# block 1

## config.mk

```make
export PLATFORM = sky130hd
export DESIGN_NAME = qsn_deshift_controller_len17
export DESIGN_NICKNAME = d
export VERILOG_FILES = /design/src/rtl/qsn_deshift_controller_len17.sv
export SDC_FILE = /design/constraint.sdc
export NUM_CORES = 1
export LEC_CHECK = 0
export ABC_CLOCK_PERIOD_IN_PS = 7800
export CORE_UTILIZATION = 59
export DETAILED_ROUTE_END_ITERATION = 10
export PLACE_DENSITY = 0.82
export SLEW_MARGIN = 30
export SYNTH_ARGS = -nofsm -noshare
export SYNTH_HDL_FRONTEND = slang
export SYNTH_SLANG_ARGS = --single-unit
```

## constraint.sdc

```tcl
create_clock -name sys_clk -period 7.8 [get_ports sys_clk]
set_input_delay 1.56 -clock sys_clk [delete_from_list [all_inputs] [get_ports sys_clk]]
set_output_delay 1.56 -clock sys_clk [all_outputs]
set_load 0.02 [all_outputs]
```

## src/rtl/qsn_deshift_controller_len17.sv

```systemverilog
// Inverse-permutation controller for the 17-lane QSN de-shift path: FIFO of forward shift factors,
// popped on return to drive registered left/right/merge selects. Optional macro: QSN_DESHIFT_OCCUPANCY_EN.
module qsn_deshift_controller_len17 #(
  parameter int unsigned FIFO_DEPTH = 8
) (
  input  logic        sys_clk,
  input  logic        rstn,
  input  logic        fwd_valid,
  input  logic [4:0]  fwd_shift,
  output logic        fwd_ready,
  input  logic        ret_valid,
  output logic        out_valid,
  output logic [4:0]  left_sel,
  output logic [4:0]  right_sel,
  output logic [15:0] merge_sel,
  output logic        underflow_err,
  output logic        overflow_err
`ifdef QSN_DESHIFT_OCCUPANCY_EN
  ,
  output logic [$clog2(FIFO_DEPTH):0] occupancy
`endif
);

  localparam int unsigned PERMUTATION_LENGTH = 17;
  localparam int unsigned PTR_W              = $clog2(FIFO_DEPTH);
  localparam logic [4:0]  PERM               = 5'(PERMUTATION_LENGTH);
  localparam logic [4:0]  MAX_SHIFT          = 5'(PERMUTATION_LENGTH - 1);

  logic [4:0]     mem_q [FIFO_DEPTH];
  logic [4:0]     mem_d [FIFO_DEPTH];
  logic [PTR_W:0] wr_ptr_q, wr_ptr_d;
  logic [PTR_W:0] rd_ptr_q, rd_ptr_d;
  logic [PTR_W:0] count_d;
  logic           full_q, full_d;
  logic           out_valid_q, out_valid_d;
  logic [4:0]     left_sel_q, left_sel_d;
  logic [4:0]     right_sel_q, right_sel_d;
  logic [15:0]    merge_sel_q, merge_sel_d;
  logic           underflow_q, underflow_d;
  logic           overflow_q, overflow_d;

  logic           empty;
  logic           push;
  logic           pop;
  logic [4:0]     rd_data;
  logic [4:0]     inv;

  // FIFO control, inverse factor and next-state select computation
  always_comb begin
    mem_d       = mem_q;
    wr_ptr_d    = wr_ptr_q;
    rd_ptr_d    = rd_ptr_q;
    out_valid_d = 1'b0;
    left_sel_d  = left_sel_q;
    right_sel_d = right_sel_q;
    merge_sel_d = merge_sel_q;
    inv         = 5'd0;

    empty   = (wr_ptr_q == rd_ptr_q);
    push    = fwd_valid & ~full_q;
    pop     = ret_valid & ~empty;
    rd_data = mem_q[rd_ptr_q[PTR_W-1:0]];

    underflow_d = underflow_q | (ret_valid & empty);
    overflow_d  = overflow_q | (fwd_valid & full_q);

    if (push) begin
      mem_d[wr_ptr_q[PTR_W-1:0]] = fwd_shift;
      wr_ptr_d = wr_ptr_q + (PTR_W+1)'(1);
    end

    // Illegal stored factors (17..31) collapse to the identity permutation
    if (rd_data != 5'd0 && rd_data <= MAX_SHIFT) begin
      inv = PERM - rd_data;
    end

    if (pop) begin
      rd_ptr_d    = rd_ptr_q + (PTR_W+1)'(1);
      out_valid_d = 1'b1;
      left_sel_d  = inv;
      right_sel_d = (inv != 5'd0) ? PERM - inv : 5'd0;
      merge_sel_d = (inv != 5'd0) ? (16'hFFFF >> (inv - 5'd1)) : 16'h0000;
    end

    count_d = wr_ptr_d - rd_ptr_d;
    full_d  = (count_d == (PTR_W+1)'(FIFO_DEPTH));
  end

  always_ff @(posedge sys_clk or negedge rstn) begin
    if (!rstn) begin
      for (int i = 0; i < FIFO_DEPTH; i++) mem_q[i] <= 5'd0;
      wr_ptr_q    <= '0;
      rd_ptr_q    <= '0;
      full_q      <= 1'b0;
      out_valid_q <= 1'b0;
      left_sel_q  <= 5'd0;
      right_sel_q <= 5'd0;
      merge_sel_q <= 16'h0000;
      underflow_q <= 1'b0;
      overflow_q  <= 1'b0;
    end else begin
      mem_q       <= mem_d;
      wr_ptr_q    <= wr_ptr_d;
      rd_ptr_q    <= rd_ptr_d;
      full_q      <= full_d;
      out_valid_q <= out_valid_d;
      left_sel_q  <= left_sel_d;
      right_sel_q <= right_sel_d;
      merge_sel_q <= merge_sel_d;
      underflow_q <= underflow_d;
      overflow_q  <= overflow_d;
    end
  end

`ifdef QSN_DESHIFT_OCCUPANCY_EN
  logic [PTR_W:0] occupancy_q;

  always_ff @(posedge sys_clk or negedge rstn) begin
    if (!rstn) occupancy_q <= '0;
    else       occupancy_q <= count_d;
  end

  assign occupancy = occupancy_q;
`endif

  assign fwd_ready     = ~full_q;
  assign out_valid     = out_valid_q;
  assign left_sel      = left_sel_q;
  assign right_sel     = right_sel_q;
  assign merge_sel     = merge_sel_q;
  assign underflow_err = underflow_q;
  assign overflow_err  = overflow_q;

endmodule

```

# block 2

===== src/rtl/multi_lane_race_official_if.sv =====
// Lane-side handshake and race-result bundle for multi_lane_race_official.
// master = lane stimulus / observer side, slave = the race official.
interface multi_lane_race_official_if #(
  parameter int LANES = 4,
  parameter int TW    = 8
);
  localparam int IW = $clog2(LANES);

  logic             mode;
  logic [LANES-1:0] ready;
  logic [LANES-1:0] done;
  logic [LANES-1:0] start;
  logic             busy;
  logic             result_valid;
  logic [IW-1:0]    winner;
  logic [TW-1:0]    winner_time;
  logic             no_winner;
  logic [LANES-1:0] finished;
  logic [LANES-1:0] dnf;

  modport master (
    output mode, ready, done,
    input  start, busy, result_valid, winner, winner_time, no_winner, finished, dnf
  );

  modport slave (
    input  mode, ready, done,
    output start, busy, result_valid, winner, winner_time, no_winner, finished, dnf
  );
endinterface


===== src/rtl/multi_lane_race_official.sv =====
// Multi-lane race official: starts a race on all/any ready lanes, times it with a
// saturating timer and timeout, and publishes registered results for one RESULT cycle.
module multi_lane_race_official #(
  parameter int LANES   = 4,
  parameter int TW      = 8,
  parameter int TIMEOUT = 200
) (
  input logic                     clk,
  input logic                     rst,
  multi_lane_race_official_if.slave bus
);
  localparam int IW = $clog2(LANES);
  localparam logic [TW-1:0] TLAST = TW'(TIMEOUT - 1);

  typedef enum logic [1:0] {IDLE, RACE, RESULT} state_t;

  state_t           state;
  logic [LANES-1:0] entrants;
  logic [LANES-1:0] acc;
  logic [TW-1:0]    timer;
  logic             seen;
  logic [IW-1:0]    win_idx;
  logic [TW-1:0]    win_time;

  logic             go;
  logic [LANES-1:0] newf;
  logic [LANES-1:0] acc_n;
  logic [IW-1:0]    first_idx;
  logic             claim;
  logic             race_end;

  always_comb begin
    go        = (bus.done == '0) && (bus.mode ? (bus.ready != '0) : (bus.ready == '1));
    newf      = bus.done & entrants & ~acc;
    acc_n     = acc | newf;
    first_idx = '0;
    // Descending scan so the lowest newly finishing lane wins a tie.
    for (int unsigned i = LANES; i > 0; i--) begin
      if (newf[i-1]) first_idx = IW'(i - 1);
    end
    claim    = !seen && (newf != '0);
    race_end = (acc_n == entrants) || (timer == TLAST);
  end

  // Per-race winner tracking is kept internally so published results stay stable
  // until the next RESULT cycle.
  always_ff @(posedge clk) begin
    if (rst) begin
      state            <= IDLE;
      entrants         <= '0;
      acc              <= '0;
      timer            <= '0;
      seen             <= 1'b0;
      win_idx          <= '0;
      win_time         <= '0;
      bus.start        <= '0;
      bus.busy         <= 1'b0;
      bus.result_valid <= 1'b0;
      bus.winner       <= '0;
      bus.winner_time  <= '0;
      bus.no_winner    <= 1'b0;
      bus.finished     <= '0;
      bus.dnf          <= '0;
    end else begin
      case (state)
        IDLE: begin
          bus.result_valid <= 1'b0;
          if (go) begin
            entrants  <= bus.mode ? bus.ready : '1;
            bus.start <= bus.mode ? bus.ready : '1;
            acc       <= '0;
            timer     <= '0;
            seen      <= 1'b0;
            win_idx   <= '0;
            win_time  <= '0;
            bus.busy  <= 1'b1;
            state     <= RACE;
          end
        end
        RACE: begin
          acc <= acc_n;
          if (timer != '1) timer <= timer + 1'b1;
          if (claim) begin
            seen     <= 1'b1;
            win_idx  <= first_idx;
            win_time <= timer;
          end
          if (race_end) begin
            state            <= RESULT;
            bus.start        <= '0;
            bus.result_valid <= 1'b1;
            bus.finished     <= acc_n;
            bus.dnf          <= entrants & ~acc_n;
            bus.no_winner    <= (acc_n == '0);
            bus.winner       <= claim ? first_idx : win_idx;
            bus.winner_time  <= claim ? timer : win_time;
          end else begin
            bus.start <= entrants & ~acc_n;
          end
        end
        RESULT: begin
          bus.result_valid <= 1'b0;
          bus.busy         <= 1'b0;
          state            <= IDLE;
        end
        default: state <= IDLE;
      endcase
    end
  end
endmodule


===== src/flat_wrapper.sv =====
// flat-port wrapper written by rule: the top's interface ports become plain ports
module multi_lane_race_official_flat 
#(
  parameter int LANES   = 4,
  parameter int TW      = 8,
  parameter int TIMEOUT = 200
)
  (clk, rst, bus_mode, bus_ready, bus_done, bus_start, bus_busy, bus_result_valid, bus_winner, bus_winner_time, bus_no_winner, bus_finished, bus_dnf);
  multi_lane_race_official_if #(.LANES(LANES), .TW(TW)) bus_i ();
  input logic clk;
  input logic rst;
  input wire logic [$bits(bus_i.mode)-1:0] bus_mode;
  input wire logic [$bits(bus_i.ready)-1:0] bus_ready;
  input wire logic [$bits(bus_i.done)-1:0] bus_done;
  output wire logic [$bits(bus_i.start)-1:0] bus_start;
  output wire logic [$bits(bus_i.busy)-1:0] bus_busy;
  output wire logic [$bits(bus_i.result_valid)-1:0] bus_result_valid;
  output wire logic [$bits(bus_i.winner)-1:0] bus_winner;
  output wire logic [$bits(bus_i.winner_time)-1:0] bus_winner_time;
  output wire logic [$bits(bus_i.no_winner)-1:0] bus_no_winner;
  output wire logic [$bits(bus_i.finished)-1:0] bus_finished;
  output wire logic [$bits(bus_i.dnf)-1:0] bus_dnf;
  assign bus_i.mode = bus_mode;
  assign bus_i.ready = bus_ready;
  assign bus_i.done = bus_done;
  assign bus_start = bus_i.start;
  assign bus_busy = bus_i.busy;
  assign bus_result_valid = bus_i.result_valid;
  assign bus_winner = bus_i.winner;
  assign bus_winner_time = bus_i.winner_time;
  assign bus_no_winner = bus_i.no_winner;
  assign bus_finished = bus_i.finished;
  assign bus_dnf = bus_i.dnf;
  multi_lane_race_official #(.LANES(LANES), .TW(TW), .TIMEOUT(TIMEOUT)) u_core (.clk(clk), .rst(rst), .bus(bus_i));
endmodule

===== config.mk =====
export PLATFORM = sky130hd
export DESIGN_NAME = multi_lane_race_official_flat
export DESIGN_NICKNAME = d
export VERILOG_FILES = /design/src/rtl/multi_lane_race_official_if.sv /design/src/rtl/multi_lane_race_official.sv /design/src/flat_wrapper.sv
export SDC_FILE = /design/constraint.sdc
export NUM_CORES = 1
export LEC_CHECK = 0
export CELL_PAD_IN_SITES_DETAIL_PLACEMENT = 1
export CELL_PAD_IN_SITES_GLOBAL_PLACEMENT = 1
export CORE_UTILIZATION = 38
export CTS_CLUSTER_DIAMETER = 80
export DETAILED_ROUTE_END_ITERATION = 8
export DONT_BUFFER_PORTS = 1
export GPL_ROUTABILITY_DRIVEN = 0
export PLACE_DENSITY = 0.67
export SYNTH_ARGS = -nofsm -noshare
export SYNTH_HDL_FRONTEND = slang
export SYNTH_SLANG_ARGS = --single-unit

===== constraint.sdc =====
create_clock -name clk -period 3.71 [get_ports clk]
set_input_delay 0.371 -clock clk [delete_from_list [all_inputs] [get_ports clk]]
set_output_delay 0.371 -clock clk [all_outputs]
set_load 0.03 [all_outputs]

# block 3

$ cat src/rtl/match_report_queue.sv
// Match report collector: serialises per-rule matches lowest-first into a FWFT report FIFO.
// Optional rising-edge filtering of the match vector via MATCH_REPORT_DEDUP_EN.
module match_report_queue #(
    parameter int unsigned NUM_RULES = 32,
    parameter int unsigned RULE_W    = 5,
    parameter int unsigned OFFSET_W  = 32,
    parameter int unsigned DEPTH     = 16,
    parameter int unsigned ADDR_W    = 4
) (
    input  logic                 clk,
    input  logic                 rst,
    input  logic                 en,
    input  logic [NUM_RULES-1:0] match,
    output logic                 hold,
    output logic                 rpt_valid,
    input  logic                 rpt_ready,
    output logic [RULE_W-1:0]    rpt_rule,
    output logic [OFFSET_W-1:0]  rpt_offset,
    output logic [ADDR_W:0]      count,
    output logic                 overflow
);

    typedef enum logic [0:0] {StIdle, StDrain} state_e;

    localparam logic [ADDR_W:0] FullCount = (ADDR_W+1)'(DEPTH);

    state_e                       state;
    logic [NUM_RULES-1:0]         cap;
    logic [NUM_RULES-1:0]         cap_next;
    logic [OFFSET_W-1:0]          cap_ofs;
    logic [OFFSET_W-1:0]          ofs;
    logic [ADDR_W-1:0]            wptr;
    logic [ADDR_W-1:0]            rptr;
    logic [RULE_W+OFFSET_W-1:0]   ram [DEPTH];
    logic [NUM_RULES-1:0]         masked;
    logic [RULE_W-1:0]            low_idx;
    logic                         full;
    logic                         push;
    logic                         pop;

`ifdef MATCH_REPORT_DEDUP_EN
    logic [NUM_RULES-1:0] prev;

    // Tracks every accepted character, even dropped ones, so only rising matches report.
    always_ff @(posedge clk) begin
        if (rst) begin
            prev <= '0;
        end else if (en) begin
            prev <= match;
        end
    end

    assign masked = match & ~prev;
`else
    assign masked = match;
`endif

    assign full      = (count == FullCount);
    assign hold      = (state == StDrain) || full;
    assign rpt_valid = (count != '0);
    assign pop       = rpt_valid && rpt_ready;
    assign push      = (state == StDrain) && (!full || pop);
    assign cap_next  = cap & (cap - NUM_RULES'(1));

    always_comb begin
        low_idx = '0;
        for (int i = NUM_RULES - 1; i >= 0; i--) begin
            if (cap[i]) begin
                low_idx = RULE_W'(i);
            end
        end
    end

    always_ff @(posedge clk) begin
        if (push) begin
            ram[wptr] <= {low_idx, cap_ofs};
        end
    end

    assign {rpt_rule, rpt_offset} = ram[rptr];

    always_ff @(posedge clk) begin
        if (rst) begin
            state    <= StIdle;
            cap      <= '0;
            cap_ofs  <= '0;
            ofs      <= '0;
            overflow <= 1'b0;
            wptr     <= '0;
            rptr     <= '0;
            count    <= '0;
        end else begin
            if (en) begin
                ofs <= ofs + OFFSET_W'(1);
            end
            if (en && hold && (masked != '0)) begin
                overflow <= 1'b1;
            end

            unique case (state)
                StIdle: begin
                    if (en && !hold && (masked != '0)) begin
                        cap     <= masked;
                        cap_ofs <= ofs;
                        state   <= StDrain;
                    end
                end
                StDrain: begin
                    if (push) begin
                        cap <= cap_next;
                        if (cap_next == '0) begin
                            state <= StIdle;
                        end
                    end
                end
                default: state <= StIdle;
            endcase

            if (push) begin
                wptr <= wptr + ADDR_W'(1);
            end
            if (pop) begin
                rptr <= rptr + ADDR_W'(1);
            end
            if (push && !pop) begin
                count <= count + (ADDR_W+1)'(1);
            end else if (pop && !push) begin
                count <= count - (ADDR_W+1)'(1);
            end
        end
    end

endmodule

$ cat config.mk
export PLATFORM = sky130hd
export DESIGN_NAME = match_report_queue
export DESIGN_NICKNAME = d
export VERILOG_FILES = /design/src/rtl/match_report_queue.sv
export SDC_FILE = /design/constraint.sdc
export NUM_CORES = 1
export LEC_CHECK = 0
export ABC_AREA = 1
export CAP_MARGIN = 15
export CORE_UTILIZATION = 35
export DETAILED_ROUTE_END_ITERATION = 10
export HOLD_SLACK_MARGIN = 0.08
export SLEW_MARGIN = 30
export SYNTH_ARGS = -nofsm -noshare
export SYNTH_HDL_FRONTEND = slang
export SYNTH_SLANG_ARGS = --single-unit
$ cat constraint.sdc
create_clock -name clk -period 2.9 [get_ports clk]
set_input_delay 0.58 -clock clk [delete_from_list [all_inputs] [get_ports clk]]
set_output_delay 0.58 -clock clk [all_outputs]
set_load 0.01 [all_outputs]
# block 4

## src/rtl/qspi_pkg.sv

```systemverilog
// rtl/qspi_pkg.sv - shared types and constants for the QSPI shift engine
package qspi_pkg;

    typedef enum logic [2:0] {
        IDLE,
        SETUP,
        HI,
        LO,
        HOLD,
        GAP
    } state_t;

    localparam logic       LANE_SINGLE = 1'b0;
    localparam logic       LANE_QUAD   = 1'b1;
    localparam logic [3:0] OE_SINGLE   = 4'b0001;

    // Zero requests the mode maximum; anything larger is clamped to it.
    function automatic logic [6:0] clamp_cycles(input logic [5:0] req, input logic [6:0] max_cyc);
        if (req == 6'd0 || {1'b0, req} > max_cyc) begin
            return max_cyc;
        end
        return {1'b0, req};
    endfunction

endpackage

```

## src/rtl/qspi_half_tick.sv

```systemverilog
// rtl/qspi_half_tick.sv - SCK half-period counter, flags the last cycle of each phase
module qspi_half_tick (
    input  logic       clk,
    input  logic       rst_n,
    input  logic [7:0] prescal,
    input  logic       restart,
    output logic       phase_end
);

    logic [7:0] cnt;
    logic [7:0] period;

    assign period    = (prescal == 8'd0) ? 8'd1 : prescal;
    assign phase_end = (cnt == period);

    always_ff @(posedge clk or negedge rst_n) begin
        if (!rst_n) begin
            cnt <= 8'd1;
        end else if (restart) begin
            cnt <= 8'd1;
        end else begin
            cnt <= cnt + 8'd1;
        end
    end

endmodule

```

## src/rtl/qspi_shift_engine.sv

```systemverilog
// rtl/qspi_shift_engine.sv - single/quad lane SPI shift engine, SCK mode 0
module qspi_shift_engine
    import qspi_pkg::*;
#(
    parameter int DW = 32
) (
    input  logic          ahb_clk_i,
    input  logic          ahb_rst_i,
    input  logic [7:0]    qspi_prescal_i,
    input  logic          start_i,
    input  logic          quad_i,
    input  logic          dir_i,
    input  logic [5:0]    xfer_cyc_i,
    input  logic [DW-1:0] tx_data_i,
    output logic [DW-1:0] rx_data_o,
    output logic          done_o,
    output logic          qspi_busy_o,
    output logic          qspi_sck_o,
    output logic          qspi_cs_n_o,
    output logic [3:0]    qspi_io_o,
    output logic [3:0]    qspi_io_oe_o,
    input  logic [3:0]    qspi_io_i
);

    state_t        state;
    state_t        state_next;
    logic [7:0]    prescal_q;
    logic          quad_q;
    logic          dir_q;
    logic [6:0]    remaining;
    logic [DW-1:0] tx_sh;
    logic [DW-1:0] rx_sh;
    logic [DW-1:0] tx_shifted;
    logic [DW-1:0] rx_sampled;
    logic [6:0]    cyc_max;
    logic          phase_end;
    logic          restart;

    function automatic logic [3:0] lane_io(input logic q, input logic d, input logic [DW-1:0] w);
        if (q == LANE_QUAD) begin
            return d ? 4'h0 : w[DW-1 -: 4];
        end
        return {3'b000, w[DW-1]};
    endfunction

    function automatic logic [3:0] lane_oe(input logic q, input logic d);
        if (q == LANE_QUAD) begin
            return d ? 4'h0 : 4'hF;
        end
        return OE_SINGLE;
    endfunction

    assign cyc_max    = (quad_i == LANE_QUAD) ? 7'(DW / 4) : 7'(DW);
    assign tx_shifted = (quad_q == LANE_QUAD) ? {tx_sh[DW-5:0], 4'h0} : {tx_sh[DW-2:0], 1'b0};
    assign rx_sampled = (quad_q == LANE_QUAD) ? {rx_sh[DW-5:0], qspi_io_i}
                                              : {rx_sh[DW-2:0], qspi_io_i[1]};

    // Holding the counter at 1 while idle makes the first SETUP cycle count 1.
    assign restart = (state_next != state) || (state == IDLE);

    qspi_half_tick u_half_tick (
        .clk       (ahb_clk_i),
        .rst_n     (ahb_rst_i),
        .prescal   (prescal_q),
        .restart   (restart),
        .phase_end (phase_end)
    );

    always_ff @(posedge ahb_clk_i or negedge ahb_rst_i) begin
        if (!ahb_rst_i) begin
            state <= IDLE;
        end else begin
            state <= state_next;
        end
    end

    always_comb begin
        state_next = state;
        case (state)
            IDLE:    if (start_i)   state_next = SETUP;
            SETUP:   if (phase_end) state_next = HI;
            HI:      if (phase_end) state_next = (remaining == 7'd0) ? HOLD : LO;
            LO:      if (phase_end) state_next = HI;
            HOLD:    if (phase_end) state_next = GAP;
            GAP:     if (phase_end) state_next = IDLE;
            default: state_next = IDLE;
        endcase
    end

    always_ff @(posedge ahb_clk_i or negedge ahb_rst_i) begin
        if (!ahb_rst_i) begin
            prescal_q    <= 8'd1;
            quad_q       <= LANE_SINGLE;
            dir_q        <= 1'b0;
            remaining    <= 7'd0;
            tx_sh        <= '0;
            rx_sh        <= '0;
            rx_data_o    <= '0;
            done_o       <= 1'b0;
            qspi_busy_o  <= 1'b0;
            qspi_sck_o   <= 1'b0;
            qspi_cs_n_o  <= 1'b1;
            qspi_io_o    <= 4'h0;
            qspi_io_oe_o <= 4'h0;
        end else begin
            done_o <= 1'b0;
            case (state)
                IDLE: begin
                    if (start_i) begin
                        prescal_q    <= qspi_prescal_i;
                        quad_q       <= quad_i;
                        dir_q        <= dir_i;
                        remaining    <= clamp_cycles(xfer_cyc_i, cyc_max);
                        tx_sh        <= tx_data_i;
                        rx_sh        <= '0;
                        qspi_cs_n_o  <= 1'b0;
                        qspi_busy_o  <= 1'b1;
                        qspi_io_o    <= lane_io(quad_i, dir_i, tx_data_i);
                        qspi_io_oe_o <= lane_oe(quad_i, dir_i);
                    end
                end
                SETUP, LO: begin
                    if (phase_end) begin
                        qspi_sck_o <= 1'b1;
                        rx_sh      <= rx_sampled;
                        remaining  <= remaining - 7'd1;
                    end
                end
                HI: begin
                    if (phase_end) begin
                        qspi_sck_o <= 1'b0;
                        if (remaining != 7'd0) begin
                            tx_sh     <= tx_shifted;
                            qspi_io_o <= lane_io(quad_q, dir_q, tx_shifted);
                        end
                    end
                end
                HOLD: begin
                    if (phase_end) begin
                        qspi_cs_n_o  <= 1'b1;
                        qspi_io_oe_o <= 4'h0;
                        qspi_io_o    <= 4'h0;
                    end
                end
                GAP: begin
                    if (phase_end) begin
                        qspi_busy_o <= 1'b0;
                        done_o      <= 1'b1;
                        rx_data_o   <= rx_sh;
                    end
                end
                default: ;
            endcase
        end
    end

endmodule

```

## config.mk

```make
export PLATFORM = sky130hd
export DESIGN_NAME = qspi_shift_engine
export DESIGN_NICKNAME = d
export VERILOG_FILES = /design/src/rtl/qspi_pkg.sv /design/src/rtl/qspi_half_tick.sv /design/src/rtl/qspi_shift_engine.sv
export SDC_FILE = /design/constraint.sdc
export NUM_CORES = 1
export LEC_CHECK = 0
export CORE_MARGIN = 1.5
export CORE_UTILIZATION = 25
export CTS_CLUSTER_SIZE = 12
export DETAILED_ROUTE_END_ITERATION = 10
export GPL_TIMING_DRIVEN = 0
export SYNTH_ARGS = -nofsm -noshare
export SYNTH_HDL_FRONTEND = slang
export SYNTH_SLANG_ARGS = --single-unit
```

## constraint.sdc

```tcl
create_clock -name ahb_clk_i -period 2.6 [get_ports ahb_clk_i]
set_input_delay 0.26 -clock ahb_clk_i [delete_from_list [all_inputs] [get_ports ahb_clk_i]]
set_output_delay 0.26 -clock ahb_clk_i [all_outputs]
set_load 0.03 [all_outputs]
```

# block 5

**src/rtl/chk_1_if.sv**
```systemverilog
// Write-port bundle between the MBIST controller, the checkerboard
// generator and the memory-under-test.
//
// Request/complete handshake: the controller raises en_in to request a
// sweep and holds it high for the whole sweep. The generator answers with
// one w_en_out pulse per word (256 back-to-back cycles) and then raises
// rst_done. rst_done stays high until en_in is seen low, which both
// acknowledges completion and returns the generator to idle. Dropping
// en_in before rst_done aborts the sweep.
interface chk_1_if;
  logic       en_in;
  logic       rev_in;
  logic [3:0] dat_out;
  logic [7:0] addr_out;
  logic       w_en_out;
  logic       rst_done;

  modport master (
    output en_in, rev_in,
    input  dat_out, addr_out, w_en_out, rst_done
  );

  modport slave (
    input  en_in, rev_in,
    output dat_out, addr_out, w_en_out, rst_done
  );
endinterface

```
**src/rtl/chk_1.sv**
```systemverilog
// Checkerboard write-sequence generator for a 256x4 memory. Sweeps all
// addresses ascending (normal pattern) or descending (inverted pattern),
// one registered write per clock, then flags completion on rst_done.
module chk_1 (
  input  logic        clk,
  input  logic        rst_n,
  chk_1_if.slave      bus,
  output logic [1:0]  state_dbg
);

  typedef enum logic [1:0] {
    IDLE = 2'd0,
    RUN  = 2'd1,
    DONE = 2'd2
  } state_t;

  state_t      state_q, state_d;
  logic        rev_q, rev_d;
  logic [7:0]  addr_q, addr_d;
  logic [3:0]  dat_q, dat_d;
  logic        w_en_q, w_en_d;
  logic        done_q, done_d;

  // Row bit 4 and column bit 0 together give the checkerboard parity.
  function automatic logic [3:0] pattern(input logic [7:0] a, input logic rev);
    return (a[0] ^ a[4] ^ rev) ? 4'b1010 : 4'b0101;
  endfunction

  // Next-state and registered-output computation.
  always_comb begin
    state_d = state_q;
    rev_d   = rev_q;
    addr_d  = addr_q;
    dat_d   = dat_q;
    w_en_d  = w_en_q;
    done_d  = done_q;
    case (state_q)
      IDLE: begin
        addr_d = 8'h00;
        dat_d  = 4'b0000;
        w_en_d = 1'b0;
        done_d = 1'b0;
        if (bus.en_in) begin
          // Direction is fixed for the whole sweep by rev_in seen here.
          rev_d   = bus.rev_in;
          addr_d  = bus.rev_in ? 8'hFF : 8'h00;
          dat_d   = pattern(bus.rev_in ? 8'hFF : 8'h00, bus.rev_in);
          w_en_d  = 1'b1;
          state_d = RUN;
        end
      end
      RUN: begin
        if (!bus.en_in) begin
          addr_d  = 8'h00;
          dat_d   = 4'b0000;
          w_en_d  = 1'b0;
          done_d  = 1'b0;
          state_d = IDLE;
        end else if (addr_q == (rev_q ? 8'h00 : 8'hFF)) begin
          // Last word was written in the cycle just ending.
          w_en_d  = 1'b0;
          done_d  = 1'b1;
          state_d = DONE;
        end else begin
          addr_d = rev_q ? addr_q - 8'd1 : addr_q + 8'd1;
          dat_d  = pattern(rev_q ? addr_q - 8'd1 : addr_q + 8'd1, rev_q);
          w_en_d = 1'b1;
        end
      end
      DONE: begin
        w_en_d = 1'b0;
        done_d = 1'b1;
        if (!bus.en_in) begin
          addr_d  = 8'h00;
          dat_d   = 4'b0000;
          done_d  = 1'b0;
          state_d = IDLE;
        end
      end
      default: begin
        addr_d  = 8'h00;
        dat_d   = 4'b0000;
        w_en_d  = 1'b0;
        done_d  = 1'b0;
        state_d = IDLE;
      end
    endcase
  end

  // State and output registers; reset clears everything including direction.
  always_ff @(posedge clk or negedge rst_n) begin
    if (!rst_n) begin
      state_q <= IDLE;
      rev_q   <= 1'b0;
      addr_q  <= 8'h00;
      dat_q   <= 4'b0000;
      w_en_q  <= 1'b0;
      done_q  <= 1'b0;
    end else begin
      state_q <= state_d;
      rev_q   <= rev_d;
      addr_q  <= addr_d;
      dat_q   <= dat_d;
      w_en_q  <= w_en_d;
      done_q  <= done_d;
    end
  end

  assign bus.addr_out = addr_q;
  assign bus.dat_out  = dat_q;
  assign bus.w_en_out = w_en_q;
  assign bus.rst_done = done_q;
  assign state_dbg    = state_q;

endmodule

```
**src/flat_wrapper.sv**
```systemverilog
// flat-port wrapper written by rule: the top's interface ports become plain ports
module chk_1_flat 
  (clk, rst_n, state_dbg, bus_en_in, bus_rev_in, bus_dat_out, bus_addr_out, bus_w_en_out, bus_rst_done);
  chk_1_if bus_i ();
  input  logic clk;
  input  logic rst_n;
  output logic [1:0] state_dbg;
  input wire logic [$bits(bus_i.en_in)-1:0] bus_en_in;
  input wire logic [$bits(bus_i.rev_in)-1:0] bus_rev_in;
  output wire logic [$bits(bus_i.dat_out)-1:0] bus_dat_out;
  output wire logic [$bits(bus_i.addr_out)-1:0] bus_addr_out;
  output wire logic [$bits(bus_i.w_en_out)-1:0] bus_w_en_out;
  output wire logic [$bits(bus_i.rst_done)-1:0] bus_rst_done;
  assign bus_i.en_in = bus_en_in;
  assign bus_i.rev_in = bus_rev_in;
  assign bus_dat_out = bus_i.dat_out;
  assign bus_addr_out = bus_i.addr_out;
  assign bus_w_en_out = bus_i.w_en_out;
  assign bus_rst_done = bus_i.rst_done;
  chk_1 u_core (.clk(clk), .rst_n(rst_n), .bus(bus_i), .state_dbg(state_dbg));
endmodule
```
**config.mk**
```make
export PLATFORM = sky130hd
export DESIGN_NAME = chk_1_flat
export DESIGN_NICKNAME = d
export VERILOG_FILES = /design/src/rtl/chk_1_if.sv /design/src/rtl/chk_1.sv /design/src/flat_wrapper.sv
export SDC_FILE = /design/constraint.sdc
export NUM_CORES = 1
export LEC_CHECK = 0
export ABC_AREA = 1
export CORE_ASPECT_RATIO = 0.7
export CORE_MARGIN = 2
export CORE_UTILIZATION = 54
export CTS_BUF_LIST = sky130_fd_sc_hd__clkbuf_8
export CTS_CLUSTER_SIZE = 20
export DETAILED_ROUTE_END_ITERATION = 8
export PLACE_DENSITY = 0.87
export SYNTH_ARGS = -nofsm -noshare
export SYNTH_HDL_FRONTEND = slang
export SYNTH_SLANG_ARGS = --single-unit
```
**constraint.sdc**
```tcl
create_clock -name clk -period 1.9 [get_ports clk]
set_input_delay 0.285 -clock clk [delete_from_list [all_inputs] [get_ports clk]]
set_output_delay 0.285 -clock clk [all_outputs]
set_load 0.005 [all_outputs]
```
**Block 3: congestion heat map**

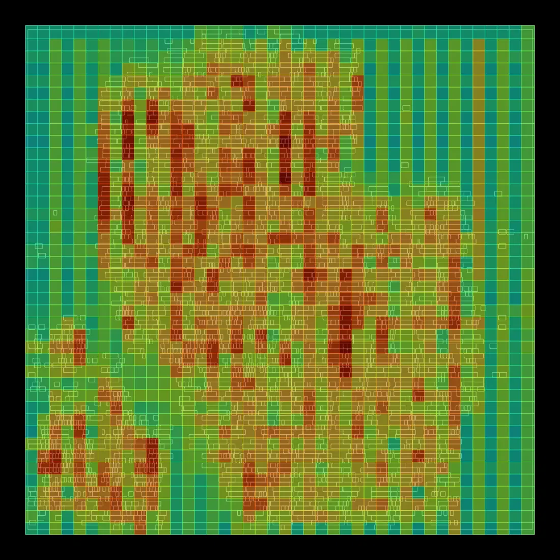
GRT busiest layer: met2
Util after Layout: 0.436
met2 usage: 0.316
GR Util met3: 0.0265
global routing usage on met1: 0.238

==> flow_metrics.py, block 3 <==
# Synthesis and PnR figures
metrics = {
    "global_route": {
        "antenna_found_initial": 0,
        "grt_pass1_wl_mm": 119,
        "grt_pass1_vias": 19355,
    },
    "layout": {
        "nets": 2621,
        "seq_share": 0.560,
        "antennaDiodeCount": 0,
        "final_cell_mix": "592 x edfxtp_1, 247 x inv_1, 218 x a21oi_1",
        "comb_cells": 1280,
        "clockBufferCount": 90,
        "regArea_sq_um": 20100,
    },
    "setup_path": {
        "critPathLaunchType": "register",
        "required_ns": 2.32,
        "cpMaxStageDelayCell": "dfxtp_4",
        "path_cells": "buf_12 -> buf_12 -> buf_16 -> mux2i_1 -> o21ai_1 -> o211ai_1 -> nand2_2 -> buf_6",
    },
    "synth": {
        "ff_type": "edfxtp_1",
        "simple_gate_share": 0.0641,
        "mux_share": 0.0509,
        "syn_area_per_cell_sq_um": 12.2,
        "async_reset_ff_frac": 0,
        "synth.distinct_cells": 43,
        "ys_seq_share": 0.689,
    },
    "final_timing": {
        "fin_tns_setup_ns": 0,
        "hold_viol_final": 0,
        "slew_viol_final": 0,
        "fin_ws_ns": 0.00826,
    },
    "placed_design": {
        "place_area_sq_um": 32300,
        "gp_congestion": 0.817,
    },
    "hold_path": {
        "hold_path.class": "reg -> reg",
    },
    "clock_network": {
        "ctsResizeCount": 236,
        "cts_setup_buffers": 19,
        "hold_buffers": 0,
        "cts_buffers": 74,
    },
    "floorplanning": {
        "ios": 81,
        "initCoreUtil": 0.354,
    },
    "drt": {
        "wl_met1_mm": 33.5,
        "viasPerCell": 5.24,
        "firstDrtPassIters": 5,
    },
    "run_status": {
        "outcome": "finished, final reports clean",
    },
}
block 3: path summary, 6_finish.rpt:
check	cells past startpoint	end	start	slack [ns]
hold / removal	2	register	rptr[3]$_SDFFE_PP0P_	0.46
setup / recovery	8	rpt_offset[3]	register	0.008
hold reg to reg	2	register	rptr[3]$_SDFFE_PP0P_	0.46
setup reg to reg	14	count[4]$_SDFFE_PP0P_	count[3]$_SDFFE_PP0P_	0.27
block 3: state kept, by name, summed over array words and instances, names as in the netlist, named ones only:
register,count
ram,592
cap,32
count,5
wptr,4
state,1
ofs,32
rptr,4
cap_ofs,32
overflow,1
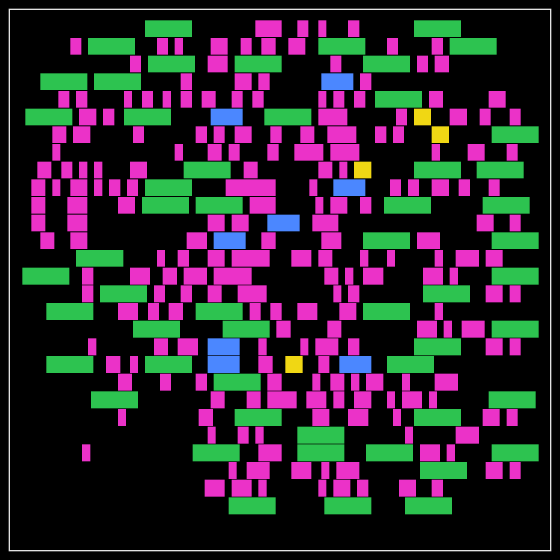
**Above:** block 2 (cell classes on the final placement).
Key: other buffers and delay cells = yellow [cells 4, share of their area 1.2%]; all other logic = magenta [cells 211, share of their area 52%]; flops = green [cells 54, share of their area 42%]; clock drivers and dummy loads = blue [cells 8, share of their area 4.3%]
final non-filler cell area: 2660 sq um
Util after Layout: 0.419

==> flow_metrics.py, block 2 <==
# Synthesis and PnR figures
metrics = {
    "setup_path": {
        "path_cells": "a21oi_1 -> ha_1 -> nand4_1 -> o21a_1 -> nor2_1 -> buf_4 -> a211oi_1",
    },
    "run": {
        "warnings": 26,
    },
    "layout": {
        "comb-cell-share": 0.489,
        "top_regs": "u_core.bus.winner_time: 8 flops, u_core.timer: 8 flops, u_core.win_time: 8 flops",
        "antennaDiodeCount": 0,
    },
    "global_route": {
        "grt_usage": 0.213,
        "grt_overflow": 0,
    },
    "placed_design": {
        "place_area_sq_um": 2550,
        "portBuffers": 0,
    },
    "run_status": {
        "outcome": "finished, final reports clean",
    },
    "synth": {
        "logic_family": "AND-OR/OR-AND gates",
        "fp_nets": 300,
    },
    "floorplanning": {
        "core_sq_um": 6350,
    },
    "drt": {
        "viasPerCell": 6.11,
        "drt_iter0_drc": 147,
    },
}
==> block 2: worst register-to-register path, cell delays in order, from the launching register on <==
cell and delay (ns):
dfxtp_1 0.37, a21oi_1 0.36, ha_1 0.31, nand4_1 0.15
o21a_1 0.31, nor2_1 0.07, buf_4 0.22, a211oi_1 0.26
**Block 4: power grid**

Pins as bars on the die edge. Tap cells in gray.
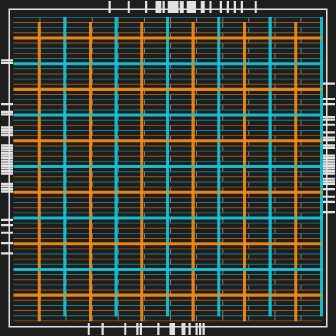
Key: VSS = orange; VDD = cyan
The core has 59 rows. 335 tap cells. 60 met1 rails follow the rows.
area of the core: 26200 sq um
Die W: 167 um
Die Y: 167 um

==> flow_metrics.py, block 4 <==
# Synthesis and PnR figures
metrics = {
    "clock_network": {
        "hold_buffers": 1,
        "ctsHtreeMaxLevel": 4,
        "root_buffer": "clkbuf_16",
        "tritoncts": "done",
        "cts_buffers": 17,
    },
    "layout": {
        "final_cell_mix": "130 x dfrtp_1, 97 x clkdlybuf4s50_1, 73 x nand2_1",
        "logic_area_sq_um": 3410,
        "inverters_excl_clock": 13,
        "top_regs": "rx_data_o: 32 flops, rx_sh: 32 flops, tx_sh: 31 flops",
        "clockBufferCount": 19,
    },
    "setup_path": {
        "cpMostUsedCell": "buf_12",
        "critPathLaunchType": "register",
        "reg2reg_slack_ns": 0.004,
        "cpMaxStageDelayCell": "or4_4",
    },
    "final_timing": {
        "fin_tns_setup_ns": 0,
        "period_used_share": 0.999,
        "rsz0062_at_grt": "true",
    },
    "drt": {
        "antenna_left": 0,
        "top_layer_used": "met4",
        "via_count": 5135,
        "route.detailed.drc": 0,
    },
    "synth": {
        "yosysTopAreaCell": "dfrtp_1",
        "synth.distinct_cells": 50,
        "ys_cells": 615,
        "ys.flops": 133,
        "ff_type": "dfrtp_1",
        "netlist_instances": 615,
        "logic_family": "multiplexers",
    },
    "global_route": {
        "gr-usage-met1": 0.169,
        "grt_use_met2": 0.194,
        "grt_usage": 0.127,
        "grt_use_met3": 0.0425,
    },
    "run_status": {
        "outcome": "finished, final reports clean",
    },
    "placed_design": {
        "dpl.hpwl_mm": 12.0,
    },
    "hold_path": {
        "holdPathEnd": "prescal_q[0]$_DFFE_PN1P_",
    },
}
-- block 4: through the flow --
stage	setup slack (ns)	area [sq um]	hold slack (ns)
after CTS	-0.0307	8950	0.331
final	0.00351	9350	0.344
after floorplan	0.113	6730	-0.0356
after global routing	-0.0751	9350	0.346
after global placement	-4.43	8130	0.451
after detailed placement	-0.404	8160	0.374
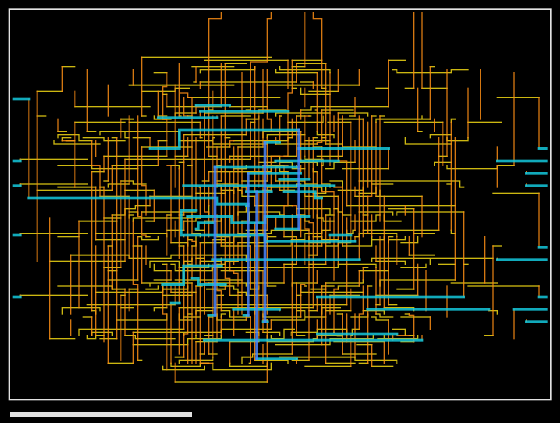
**Above:** block 5 (routed metal, one color a layer).
Bar = 20 um.
Key: met4 = blue [wire length 80.9 um]; met3 = cyan [wire length 300 um]; met2 = orange [wire length 1540 um]; met1 = yellow [wire length 1330 um]
Routed WL per cell: 15.0 um
Routed WL: 3.26 mm

==> flow_metrics.py, block 5 <==
# Synthesis and PnR figures
metrics = {
    "synth": {
        "logic_family": "simple AND/OR/NAND/NOR gates",
        "edf_count": 0,
        "synth_warnings": 0,
        "ff_type": "dfrtp_1",
        "yosys.cell_count.top_type": "nand2_1",
        "mux_share": 0,
        "ys_cells": 168,
        "xor_share": 0.0216,
        "fp_nets": 182,
        "top_cell_area_share": 0.324,
        "ys_area_sq_um": 1160,
        "yosys-top-cells-count": "68 x nand2_1, 24 x nand3_1, 19 x inv_1",
        "async_reset_ff_frac": 1.00,
    },
    "layout": {
        "lay_top_count": "nand2_1",
        "utilization": 0.790,
        "final_cell_mix": "65 x nand2_1, 22 x nand3_1, 19 x inv_1, 19 x clkdlybuf4s50_1, 14 x dfrtp_1",
        "drive_above_1_share": 0.164,
        "seq_share": 0.246,
    },
    "setup_path": {
        "regToRegEndpoint": "u_core.bus.addr_out[1]$_DFFE_PN0P_",
        "ff2ff_path_depth": 10,
        "worstPathMaxFanout": 8,
        "path_class": "reg -> reg",
        "startpoint": "u_core.rev_q$_DFFE_PN0P_",
        "required_ns": 2.04,
        "arrival_ns": 2.05,
        "critPathLaunchType": "register",
        "reg2reg_slack_ns": -0.01,
        "path_buffers": 2,
        "slowest_delay_ns": 0.49,
    },
    "run_status": {
        "violations": "negative setup slack",
        "outcome": "complete, but fails checks",
    },
    "clock_network": {
        "tritoncts": "done",
        "ctsResizeCount": 1,
        "cts_buffer_depth": 2,
        "cts.sinks": 15,
    },
    "final_timing": {
        "hold_viol_final": 0,
        "fin_ws_ns": -0.0130,
        "setup_viol": 1,
        "period_used_share": 1.01,
    },
    "floorplanning": {
        "die-area_sq_um": 2540,
        "die_h_um": 42.8,
    },
    "global_route": {
        "grt_pass1_wl_mm": 5.27,
        "grt_usage": 0.279,
    },
    "placed_design": {
        "dpl.hpwl_mm": 2.26,
        "placed_cells": 211,
        "pre_cts_ws_ns": -0.00494,
    },
    "drt": {
        "via_count": 1227,
    },
}
block 5: routing by layer:
| metal | track usage | part of all wire |
|---|---|---|
| met1 | 0.372 | 0.41 |
| met2 | 0.442 | 0.47 |
| met3 | 0.0762 | 0.092 |
| met4 | 0.0773 | 0.025 |
| met5 | 0 | 0 |
**Block 1: power grid**

Pins as bars on the die edge. Tap cells in gray.
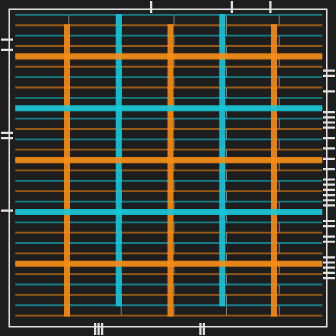
Key: VDD = cyan; VSS = orange
77 tap cells. The core has 29 rows.
area of the core: 6350 sq um

==> flow_metrics.py, block 1 <==
# Synthesis and PnR figures
metrics = {
    "hold_path": {
        "whs_path_depth": 1,
    },
    "run_status": {
        "outcome": "finished, final reports clean",
    },
    "drt": {
        "via_count": 2478,
        "wl_met2_mm": 3.56,
        "drt_iter0_drc": 156,
        "antenna_left": 0,
    },
    "setup_path": {
        "path_buffers": 3,
        "path_cells": "mux4_1 -> mux2_2 -> inv_1 -> ha_1 -> a31oi_1 -> nor2_1 -> inv_1 -> ha_1 -> inv_1 -> o221ai_1 -> xnor2_2 -> nand2_2 -> o31ai_2",
        "crit_end": "merge_sel[13]$_DFFE_PN0N_",
        "slowest_delay_ns": 0.81,
        "startpoint": "rd_ptr_q[0]$_DFF_PN0_",
        "reg2reg_from": "rd_ptr_q[0]$_DFF_PN0_",
        "ff2ff_path_depth": 13,
    },
    "clock_network": {
        "hold_buffers": 0,
    },
    "final_timing": {
        "rsz0062_at_grt": "false",
        "slew_viol_final": 0,
    },
    "layout": {
        "utilization": 0.706,
        "nets": 366,
    },
    "floorplanning": {
        "die_h_um": 82.9,
        "die-area_sq_um": 6870,
    },
    "synth": {
        "synth_warnings": 0,
        "netlist_instances": 307,
    },
}
-- block 1: Yosys cell counts (3+ instances only) --
cell type	instances
a21o_1	3
a21oi_1	4
a22o_1	4
buf_6	4
clkbuf_1	5
dfrtp_1	78
ha_1	11
inv_1	14
mux2_2	45
mux4_1	5
mux4_2	5
nand2_1	30
nand3_1	7
nand3b_1	3
nor2_1	10
nor2b_1	3
nor3_1	4
o21ai_0	7
o21ai_1	15
o31ai_1	3
xnor2_1	6
xor2_1	7

==> gallery <==
Clock distribution.
(a)
Bar = 50 um.
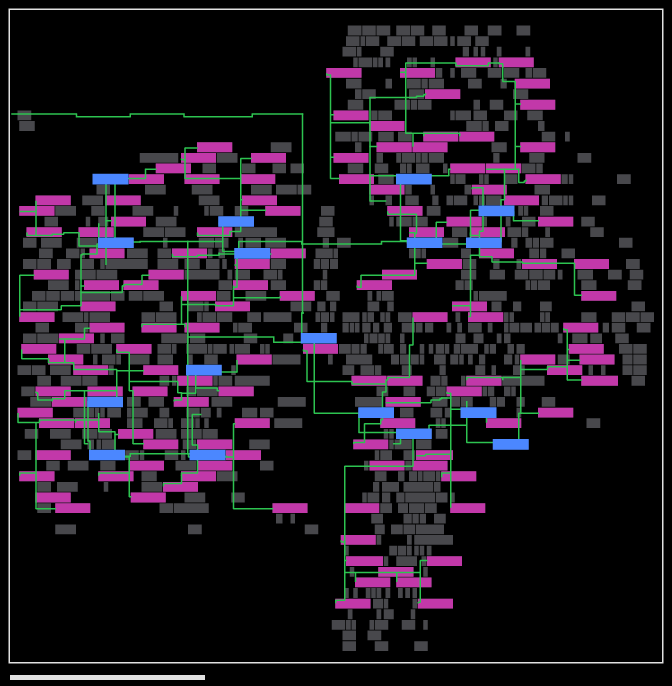
(b)
Bar = 20 um.
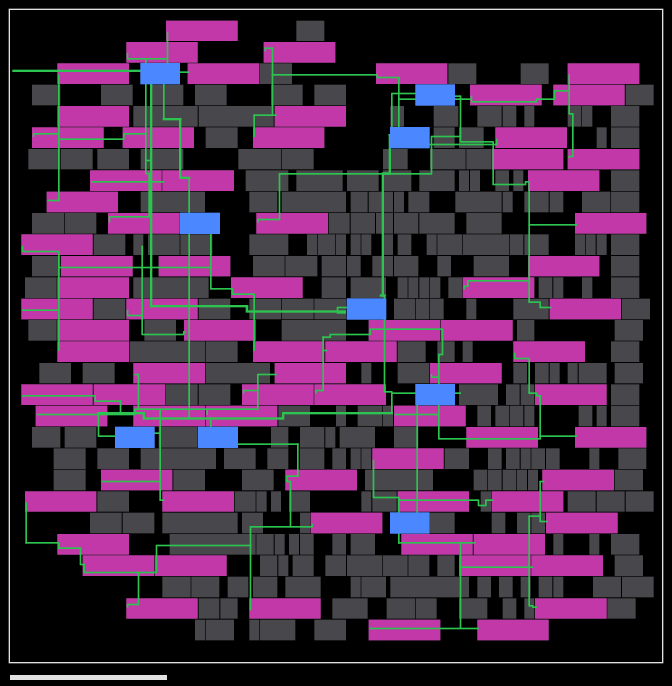
(c)
Bar = 20 um.
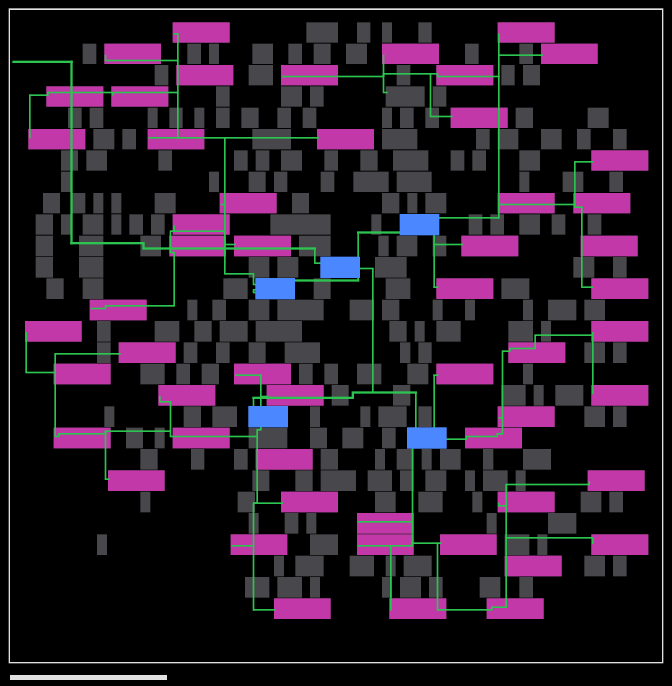
(d)
Bar = 100 um.
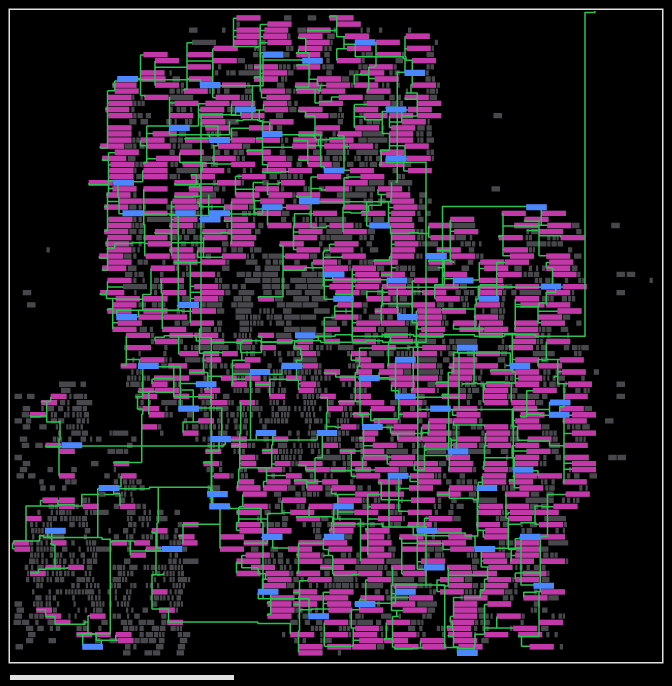
(e)
Bar = 20 um.
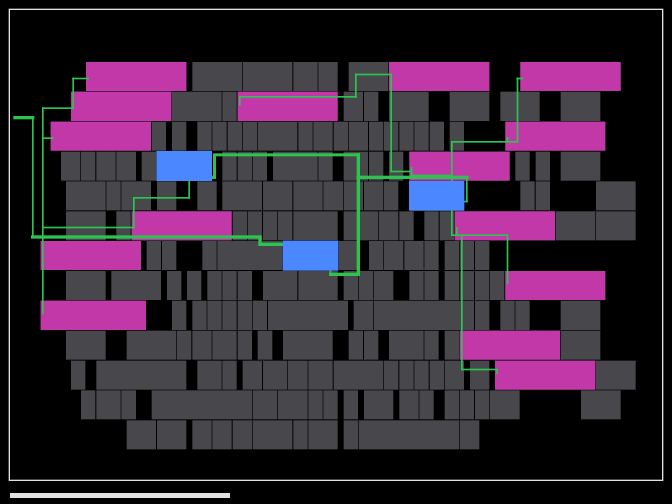
- (d) = block 3
- (c) = block 2
- (e) = block 5
- (a) = block 4
- (b) = block 1
- fewest sequential cells: (e)
- largest die: (d)


# block 6

**Block 6: clock distribution**

Bar = 20 um.
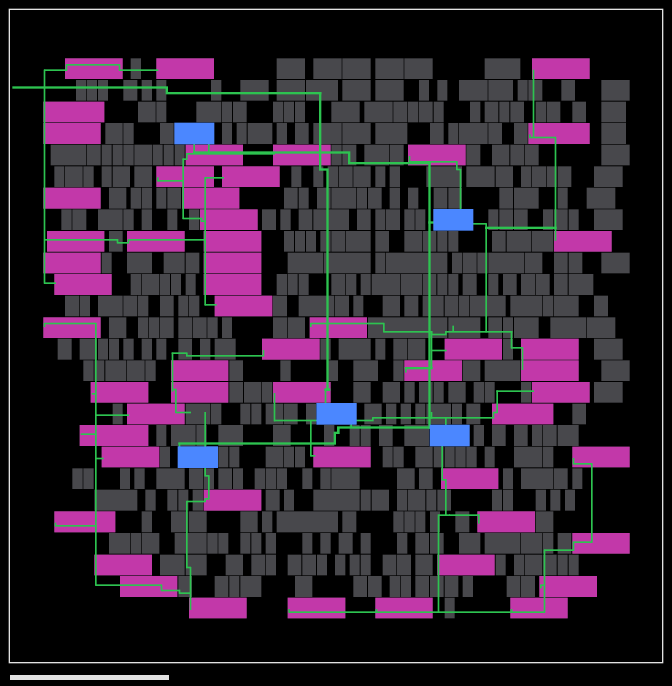

--- config.mk ---
export PLATFORM = sky130hd
export DESIGN_NAME = bcd_scan_counter
export DESIGN_NICKNAME = d
export VERILOG_FILES = /design/src/rtl/bcd_pkg.sv /design/src/rtl/bcd_digit.sv /design/src/rtl/bcd_scan_counter.sv
export SDC_FILE = /design/constraint.sdc
export NUM_CORES = 1
export LEC_CHECK = 0
export ABC_AREA = 1
export ABC_CLOCK_PERIOD_IN_PS = 2110
export CAP_MARGIN = 30
export CORE_MARGIN = 4
export CORE_UTILIZATION = 57
export DETAILED_ROUTE_END_ITERATION = 8
export GPL_TIMING_DRIVEN = 0
export PLACE_DENSITY = 0.79
export SLEW_MARGIN = 20
export SYNTH_ARGS = -nofsm -noshare
export SYNTH_HDL_FRONTEND = slang
export SYNTH_SLANG_ARGS = --single-unit
--- constraint.sdc ---
create_clock -name clk -period 2.11 [get_ports clk]
set_clock_uncertainty 0.2 [all_clocks]
set_input_delay 0.3165 -clock clk [delete_from_list [all_inputs] [get_ports clk]]
set_output_delay 0.3165 -clock clk [all_outputs]
set_load 0.03 [all_outputs]
--- src/rtl/bcd_pkg.sv ---
// Shared types and constants for the two-digit BCD scan counter.
// Digits are plain 4-bit BCD; the run FSM has two states.
package bcd_pkg;

  typedef enum logic {
    STOPPED = 1'b0,
    RUNNING = 1'b1
  } state_t;

  typedef logic [3:0] bcd_t;

  localparam bcd_t BCD_MAX = 4'd9;

endpackage

--- src/rtl/bcd_digit.sv ---
// One BCD decade with load, clear and up/down step.
// Carry/borrow are combinational so the next decade steps in the same cycle.
module bcd_digit
  import bcd_pkg::*;
(
  input  logic clk,
  input  logic rst,
  input  logic clr,
  input  logic load,
  input  bcd_t load_digit,
  input  logic step,
  input  logic up,
  output bcd_t digit,
  output logic carry_out,
  output logic borrow_out
);

  assign carry_out  = step & up & (digit == BCD_MAX);
  assign borrow_out = step & ~up & (digit == 4'd0);

  always_ff @(posedge clk) begin
    if (rst) begin
      digit <= 4'd0;
    end else if (clr) begin
      digit <= 4'd0;
    end else if (load) begin
      digit <= load_digit;
    end else if (step) begin
      if (up) begin
        digit <= carry_out ? 4'd0 : digit + 4'd1;
      end else begin
        digit <= borrow_out ? BCD_MAX : digit - 4'd1;
      end
    end
  end

endmodule

--- src/rtl/bcd_scan_counter.sv ---
// Two-digit BCD up/down counter with run/stop FSM, tick prescaler
// and a free-running digit scan feeding one seven-segment decoder.
module bcd_scan_counter
  import bcd_pkg::*;
#(
  parameter int TICK_DIV = 50_000_000,
  parameter int SCAN_DIV = 50_000
) (
  input  logic       clk,
  input  logic       rst,
  input  logic       start_stop,
  input  logic       up,
  input  logic       clr,
  input  logic       load,
  input  logic [7:0] load_val,
  output logic [3:0] data,
  output logic       sel,
  output logic [7:0] count,
  output logic       wrap,
  output logic       load_err
);

  localparam int TW = $clog2(TICK_DIV);
  localparam int SW = (SCAN_DIV > 1) ? $clog2(SCAN_DIV) : 1;
  localparam logic [TW-1:0] TICK_LAST = TW'(TICK_DIV - 1);
  localparam logic [SW-1:0] SCAN_LAST = SW'(SCAN_DIV - 1);

  state_t        state;
  state_t        state_next;
  logic [TW-1:0] presc;
  logic [SW-1:0] scan;
  logic          tick;
  logic          load_ok;
  logic          step;
  bcd_t          ones;
  bcd_t          tens;
  logic          ones_carry;
  logic          ones_borrow;
  logic          tens_carry;
  logic          tens_borrow;

  assign tick    = (state == RUNNING) && (presc == TICK_LAST);
  assign load_ok = (load_val[7:4] <= BCD_MAX) &&
                   (load_val[3:0] <= BCD_MAX);
  // Any load strobe, accepted or not, swallows a coincident tick.
  assign step    = tick & ~clr & ~load;

  always_comb begin
    state_next = state;
    if (clr) begin
      state_next = STOPPED;
    end else if (start_stop) begin
      state_next = (state == RUNNING) ? STOPPED : RUNNING;
    end
  end

  always_ff @(posedge clk) begin
    if (rst) begin
      state <= STOPPED;
    end else begin
      state <= state_next;
    end
  end

  always_ff @(posedge clk) begin
    if (rst) begin
      presc <= '0;
    end else if (state == RUNNING && !clr && !load &&
                 !start_stop && !tick) begin
      presc <= presc + TW'(1);
    end else begin
      presc <= '0;
    end
  end

  always_ff @(posedge clk) begin
    if (rst) begin
      scan <= '0;
      sel  <= 1'b0;
    end else if (scan == SCAN_LAST) begin
      scan <= '0;
      sel  <= ~sel;
    end else begin
      scan <= scan + SW'(1);
    end
  end

  always_ff @(posedge clk) begin
    if (rst) begin
      wrap     <= 1'b0;
      load_err <= 1'b0;
    end else begin
      wrap     <= tens_carry | tens_borrow;
      load_err <= load & ~clr & ~load_ok;
    end
  end

  bcd_digit u_ones (
    .clk        (clk),
    .rst        (rst),
    .clr        (clr),
    .load       (load & load_ok),
    .load_digit (load_val[3:0]),
    .step       (step),
    .up         (up),
    .digit      (ones),
    .carry_out  (ones_carry),
    .borrow_out (ones_borrow)
  );

  bcd_digit u_tens (
    .clk        (clk),
    .rst        (rst),
    .clr        (clr),
    .load       (load & load_ok),
    .load_digit (load_val[7:4]),
    .step       (ones_carry | ones_borrow),
    .up         (up),
    .digit      (tens),
    .carry_out  (tens_carry),
    .borrow_out (tens_borrow)
  );

  assign count = {tens, ones};
  assign data  = sel ? tens : ones;

endmodule

# block 7

<file path="src/rtl/imem_loader_if.sv">
// Byte-stream input and instruction-memory write port of the program loader.
// The loader sits on the slave modport; the byte source and the memory form the master side.
interface imem_loader_if #(
    parameter int ADDR_W = 10
);
    logic              in_valid;
    logic [7:0]        in_data;
    logic              in_ready;
    logic              imem_we;
    logic [ADDR_W-1:0] imem_addr;
    logic [31:0]       imem_wdata;

    modport slave (
        input  in_valid,
        input  in_data,
        output in_ready,
        output imem_we,
        output imem_addr,
        output imem_wdata
    );

    modport master (
        output in_valid,
        output in_data,
        input  in_ready,
        input  imem_we,
        input  imem_addr,
        input  imem_wdata
    );
endinterface

</file>
<file path="src/rtl/imem_loader.sv">
// Framed byte-stream program loader: assembles little-endian words into instruction memory
// from address 0 and holds the CPU until a frame ends with a good checksum.
module imem_loader #(
    parameter int         ADDR_W    = 10,
    parameter int         MAX_WORDS = 1024,
    parameter logic [7:0] SYNC_BYTE = 8'hA5
) (
    input  logic            clk,
    input  logic            rst_n,
    input  logic            restart,
    imem_loader_if.slave    bus,
    output logic            cpu_hold,
    output logic            done,
    output logic            error,
    output logic [ADDR_W:0] word_cnt
);
    typedef enum logic [2:0] {IDLE, LEN_LO, LEN_HI, DATA, CHK, DONE, ERR} state_t;

    state_t            state, state_nx;
    logic [7:0]        len_lo, len_lo_nx;
    logic [15:0]       len, len_nx;
    logic [7:0]        checksum, checksum_nx;
    logic [1:0]        byte_idx, byte_idx_nx;
    logic [23:0]       asm_word, asm_word_nx;
    logic [ADDR_W:0]   word_cnt_nx;
    logic              imem_we_nx;
    logic [ADDR_W-1:0] imem_addr_nx;
    logic [31:0]       imem_wdata_nx;
    logic              accept;
    logic [15:0]       len_in;
    logic [ADDR_W:0]   word_cnt_inc;

    assign bus.in_ready = (state != DONE) && (state != ERR);
    assign accept       = bus.in_valid && bus.in_ready;
    assign len_in       = {bus.in_data, len_lo};
    assign word_cnt_inc = word_cnt + {{ADDR_W{1'b0}}, 1'b1};

    // Next-state and next-register values; the fourth byte of a word registers the write
    // so imem_we follows the accepting edge by exactly one cycle.
    always_comb begin
        state_nx      = state;
        len_lo_nx     = len_lo;
        len_nx        = len;
        checksum_nx   = checksum;
        byte_idx_nx   = byte_idx;
        asm_word_nx   = asm_word;
        word_cnt_nx   = word_cnt;
        imem_we_nx    = 1'b0;
        imem_addr_nx  = bus.imem_addr;
        imem_wdata_nx = bus.imem_wdata;

        unique case (state)
            IDLE: begin
                if (accept && (bus.in_data == SYNC_BYTE)) begin
                    checksum_nx = '0;
                    word_cnt_nx = '0;
                    byte_idx_nx = '0;
                    state_nx    = LEN_LO;
                end
            end
            LEN_LO: begin
                if (accept) begin
                    len_lo_nx   = bus.in_data;
                    checksum_nx = checksum ^ bus.in_data;
                    state_nx    = LEN_HI;
                end
            end
            LEN_HI: begin
                if (accept) begin
                    len_nx      = len_in;
                    checksum_nx = checksum ^ bus.in_data;
                    if (32'(len_in) > 32'(MAX_WORDS)) begin
                        state_nx = ERR;
                    end else if (len_in == 16'd0) begin
                        state_nx = CHK;
                    end else begin
                        state_nx = DATA;
                    end
                end
            end
            DATA: begin
                if (accept) begin
                    checksum_nx = checksum ^ bus.in_data;
                    byte_idx_nx = byte_idx + 2'd1;
                    unique case (byte_idx)
                        2'd0: asm_word_nx[7:0]   = bus.in_data;
                        2'd1: asm_word_nx[15:8]  = bus.in_data;
                        2'd2: asm_word_nx[23:16] = bus.in_data;
                        default: begin
                            imem_we_nx    = 1'b1;
                            imem_wdata_nx = {bus.in_data, asm_word};
                            imem_addr_nx  = word_cnt[ADDR_W-1:0];
                            word_cnt_nx   = word_cnt_inc;
                            if (32'(word_cnt_inc) == 32'(len)) begin
                                state_nx = CHK;
                            end
                        end
                    endcase
                end
            end
            CHK: begin
                if (accept) begin
                    state_nx = (bus.in_data == checksum) ? DONE : ERR;
                end
            end
            DONE, ERR: begin
                if (restart) begin
                    state_nx = IDLE;
                end
            end
            default: state_nx = IDLE;
        endcase
    end

    // Status flags are registered from the next state so cpu_hold drops on the edge done rises.
    always_ff @(posedge clk or negedge rst_n) begin
        if (!rst_n) begin
            state          <= IDLE;
            len_lo         <= '0;
            len            <= '0;
            checksum       <= '0;
            byte_idx       <= '0;
            asm_word       <= '0;
            word_cnt       <= '0;
            bus.imem_we    <= 1'b0;
            bus.imem_addr  <= '0;
            bus.imem_wdata <= '0;
            cpu_hold       <= 1'b1;
            done           <= 1'b0;
            error          <= 1'b0;
        end else begin
            state          <= state_nx;
            len_lo         <= len_lo_nx;
            len            <= len_nx;
            checksum       <= checksum_nx;
            byte_idx       <= byte_idx_nx;
            asm_word       <= asm_word_nx;
            word_cnt       <= word_cnt_nx;
            bus.imem_we    <= imem_we_nx;
            bus.imem_addr  <= imem_addr_nx;
            bus.imem_wdata <= imem_wdata_nx;
            cpu_hold       <= (state_nx != DONE);
            done           <= (state_nx == DONE);
            error          <= (state_nx == ERR);
        end
    end
endmodule

</file>
<file path="src/flat_wrapper.sv">
// flat-port wrapper written by rule: the top's interface ports become plain ports
module imem_loader_flat 
#(
    parameter int         ADDR_W    = 10,
    parameter int         MAX_WORDS = 1024,
    parameter logic [7:0] SYNC_BYTE = 8'hA5
)
  (clk, rst_n, restart, cpu_hold, done, error, word_cnt, bus_in_valid, bus_in_data, bus_in_ready, bus_imem_we, bus_imem_addr, bus_imem_wdata);
  imem_loader_if #(.ADDR_W(ADDR_W)) bus_i ();
  input  logic clk;
  input  logic rst_n;
  input  logic restart;
  output logic cpu_hold;
  output logic done;
  output logic error;
  output logic [ADDR_W:0] word_cnt;
  input wire logic [$bits(bus_i.in_valid)-1:0] bus_in_valid;
  input wire logic [$bits(bus_i.in_data)-1:0] bus_in_data;
  output wire logic [$bits(bus_i.in_ready)-1:0] bus_in_ready;
  output wire logic [$bits(bus_i.imem_we)-1:0] bus_imem_we;
  output wire logic [$bits(bus_i.imem_addr)-1:0] bus_imem_addr;
  output wire logic [$bits(bus_i.imem_wdata)-1:0] bus_imem_wdata;
  assign bus_i.in_valid = bus_in_valid;
  assign bus_i.in_data = bus_in_data;
  assign bus_in_ready = bus_i.in_ready;
  assign bus_imem_we = bus_i.imem_we;
  assign bus_imem_addr = bus_i.imem_addr;
  assign bus_imem_wdata = bus_i.imem_wdata;
  imem_loader #(.ADDR_W(ADDR_W), .MAX_WORDS(MAX_WORDS), .SYNC_BYTE(SYNC_BYTE)) u_core (.clk(clk), .rst_n(rst_n), .restart(restart), .bus(bus_i), .cpu_hold(cpu_hold), .done(done), .error(error), .word_cnt(word_cnt));
endmodule
</file>
<file path="config.mk">
export PLATFORM = sky130hd
export DESIGN_NAME = imem_loader_flat
export DESIGN_NICKNAME = d
export VERILOG_FILES = /design/src/rtl/imem_loader_if.sv /design/src/rtl/imem_loader.sv /design/src/flat_wrapper.sv
export SDC_FILE = /design/constraint.sdc
export NUM_CORES = 1
export LEC_CHECK = 0
export ABC_AREA = 1
export CORE_ASPECT_RATIO = 1.4
export CORE_MARGIN = 2
export CORE_UTILIZATION = 50
export CTS_CLUSTER_DIAMETER = 60
export DETAILED_ROUTE_END_ITERATION = 8
export GPL_TIMING_DRIVEN = 0
export PLACE_DENSITY = 0.77
export SLEW_MARGIN = 20
export SYNTH_ARGS = -nofsm -noshare
export SYNTH_HDL_FRONTEND = slang
export SYNTH_SLANG_ARGS = --single-unit
export TNS_END_PERCENT = 50
</file>
<file path="constraint.sdc">
create_clock -name clk -period 3.3 [get_ports clk]
set_input_delay 0.825 -clock clk [delete_from_list [all_inputs] [get_ports clk]]
set_output_delay 0.825 -clock clk [all_outputs]
set_load 0.005 [all_outputs]
</file>
# block 8

### src/rtl/rob_multiport_if.sv
// Reorder-buffer port bundle: dispatch, CDB broadcast, operand lookup, retire and recovery.
// Handshake: an entry is accepted when alloc_valid and alloc_ready are both high at a clock edge.
interface rob_multiport_if #(
  parameter int DATA_W  = 16,
  parameter int TAG_W   = 3,
  parameter int NUM_CDB = 2
);
  logic                      alloc_valid;
  logic                      alloc_ready;
  logic [3:0]                alloc_op;
  logic [2:0]                alloc_dest;
  logic [DATA_W-1:0]         alloc_value;
  logic                      alloc_done;
  logic [15:0]               alloc_pc;
  logic                      alloc_predict;
  logic [3:0]                alloc_bht;
  logic [TAG_W-1:0]          alloc_tag;
  logic [NUM_CDB-1:0]        cdb_valid;
  logic [NUM_CDB*TAG_W-1:0]  cdb_tag;
  logic [NUM_CDB*DATA_W-1:0] cdb_data;
  logic [TAG_W-1:0]          rd_tag1;
  logic [TAG_W-1:0]          rd_tag2;
  logic [DATA_W-1:0]         rd_value1;
  logic [DATA_W-1:0]         rd_value2;
  logic                      rd_done1;
  logic                      rd_done2;
  logic                      head_valid;
  logic [TAG_W-1:0]          head_tag;
  logic [3:0]                head_op;
  logic [2:0]                head_dest;
  logic [DATA_W-1:0]         head_value;
  logic [15:0]               head_pc;
  logic                      head_predict;
  logic [3:0]                head_bht;
  logic                      commit;
  logic                      squash_valid;
  logic [TAG_W-1:0]          squash_tag;
  logic                      flush;
  logic [TAG_W:0]            count;
  logic                      empty;
  logic                      full;

  modport master (
    output alloc_valid, alloc_op, alloc_dest, alloc_value, alloc_done, alloc_pc,
           alloc_predict, alloc_bht, cdb_valid, cdb_tag, cdb_data, rd_tag1, rd_tag2,
           commit, squash_valid, squash_tag, flush,
    input  alloc_ready, alloc_tag, rd_value1, rd_value2, rd_done1, rd_done2,
           head_valid, head_tag, head_op, head_dest, head_value, head_pc,
           head_predict, head_bht, count, empty, full
  );

  modport slave (
    input  alloc_valid, alloc_op, alloc_dest, alloc_value, alloc_done, alloc_pc,
           alloc_predict, alloc_bht, cdb_valid, cdb_tag, cdb_data, rd_tag1, rd_tag2,
           commit, squash_valid, squash_tag, flush,
    output alloc_ready, alloc_tag, rd_value1, rd_value2, rd_done1, rd_done2,
           head_valid, head_tag, head_op, head_dest, head_value, head_pc,
           head_predict, head_bht, count, empty, full
  );
endinterface

### src/rtl/rob_multiport.sv
// Circular reorder buffer: in-order allocate, out-of-order CDB completion, in-order commit,
// with combinational CDB bypass on lookup, partial squash and full flush.
module rob_multiport #(
  parameter int DATA_W  = 16,
  parameter int DEPTH   = 8,
  parameter int TAG_W   = $clog2(DEPTH),
  parameter int NUM_CDB = 2
) (
  input logic            clk,
  input logic            rst_n,
  rob_multiport_if.slave bus
);
  localparam int PTR_W = TAG_W + 1;

  logic [PTR_W-1:0]  head_q, head_d, tail_q, tail_d;
  logic [DEPTH-1:0]  busy_q, busy_d, done_q, done_d;
  logic [DEPTH-1:0]  kill, cdb_hit;
  logic [DATA_W-1:0] value_q [DEPTH];
  logic [DATA_W-1:0] value_d [DEPTH];
  logic [DATA_W-1:0] cdb_val [DEPTH];
  logic [3:0]        op_q    [DEPTH];
  logic [2:0]        dest_q  [DEPTH];
  logic [15:0]       pc_q    [DEPTH];
  logic [3:0]        bht_q   [DEPTH];
  logic [DEPTH-1:0]  pred_q;

  logic [TAG_W-1:0]  head_idx, tail_idx, sq_off;
  logic [PTR_W-1:0]  count;
  logic              full, head_valid, squash_apply, alloc_fire, commit_fire;

  always_comb begin
    head_idx     = head_q[TAG_W-1:0];
    tail_idx     = tail_q[TAG_W-1:0];
    count        = tail_q - head_q;
    full         = (count == PTR_W'(DEPTH));
    head_valid   = busy_q[head_idx] & done_q[head_idx];
    squash_apply = bus.squash_valid & busy_q[bus.squash_tag];
    sq_off       = bus.squash_tag - head_idx;
    alloc_fire   = bus.alloc_valid & ~full & ~squash_apply;
    commit_fire  = bus.commit & head_valid;
  end

  // Per-entry CDB match (lowest channel wins) and squash kill by age relative to head.
  always_comb begin
    cdb_hit = '0;
    kill    = '0;
    for (int i = 0; i < DEPTH; i++) begin
      cdb_val[i] = '0;
      kill[i]    = squash_apply && ((TAG_W'(i) - head_idx) > sq_off);
      for (int c = NUM_CDB - 1; c >= 0; c--) begin
        if (bus.cdb_valid[c] && (bus.cdb_tag[c*TAG_W +: TAG_W] == TAG_W'(i))) begin
          cdb_hit[i] = 1'b1;
          cdb_val[i] = bus.cdb_data[c*DATA_W +: DATA_W];
        end
      end
    end
  end

  always_comb begin
    head_d = head_q;
    tail_d = tail_q;
    busy_d = busy_q;
    done_d = done_q;
    for (int i = 0; i < DEPTH; i++) value_d[i] = value_q[i];
    if (bus.flush) begin
      head_d = '0;
      tail_d = '0;
      busy_d = '0;
      done_d = '0;
    end else begin
      if (squash_apply)    tail_d = head_q + PTR_W'(sq_off) + PTR_W'(1);
      else if (alloc_fire) tail_d = tail_q + PTR_W'(1);
      if (commit_fire)     head_d = head_q + PTR_W'(1);
      for (int i = 0; i < DEPTH; i++) begin
        if (kill[i]) begin
          busy_d[i] = 1'b0;
          done_d[i] = 1'b0;
        end else if (busy_q[i] && cdb_hit[i]) begin
          done_d[i]  = 1'b1;
          value_d[i] = cdb_val[i];
        end
      end
      if (commit_fire) begin
        busy_d[head_idx] = 1'b0;
        done_d[head_idx] = 1'b0;
      end
      // Allocation is applied last so it overrides any CDB write to the same slot.
      if (alloc_fire) begin
        busy_d[tail_idx]  = 1'b1;
        done_d[tail_idx]  = bus.alloc_done;
        value_d[tail_idx] = bus.alloc_value;
      end
    end
  end

  always_ff @(posedge clk) begin
    if (!rst_n) begin
      head_q <= '0;
      tail_q <= '0;
      busy_q <= '0;
      done_q <= '0;
    end else begin
      head_q <= head_d;
      tail_q <= tail_d;
      busy_q <= busy_d;
      done_q <= done_d;
    end
  end

  always_ff @(posedge clk) begin
    for (int i = 0; i < DEPTH; i++) value_q[i] <= value_d[i];
    if (alloc_fire && !bus.flush) begin
      op_q[tail_idx]   <= bus.alloc_op;
      dest_q[tail_idx] <= bus.alloc_dest;
      pc_q[tail_idx]   <= bus.alloc_pc;
      pred_q[tail_idx] <= bus.alloc_predict;
      bht_q[tail_idx]  <= bus.alloc_bht;
    end
  end

  always_comb begin
    bus.rd_value1 = value_q[bus.rd_tag1];
    bus.rd_done1  = busy_q[bus.rd_tag1] & done_q[bus.rd_tag1];
    bus.rd_value2 = value_q[bus.rd_tag2];
    bus.rd_done2  = busy_q[bus.rd_tag2] & done_q[bus.rd_tag2];
    for (int c = NUM_CDB - 1; c >= 0; c--) begin
      if (bus.cdb_valid[c] && (bus.cdb_tag[c*TAG_W +: TAG_W] == bus.rd_tag1)) begin
        bus.rd_value1 = bus.cdb_data[c*DATA_W +: DATA_W];
        bus.rd_done1  = 1'b1;
      end
      if (bus.cdb_valid[c] && (bus.cdb_tag[c*TAG_W +: TAG_W] == bus.rd_tag2)) begin
        bus.rd_value2 = bus.cdb_data[c*DATA_W +: DATA_W];
        bus.rd_done2  = 1'b1;
      end
    end
  end

  assign bus.alloc_ready  = ~full;
  assign bus.alloc_tag    = tail_idx;
  assign bus.head_valid   = head_valid;
  assign bus.head_tag     = head_idx;
  assign bus.head_op      = op_q[head_idx];
  assign bus.head_dest    = dest_q[head_idx];
  assign bus.head_value   = value_q[head_idx];
  assign bus.head_pc      = pc_q[head_idx];
  assign bus.head_predict = pred_q[head_idx];
  assign bus.head_bht     = bht_q[head_idx];
  assign bus.count        = count;
  assign bus.empty        = (count == '0);
  assign bus.full         = full;

endmodule

### src/flat_wrapper.sv
// flat-port wrapper written by rule: the top's interface ports become plain ports
module rob_multiport_flat 
#(
  parameter int DATA_W  = 16,
  parameter int DEPTH   = 8,
  parameter int TAG_W   = $clog2(DEPTH),
  parameter int NUM_CDB = 2
)
  (clk, rst_n, bus_alloc_valid, bus_alloc_op, bus_alloc_dest, bus_alloc_value, bus_alloc_done, bus_alloc_pc, bus_alloc_predict, bus_alloc_bht, bus_cdb_valid, bus_cdb_tag, bus_cdb_data, bus_rd_tag1, bus_rd_tag2, bus_commit, bus_squash_valid, bus_squash_tag, bus_flush, bus_alloc_ready, bus_alloc_tag, bus_rd_value1, bus_rd_value2, bus_rd_done1, bus_rd_done2, bus_head_valid, bus_head_tag, bus_head_op, bus_head_dest, bus_head_value, bus_head_pc, bus_head_predict, bus_head_bht, bus_count, bus_empty, bus_full);
  rob_multiport_if #(.DATA_W(DATA_W), .TAG_W(TAG_W), .NUM_CDB(NUM_CDB)) bus_i ();
  input logic clk;
  input logic rst_n;
  input wire logic [$bits(bus_i.alloc_valid)-1:0] bus_alloc_valid;
  input wire logic [$bits(bus_i.alloc_op)-1:0] bus_alloc_op;
  input wire logic [$bits(bus_i.alloc_dest)-1:0] bus_alloc_dest;
  input wire logic [$bits(bus_i.alloc_value)-1:0] bus_alloc_value;
  input wire logic [$bits(bus_i.alloc_done)-1:0] bus_alloc_done;
  input wire logic [$bits(bus_i.alloc_pc)-1:0] bus_alloc_pc;
  input wire logic [$bits(bus_i.alloc_predict)-1:0] bus_alloc_predict;
  input wire logic [$bits(bus_i.alloc_bht)-1:0] bus_alloc_bht;
  input wire logic [$bits(bus_i.cdb_valid)-1:0] bus_cdb_valid;
  input wire logic [$bits(bus_i.cdb_tag)-1:0] bus_cdb_tag;
  input wire logic [$bits(bus_i.cdb_data)-1:0] bus_cdb_data;
  input wire logic [$bits(bus_i.rd_tag1)-1:0] bus_rd_tag1;
  input wire logic [$bits(bus_i.rd_tag2)-1:0] bus_rd_tag2;
  input wire logic [$bits(bus_i.commit)-1:0] bus_commit;
  input wire logic [$bits(bus_i.squash_valid)-1:0] bus_squash_valid;
  input wire logic [$bits(bus_i.squash_tag)-1:0] bus_squash_tag;
  input wire logic [$bits(bus_i.flush)-1:0] bus_flush;
  output wire logic [$bits(bus_i.alloc_ready)-1:0] bus_alloc_ready;
  output wire logic [$bits(bus_i.alloc_tag)-1:0] bus_alloc_tag;
  output wire logic [$bits(bus_i.rd_value1)-1:0] bus_rd_value1;
  output wire logic [$bits(bus_i.rd_value2)-1:0] bus_rd_value2;
  output wire logic [$bits(bus_i.rd_done1)-1:0] bus_rd_done1;
  output wire logic [$bits(bus_i.rd_done2)-1:0] bus_rd_done2;
  output wire logic [$bits(bus_i.head_valid)-1:0] bus_head_valid;
  output wire logic [$bits(bus_i.head_tag)-1:0] bus_head_tag;
  output wire logic [$bits(bus_i.head_op)-1:0] bus_head_op;
  output wire logic [$bits(bus_i.head_dest)-1:0] bus_head_dest;
  output wire logic [$bits(bus_i.head_value)-1:0] bus_head_value;
  output wire logic [$bits(bus_i.head_pc)-1:0] bus_head_pc;
  output wire logic [$bits(bus_i.head_predict)-1:0] bus_head_predict;
  output wire logic [$bits(bus_i.head_bht)-1:0] bus_head_bht;
  output wire logic [$bits(bus_i.count)-1:0] bus_count;
  output wire logic [$bits(bus_i.empty)-1:0] bus_empty;
  output wire logic [$bits(bus_i.full)-1:0] bus_full;
  assign bus_i.alloc_valid = bus_alloc_valid;
  assign bus_i.alloc_op = bus_alloc_op;
  assign bus_i.alloc_dest = bus_alloc_dest;
  assign bus_i.alloc_value = bus_alloc_value;
  assign bus_i.alloc_done = bus_alloc_done;
  assign bus_i.alloc_pc = bus_alloc_pc;
  assign bus_i.alloc_predict = bus_alloc_predict;
  assign bus_i.alloc_bht = bus_alloc_bht;
  assign bus_i.cdb_valid = bus_cdb_valid;
  assign bus_i.cdb_tag = bus_cdb_tag;
  assign bus_i.cdb_data = bus_cdb_data;
  assign bus_i.rd_tag1 = bus_rd_tag1;
  assign bus_i.rd_tag2 = bus_rd_tag2;
  assign bus_i.commit = bus_commit;
  assign bus_i.squash_valid = bus_squash_valid;
  assign bus_i.squash_tag = bus_squash_tag;
  assign bus_i.flush = bus_flush;
  assign bus_alloc_ready = bus_i.alloc_ready;
  assign bus_alloc_tag = bus_i.alloc_tag;
  assign bus_rd_value1 = bus_i.rd_value1;
  assign bus_rd_value2 = bus_i.rd_value2;
  assign bus_rd_done1 = bus_i.rd_done1;
  assign bus_rd_done2 = bus_i.rd_done2;
  assign bus_head_valid = bus_i.head_valid;
  assign bus_head_tag = bus_i.head_tag;
  assign bus_head_op = bus_i.head_op;
  assign bus_head_dest = bus_i.head_dest;
  assign bus_head_value = bus_i.head_value;
  assign bus_head_pc = bus_i.head_pc;
  assign bus_head_predict = bus_i.head_predict;
  assign bus_head_bht = bus_i.head_bht;
  assign bus_count = bus_i.count;
  assign bus_empty = bus_i.empty;
  assign bus_full = bus_i.full;
  rob_multiport #(.DATA_W(DATA_W), .DEPTH(DEPTH), .TAG_W(TAG_W), .NUM_CDB(NUM_CDB)) u_core (.clk(clk), .rst_n(rst_n), .bus(bus_i));
endmodule
### config.mk
export PLATFORM = sky130hd
export DESIGN_NAME = rob_multiport_flat
export DESIGN_NICKNAME = d
export VERILOG_FILES = /design/src/rtl/rob_multiport_if.sv /design/src/rtl/rob_multiport.sv /design/src/flat_wrapper.sv
export SDC_FILE = /design/constraint.sdc
export NUM_CORES = 1
export LEC_CHECK = 0
export CAP_MARGIN = 10
export CORE_MARGIN = 8
export CORE_UTILIZATION = 40
export CTS_CLUSTER_SIZE = 30
export DETAILED_ROUTE_END_ITERATION = 10
export PLACE_DENSITY_LB_ADDON = 0.3
export SLEW_MARGIN = 20
export SYNTH_ARGS = -nofsm -noshare
export SYNTH_HDL_FRONTEND = slang
export SYNTH_SLANG_ARGS = --single-unit
### constraint.sdc
create_clock -name clk -period 11.48 [get_ports clk]
set_input_delay 2.296 -clock clk [delete_from_list [all_inputs] [get_ports clk]]
set_output_delay 2.296 -clock clk [all_outputs]
set_load 0.01 [all_outputs]
# block 9

--- src/rtl/reaction_pkg.sv ---
// Shared types and constants for the reaction-timer timebase: RNG states,
// LFSR seed/taps and default widths.
package reaction_pkg;

  localparam int CNT_W_DEF    = 14;
  localparam int RND_BITS_DEF = 12;

  // x^16+x^14+x^13+x^11+1 as a right-shifting Fibonacci register: taps land on bits 0,2,3,5.
  localparam logic [15:0] LFSR_SEED = 16'hACE1;
  localparam logic [15:0] LFSR_TAPS = 16'h002D;

  typedef enum logic [1:0] {
    RNG_IDLE  = 2'd0,
    RNG_GEN   = 2'd1,
    RNG_READY = 2'd2
  } rng_state_e;

  function automatic logic [15:0] lfsr_next(input logic [15:0] s);
    return {^(s & LFSR_TAPS), s[15:1]};
  endfunction

endpackage

--- src/rtl/ms_tick_gen.sv ---
// Prescaler: counts 0..DIV-1 and emits a registered one-cycle tick while the
// count sits at DIV-1. Only reset and clear restart it.
module ms_tick_gen #(
  parameter int DIV = 50_000
) (
  input  logic clk,
  input  logic reset,
  input  logic clear,
  output logic tick
);

  localparam int W = (DIV > 1) ? $clog2(DIV) : 1;
  localparam logic [W-1:0] LAST = W'(DIV - 1);

  logic [W-1:0] cnt_q, cnt_d;
  logic         tick_q, tick_d;

  // NOTE: every signal written here gets a default first, so no path leaves it unassigned and no latch is inferred.
  always_comb begin
    cnt_d  = (cnt_q == LAST) ? '0 : cnt_q + W'(1);
    if (clear) cnt_d = '0;
    tick_d = !clear && (cnt_d == LAST);
  end

  // NOTE: state registers use non-blocking assignments so all flops update together on the edge.
  always_ff @(posedge clk) begin
    if (reset) begin
      cnt_q  <= '0;
      tick_q <= 1'b0;
    end else begin
      cnt_q  <= cnt_d;
      tick_q <= tick_d;
    end
  end

  assign tick = tick_q;

endmodule

--- src/rtl/reaction_timebase.sv ---
// Millisecond counter and random-delay generator for the reaction-timer game.
// Define REACTION_CNT_SAT_EN to make the counter saturate instead of wrapping.
module reaction_timebase
  import reaction_pkg::*;
#(
  parameter int         CLK_HZ        = 50_000_000,
  parameter int         TICK_HZ       = 1000,
  parameter int         CNT_W         = CNT_W_DEF,
  parameter int         RND_MIN       = 2000,
  parameter int         RND_BITS      = RND_BITS_DEF,
  parameter int         RND_SETTLE    = 16,
  parameter rng_state_e RNG_RST_STATE = RNG_GEN
) (
  input  logic             CLOCK50,
  input  logic             reset,
  input  logic             counter_reset,
  input  logic             counter_start,
  input  logic             counter_stop,
  input  logic             rng_resume,
  output logic [CNT_W-1:0] counter,
  output logic [CNT_W-1:0] random,
  output logic             rnd_ready,
  output logic             tick
);

  localparam int DIV      = CLK_HZ / TICK_HZ;
  localparam int SETTLE_W = (RND_SETTLE > 1) ? $clog2(RND_SETTLE) : 1;
  localparam logic [SETTLE_W-1:0] SETTLE_LAST = SETTLE_W'(RND_SETTLE - 1);

  logic tick_w;

  ms_tick_gen #(
    .DIV (DIV)
  ) u_tick (
    .clk   (CLOCK50),
    .reset (reset),
    .clear (!counter_reset),
    .tick  (tick_w)
  );

  logic                run_q, run_d;
  logic [CNT_W-1:0]    counter_q, counter_d;
  logic [15:0]         lfsr_q, lfsr_d;
  rng_state_e          state_q, state_d;
  logic [SETTLE_W-1:0] settle_q, settle_d;
  logic [CNT_W-1:0]    random_q, random_d;
  logic                rnd_ready_q, rnd_ready_d;
  logic                rng_prev_q, rng_prev_d;
  logic                rng_req;
  logic [CNT_W-1:0]    rnd_draw;

  assign rng_req  = rng_prev_q && !rng_resume;
  assign rnd_draw = CNT_W'(RND_MIN) + CNT_W'(lfsr_q[RND_BITS-1:0]);

  // Increment gates on the next run value so a stop in a tick cycle wins.
  always_comb begin
    run_d = run_q;
    if (!counter_reset)     run_d = 1'b1;
    else if (!counter_stop) run_d = 1'b0;
    else if (counter_start) run_d = 1'b1;

    counter_d = counter_q;
    if (!counter_reset) begin
      counter_d = '0;
    end else if (tick_w && run_d) begin
`ifdef REACTION_CNT_SAT_EN
      if (counter_q != '1) counter_d = counter_q + CNT_W'(1);
`else
      counter_d = counter_q + CNT_W'(1);
`endif
    end

    lfsr_d = lfsr_next(lfsr_q);
  end

  always_comb begin
    state_d    = state_q;
    settle_d   = settle_q;
    random_d   = random_q;
    rng_prev_d = rng_resume;

    unique case (state_q)
      RNG_IDLE:  ;
      RNG_GEN: begin
        if (settle_q == SETTLE_LAST) begin
          random_d = rnd_draw;
          state_d  = RNG_READY;
          settle_d = '0;
        end else begin
          settle_d = settle_q + SETTLE_W'(1);
        end
      end
      RNG_READY: ;
      default:   state_d = RNG_GEN;
    endcase

    // A new request always restarts the draw; a latch due this cycle is abandoned.
    if (rng_req) begin
      state_d  = RNG_GEN;
      settle_d = '0;
      random_d = random_q;
    end

    rnd_ready_d = (state_q == RNG_READY) && !rng_req;
  end

  always_ff @(posedge CLOCK50) begin
    if (reset) begin
      run_q       <= 1'b1;
      counter_q   <= '0;
      lfsr_q      <= LFSR_SEED;
      state_q     <= RNG_RST_STATE;
      settle_q    <= '0;
      random_q    <= '0;
      rnd_ready_q <= 1'b0;
      rng_prev_q  <= 1'b1;
    end else begin
      run_q       <= run_d;
      counter_q   <= counter_d;
      lfsr_q      <= lfsr_d;
      state_q     <= state_d;
      settle_q    <= settle_d;
      random_q    <= random_d;
      rnd_ready_q <= rnd_ready_d;
      rng_prev_q  <= rng_prev_d;
    end
  end

  assign counter   = counter_q;
  assign random    = random_q;
  assign rnd_ready = rnd_ready_q;
  assign tick      = tick_w;

endmodule

--- config.mk ---
export PLATFORM = sky130hd
export DESIGN_NAME = reaction_timebase
export DESIGN_NICKNAME = d
export VERILOG_FILES = /design/src/rtl/reaction_pkg.sv /design/src/rtl/ms_tick_gen.sv /design/src/rtl/reaction_timebase.sv
export SDC_FILE = /design/constraint.sdc
export NUM_CORES = 1
export LEC_CHECK = 0
export CORE_MARGIN = 2
export CORE_UTILIZATION = 49
export DETAILED_ROUTE_END_ITERATION = 8
export GPL_ROUTABILITY_DRIVEN = 0
export GPL_TIMING_DRIVEN = 0
export PLACE_DENSITY = 0.74
export SETUP_SLACK_MARGIN = 0.5
export SYNTH_ARGS = -nofsm -noshare
export SYNTH_HDL_FRONTEND = slang
export SYNTH_HIERARCHICAL = 1
export SYNTH_SLANG_ARGS = --single-unit
export TNS_END_PERCENT = 50
--- constraint.sdc ---
create_clock -name CLOCK50 -period 1.69 [get_ports CLOCK50]
set_clock_uncertainty 0.15 [all_clocks]
set_input_delay 0.338 -clock CLOCK50 [delete_from_list [all_inputs] [get_ports CLOCK50]]
set_output_delay 0.338 -clock CLOCK50 [all_outputs]
set_load 0.005 [all_outputs]
**Block 6: power grid**

Pins as bars on the die edge. Tap cells in gray.
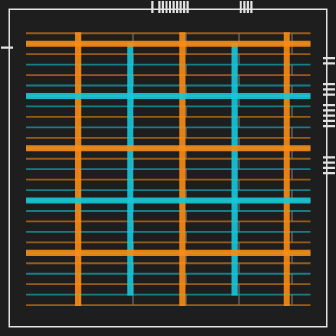
Key: VSS = orange; VDD = cyan
27 met1 rails follow the rows. 5 straps on met5. 5 straps on met4.
Die W: 82.2 um
Worst VDD drop: 0.508 mV
area of the core: 5240 sq um

**Block 6: cell classes on the final placement**

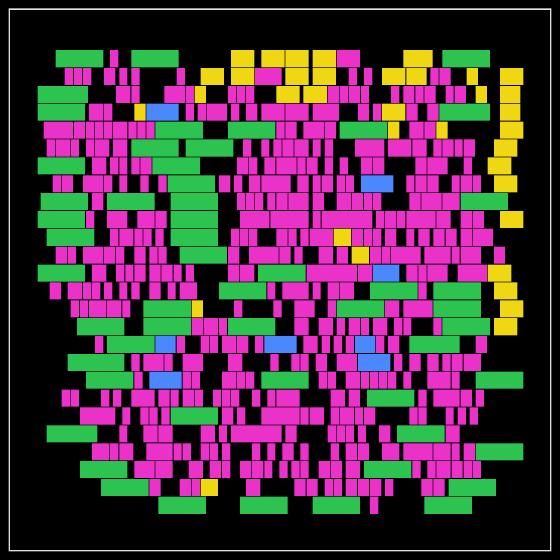
Key: other buffers and delay cells = yellow [cells 36, share of their area 8.7%]; flops = green [cells 54, share of their area 30%]; all other logic = magenta [cells 403, share of their area 59%]; clock drivers and dummy loads = blue [cells 8, share of their area 2.7%]
final non-filler cell area: 3730 sq um
flop share of the area: 0.292

Notes on 'clock distribution' of block 6 above:
Key: clock wires = green [length 673 um]; flip-flops = magenta [count 54]; cells driving clock nets = blue [count 5]
Position of the flops: all over the die. There are 6 routed clock nets.
clk latency late pin: 0.33 ns
Clk network pwr share: 0.342
Clock Power: 626 uW

==> flow_metrics.py, block 6 <==
# Synthesis and PnR figures
metrics = {
    "final_timing": {
        "fmax_ghz": 0.479,
        "period_needed_ns": 2.09,
    },
    "layout": {
        "syn_to_final_growth_pct": 18.9,
        "drive_above_1_share": 0.128,
        "logic_area_sq_um": 1890,
        "utilization": 0.712,
        "nFillCells": 464,
        "final_cell_mix": "86 x nand2_1, 65 x inv_1, 50 x nor2_1",
    },
    "placed_design": {
        "dpl.hpwl_mm": 5.64,
        "portBuffers": 27,
    },
    "clock_network": {
        "ctsHtreeMaxLevel": 2,
        "ctsResizeCount": 9,
        "cts_setup_buffers": 3,
        "cts_buffer_depth": 2,
        "cts_buffers": 5,
    },
    "synth": {
        "async_reset_ff_frac": 0,
        "ys.flops": 54,
        "ys_seq_share": 0.344,
        "xor_share": 0.0446,
        "netlist_instances": 463,
        "fp_nets": 487,
        "syn_area_per_cell_sq_um": 6.78,
        "yosysTopAreaCell": "dfxtp_1",
    },
    "setup_path": {
        "ff2ff_path_depth": 9,
        "end_kind": "primary output",
        "reg2reg_from": "presc[0]$_SDFF_PP0_",
        "path_buffers": 2,
        "worstPathMaxFanout": 6,
        "cpMaxStageDelayCell": "dfxtp_1",
    },
    "global_route": {
        "antenna_found_initial": 0,
        "grt_use_met2": 0.368,
        "top_usage_layer": "met2",
    },
    "pwr": {
        "power-per-cell-area_nw_per_um2": 491,
        "switching_power_uw": 487,
        "p_sw_frac": 0.266,
        "power-top-group": "sequential cells",
        "pwr-share-seq": 0.568,
        "combPwrFrac": 0.090,
    },
    "floorplanning": {
        "ios": 29,
        "placementRows": 26,
    },
    "drt": {
        "viasPerCell": 5.46,
        "via_count": 3120,
        "wl_per_cell_um": 13.4,
    },
    "hold_path": {
        "whs_path_depth": 1,
    },
    "run": {
        "warnings": 33,
    },
    "run_status": {
        "outcome": "finished, final reports clean",
    },
}
block 6: cell type report:
cell class	instances	area share
repair buffers	30	0.0768
flip-flops and latches	54	0.292
multi-input cells	336	0.506
well taps	70	0.0235
inverters	67	0.0674
plain buffers	6	0.00805
clock inverters	3	0.00771
clock buffers	5	0.0184
block 6: stage by stage:
stage               power, mW  hold WS (ns)  setup WS (ns)
floorplan                1.16         0.186          0.163
global placement         1.21         0.228         -0.530
detailed placement       1.22         0.237         -0.486
CTS                      1.84         0.247        0.00795
global route             1.91         0.240        -0.0565
finish                   1.83         0.228         0.0234
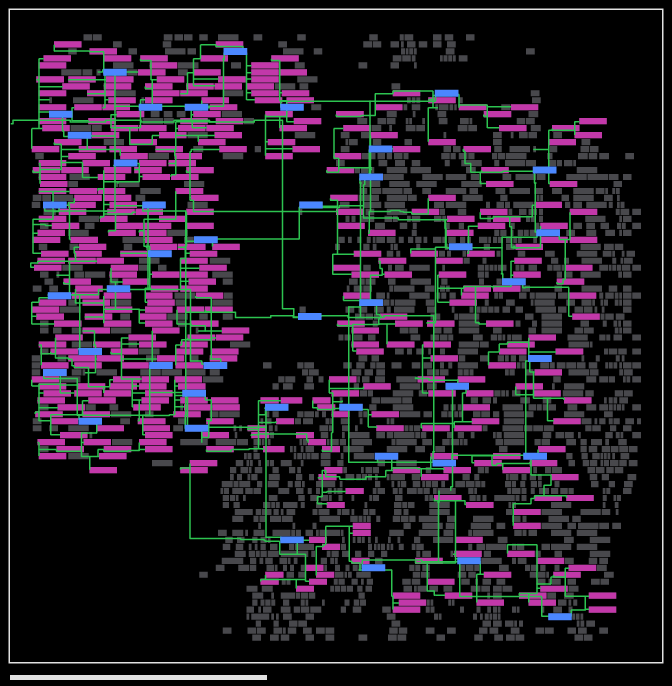
**Above:** block 8 (clock distribution).
Bar = 100 um.
Key: clock wires = green [length 5230 um]; flip-flops = magenta [count 379]; cells driving clock nets = blue [count 42]
There are 43 routed clock nets.
clock skew: 0.0526 ns
Clk network pwr share: 0.384
Clock Power: 1.27 mW
clk latency late pin: 0.61 ns

==> flow_metrics.py, block 8 <==
# Synthesis and PnR figures
metrics = {
    "drt": {
        "top_layer_used": "met5",
        "wl_mm": 74.3,
        "antenna_left": 0,
    },
    "layout": {
        "comb_cells": 1118,
        "logic_area_sq_um": 10800,
        "comb-cell-share": 0.408,
        "nets": 1939,
        "layout.nonclk_buf_frac": 0.0839,
    },
    "clock_network": {
        "cts_setup_buffers": 0,
        "tritoncts": "done",
    },
    "placed_design": {
        "place_area_sq_um": 25300,
        "pre_cts_ws_ns": 3.86,
        "dpl.hpwl_mm": 44.6,
    },
    "hold_path": {
        "hold_path.class": "reg -> reg",
    },
    "global_route": {
        "grt_pass1_wl_mm": 109,
        "grt_overflow": 0,
    },
    "synth": {
        "ys_sh_adder": 0.0142,
        "ys_top_cells_by_area": "edfxtp_1 47%, mux4_2 16%, mux2i_1 6.6%",
        "netlist_instances": 1709,
        "mux_share": 0.274,
        "ys_area_sq_um": 22700,
        "edf_count": 352,
        "synth.distinct_cells": 72,
    },
    "floorplanning": {
        "placementRows": 87,
    },
    "setup_path": {
        "path_cells": "buf_2 -> xor2_1 -> nor3_2 -> buf_4 -> nand2_1 -> o21ai_0 -> clkdlybuf4s50_1",
        "crit_end": "bus_rd_value1[9]",
    },
    "run_status": {
        "outcome": "finished, final reports clean",
    },
    "final_timing": {
        "setup_viol": 0,
        "fin_ws_ns": 3.90,
        "holdWs_ns": 0.512,
        "hold_viol_final": 0,
    },
}
block 8: routing by layer:
layer  up-vias  track usage
li1       7032            -
met1      8285        0.277
met2      1052        0.358
met3       245       0.0658
met4         4        0.104
met5         -            0
block 8: report_power, final:
| group | leakage, nW | switching (mW) | internal, mW |
|---|---|---|---|
| combinational | 4.92 | 0.225 | 0.216 |
| clock | 0.601 | 0.570 | 0.697 |
| sequential | 3.50 | 0.0340 | 1.56 |
block 8: tightest hold or removal path: stages, from the launching register on:
cell and delay, ns:
dfxtp_1 0.33, o21ai_0 0.08, a21oi_1 0.06
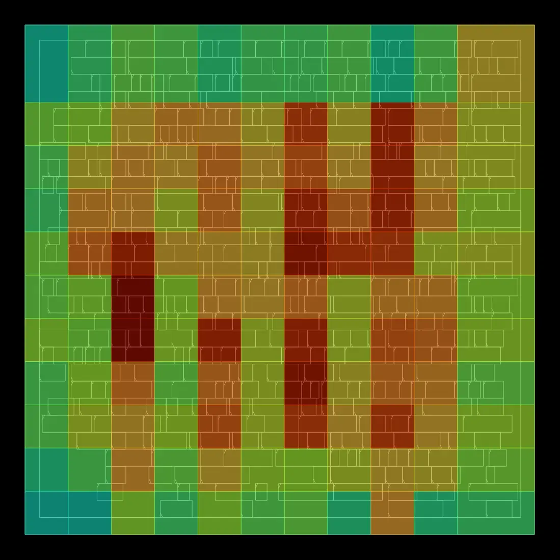
**Above:** block 9 (congestion heat map).
GR Util met3: 0.0489
GRT busiest layer: met2

==> flow_metrics.py, block 9 <==
# Synthesis and PnR figures
metrics = {
    "run_status": {
        "violations": "negative setup slack",
        "outcome": "complete, but fails checks",
    },
    "setup_path": {
        "ff2ff_path_depth": 7,
        "slowest_delay_ns": 0.42,
    },
    "final_timing": {
        "setup_viol": 5,
        "worstMarginPinSlew_ns": 0.500,
        "fin_ws_ns": -0.126,
        "fin_tns_setup_ns": -0.370,
        "slew_viol_final": 0,
        "holdWs_ns": 0.267,
    },
    "clock_network": {
        "root_buffer": "clkbuf_8",
        "cts_setup_buffers": 43,
    },
    "synth": {
        "ff_type": "dfxtp_1",
        "mux_share": 0.00342,
    },
    "drt": {
        "antenna_left": 0,
    },
    "layout": {
        "syn_to_final_growth_pct": 63.6,
        "regArea_sq_um": 1490,
        "nets": 438,
    },
    "placed_design": {
        "portBuffers": 34,
    },
}
[block 9: metrics by stage]
stage	setup WS (ns)	power, mW	area (sq um)	instances
final	-0.126	3.05	4790	508
after global routing	-0.256	3.15	4790	508
after CTS	0.00254	3.01	4210	484
after detailed placement	-0.532	1.85	3540	424
after global placement	-0.532	1.85	3540	424
after floorplan	0.133	1.80	3110	315
[block 9: worst max-delay path, delay by kind of cell (launching register included)]
kind	cells	cell delay, ns
xor+xnor	1	0.24
buf+inv	2	0.23
flops	1	0.42
simple gates	4	0.70
**Block 7: clock distribution**

Bar = 20 um.
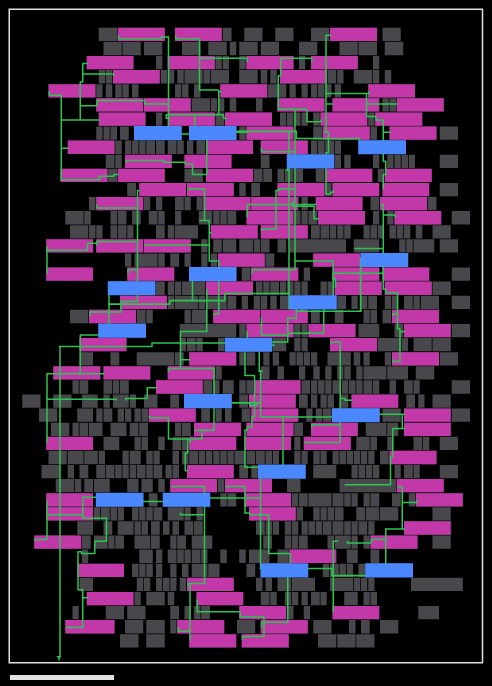
Key: clock wires = green [length 1510 um]; cells driving clock nets = blue [count 17]; flip-flops = magenta [count 118]
There are 18 routed clock nets. Position of the flops: all over the die.
clk latency late pin: 0.41 ns
Clk network pwr share: 0.301
Clock Power: 1.86 mW
clock skew: 0.00723 ns

==> flow_metrics.py, block 7 <==
# Synthesis and PnR figures
metrics = {
    "hold_path": {
        "hold_path.class": "in -> async",
    },
    "setup_path": {
        "path_class": "reg -> out",
        "reg2reg_slack_ns": 1.25,
        "worstPathMaxFanout": 4,
        "end_kind": "primary output",
    },
    "pwr": {
        "power-per-cell-area_nw_per_um2": 913,
        "pg_comb_mw": 1.94,
        "combPwrFrac": 0.313,
        "p_leak_nw": 3.37,
    },
    "synth": {
        "yosys.area_share.aoi": 0.0943,
        "syn_area_sq_um": 5290,
        "netlist_instances": 620,
        "ys.flops": 118,
        "ys_area_sq_um": 5290,
        "fp_nets": 637,
        "ys_seq_share": 0.558,
        "synth_warnings": 0,
    },
    "floorplanning": {
        "tap_cells": 138,
    },
    "final_timing": {
        "fin_tns_setup_ns": 0,
        "slew_headroom": 0.651,
        "fmax_ghz": 0.387,
        "worstMarginPinSlew_ns": 0.523,
        "hold_viol_final": 0,
    },
    "clock_network": {
        "ctsResizeCount": 0,
        "clk_pin_slew_ns": 0.05,
        "tritoncts": "done",
        "ctsHtreeMaxLevel": 4,
    },
    "drt": {
        "wl_met1_mm": 5.11,
        "firstDrtPassIters": 5,
        "top_layer_used": "met4",
        "route.detailed.drc": 0,
        "via_count": 4548,
        "wl_met2_mm": 6.75,
    },
    "run_status": {
        "outcome": "finished, final reports clean",
    },
    "global_route": {
        "grt_pass1_wl_mm": 22.0,
        "grt_overflow": 0,
        "top_usage_layer": "met2",
    },
    "placed_design": {
        "gp_congestion": 0.931,
    },
    "layout": {
        "utilization": 0.655,
        "layout.nonclk_buf_frac": 0.121,
        "lay_top_count": "nand2_1",
        "top_regs": "u_core.bus.imem_wdata: 32 flops, u_core.asm_word: 24 flops, u_core.len: 16 flops",
    },
    "run": {
        "warnings": 29,
    },
}
-- block 7: synth_stat cells, types with 3 or more instances --
cell type and count:
xnor2_1 4, ha_1 5, o22ai_2 6, buf_2 4
nand4_1 6, o21ai_0 75, clkbuf_1 10, nand2_1 235
nor2_4 4, buf_4 3, inv_1 54, nor3_1 6
nor2_1 20, dfrtp_1 117, nand3_1 33, inv_2 6
xor2_1 4, nor2_2 3, nand3b_1 9
-- block 7: critical path: stages, from the launching register on --
cell and delay [ns]:
dfrtp_1 0.44, inv_1 0.17, nand2_1 0.15, nand3_2 0.09, clkdlybuf4s50_1 0.49


==> gallery <==
Power grid.
Pins as bars on the die edge. Tap cells in gray.
panel A
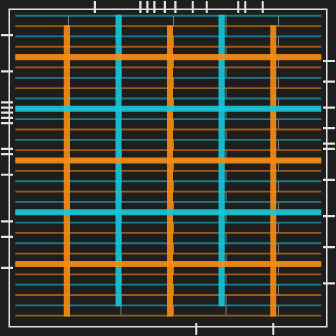
panel B
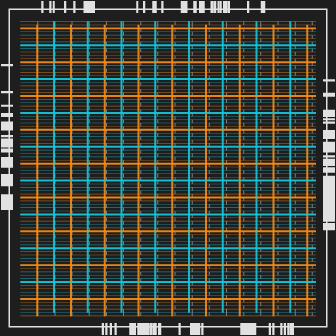
panel C
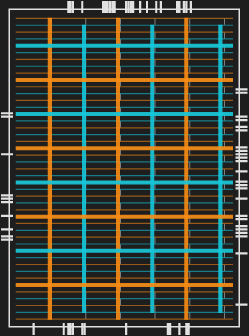
panel D
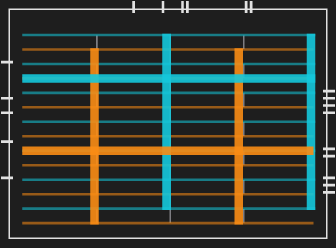
panel E
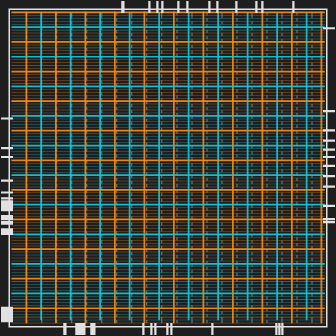
panel F
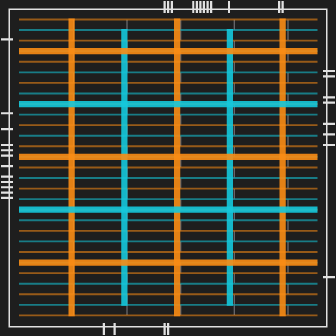
Panel C is block 7.
Panel D is block 5.
Panel E is block 3.
Panel B is block 8.
Panel F is block 9.
Panel A is block 2.

Key to panel C:
Key: VSS = orange; VDD = cyan
8 straps on met5. 6 straps on met4. The core has 44 rows. 45 met1 rails follow the rows. 138 tap cells.


## Gallery

Routed metal, one color a layer.
Plate I
Bar = 20 um.
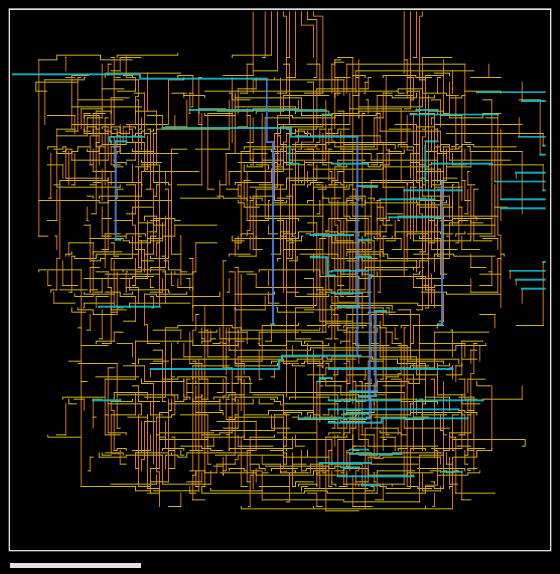
Plate II
Bar = 20 um.
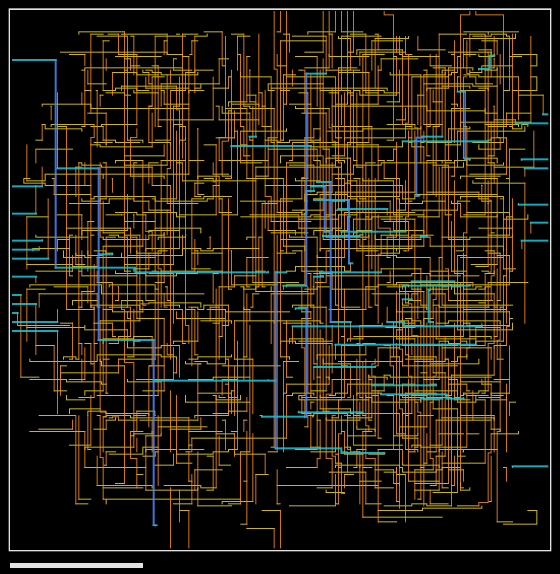
Plate III
Bar = 20 um.
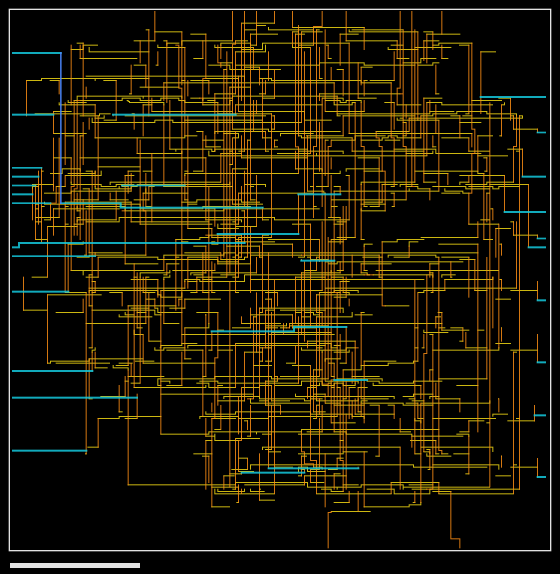
Plate IV
Bar = 100 um.
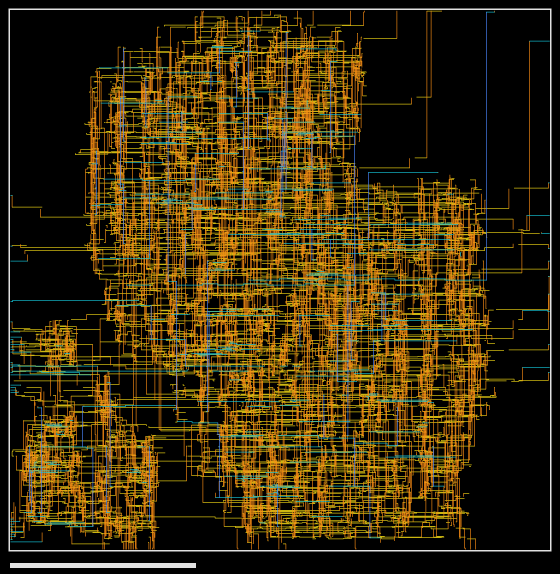
Plate V
Bar = 20 um.
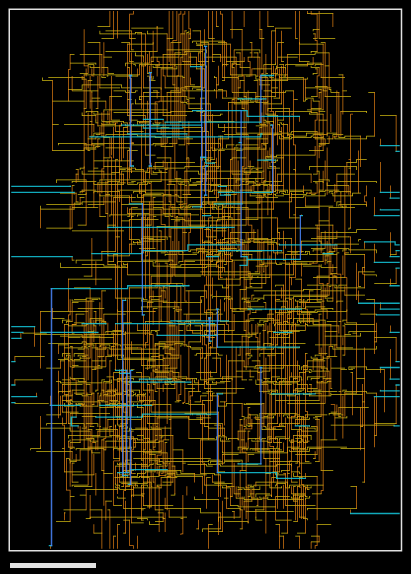
Plate VI
Bar = 20 um.
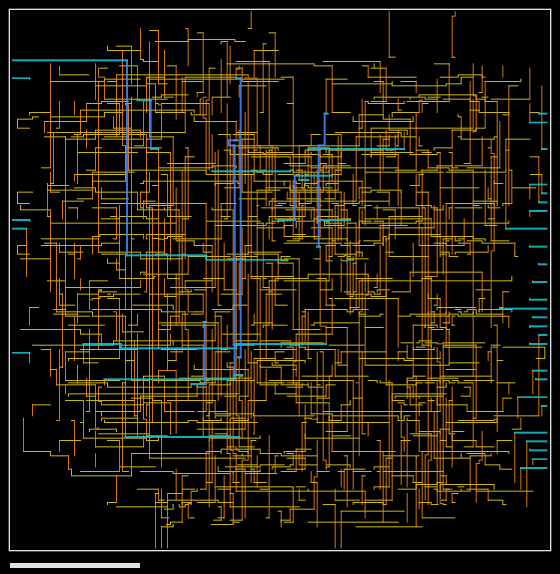
Plate III is block 2.
Plate VI is block 1.
Plate IV is block 3.
Plate V is block 7.
Plate II is block 9.
Plate I is block 6.

Key to Plate V:
Key: met1 = yellow [wire length 5110 um]; met2 = orange [wire length 6750 um]; met4 = blue [wire length 411 um]; met3 = cyan [wire length 731 um]

No activity file was given, so power comes from the tool's default toggle rates.
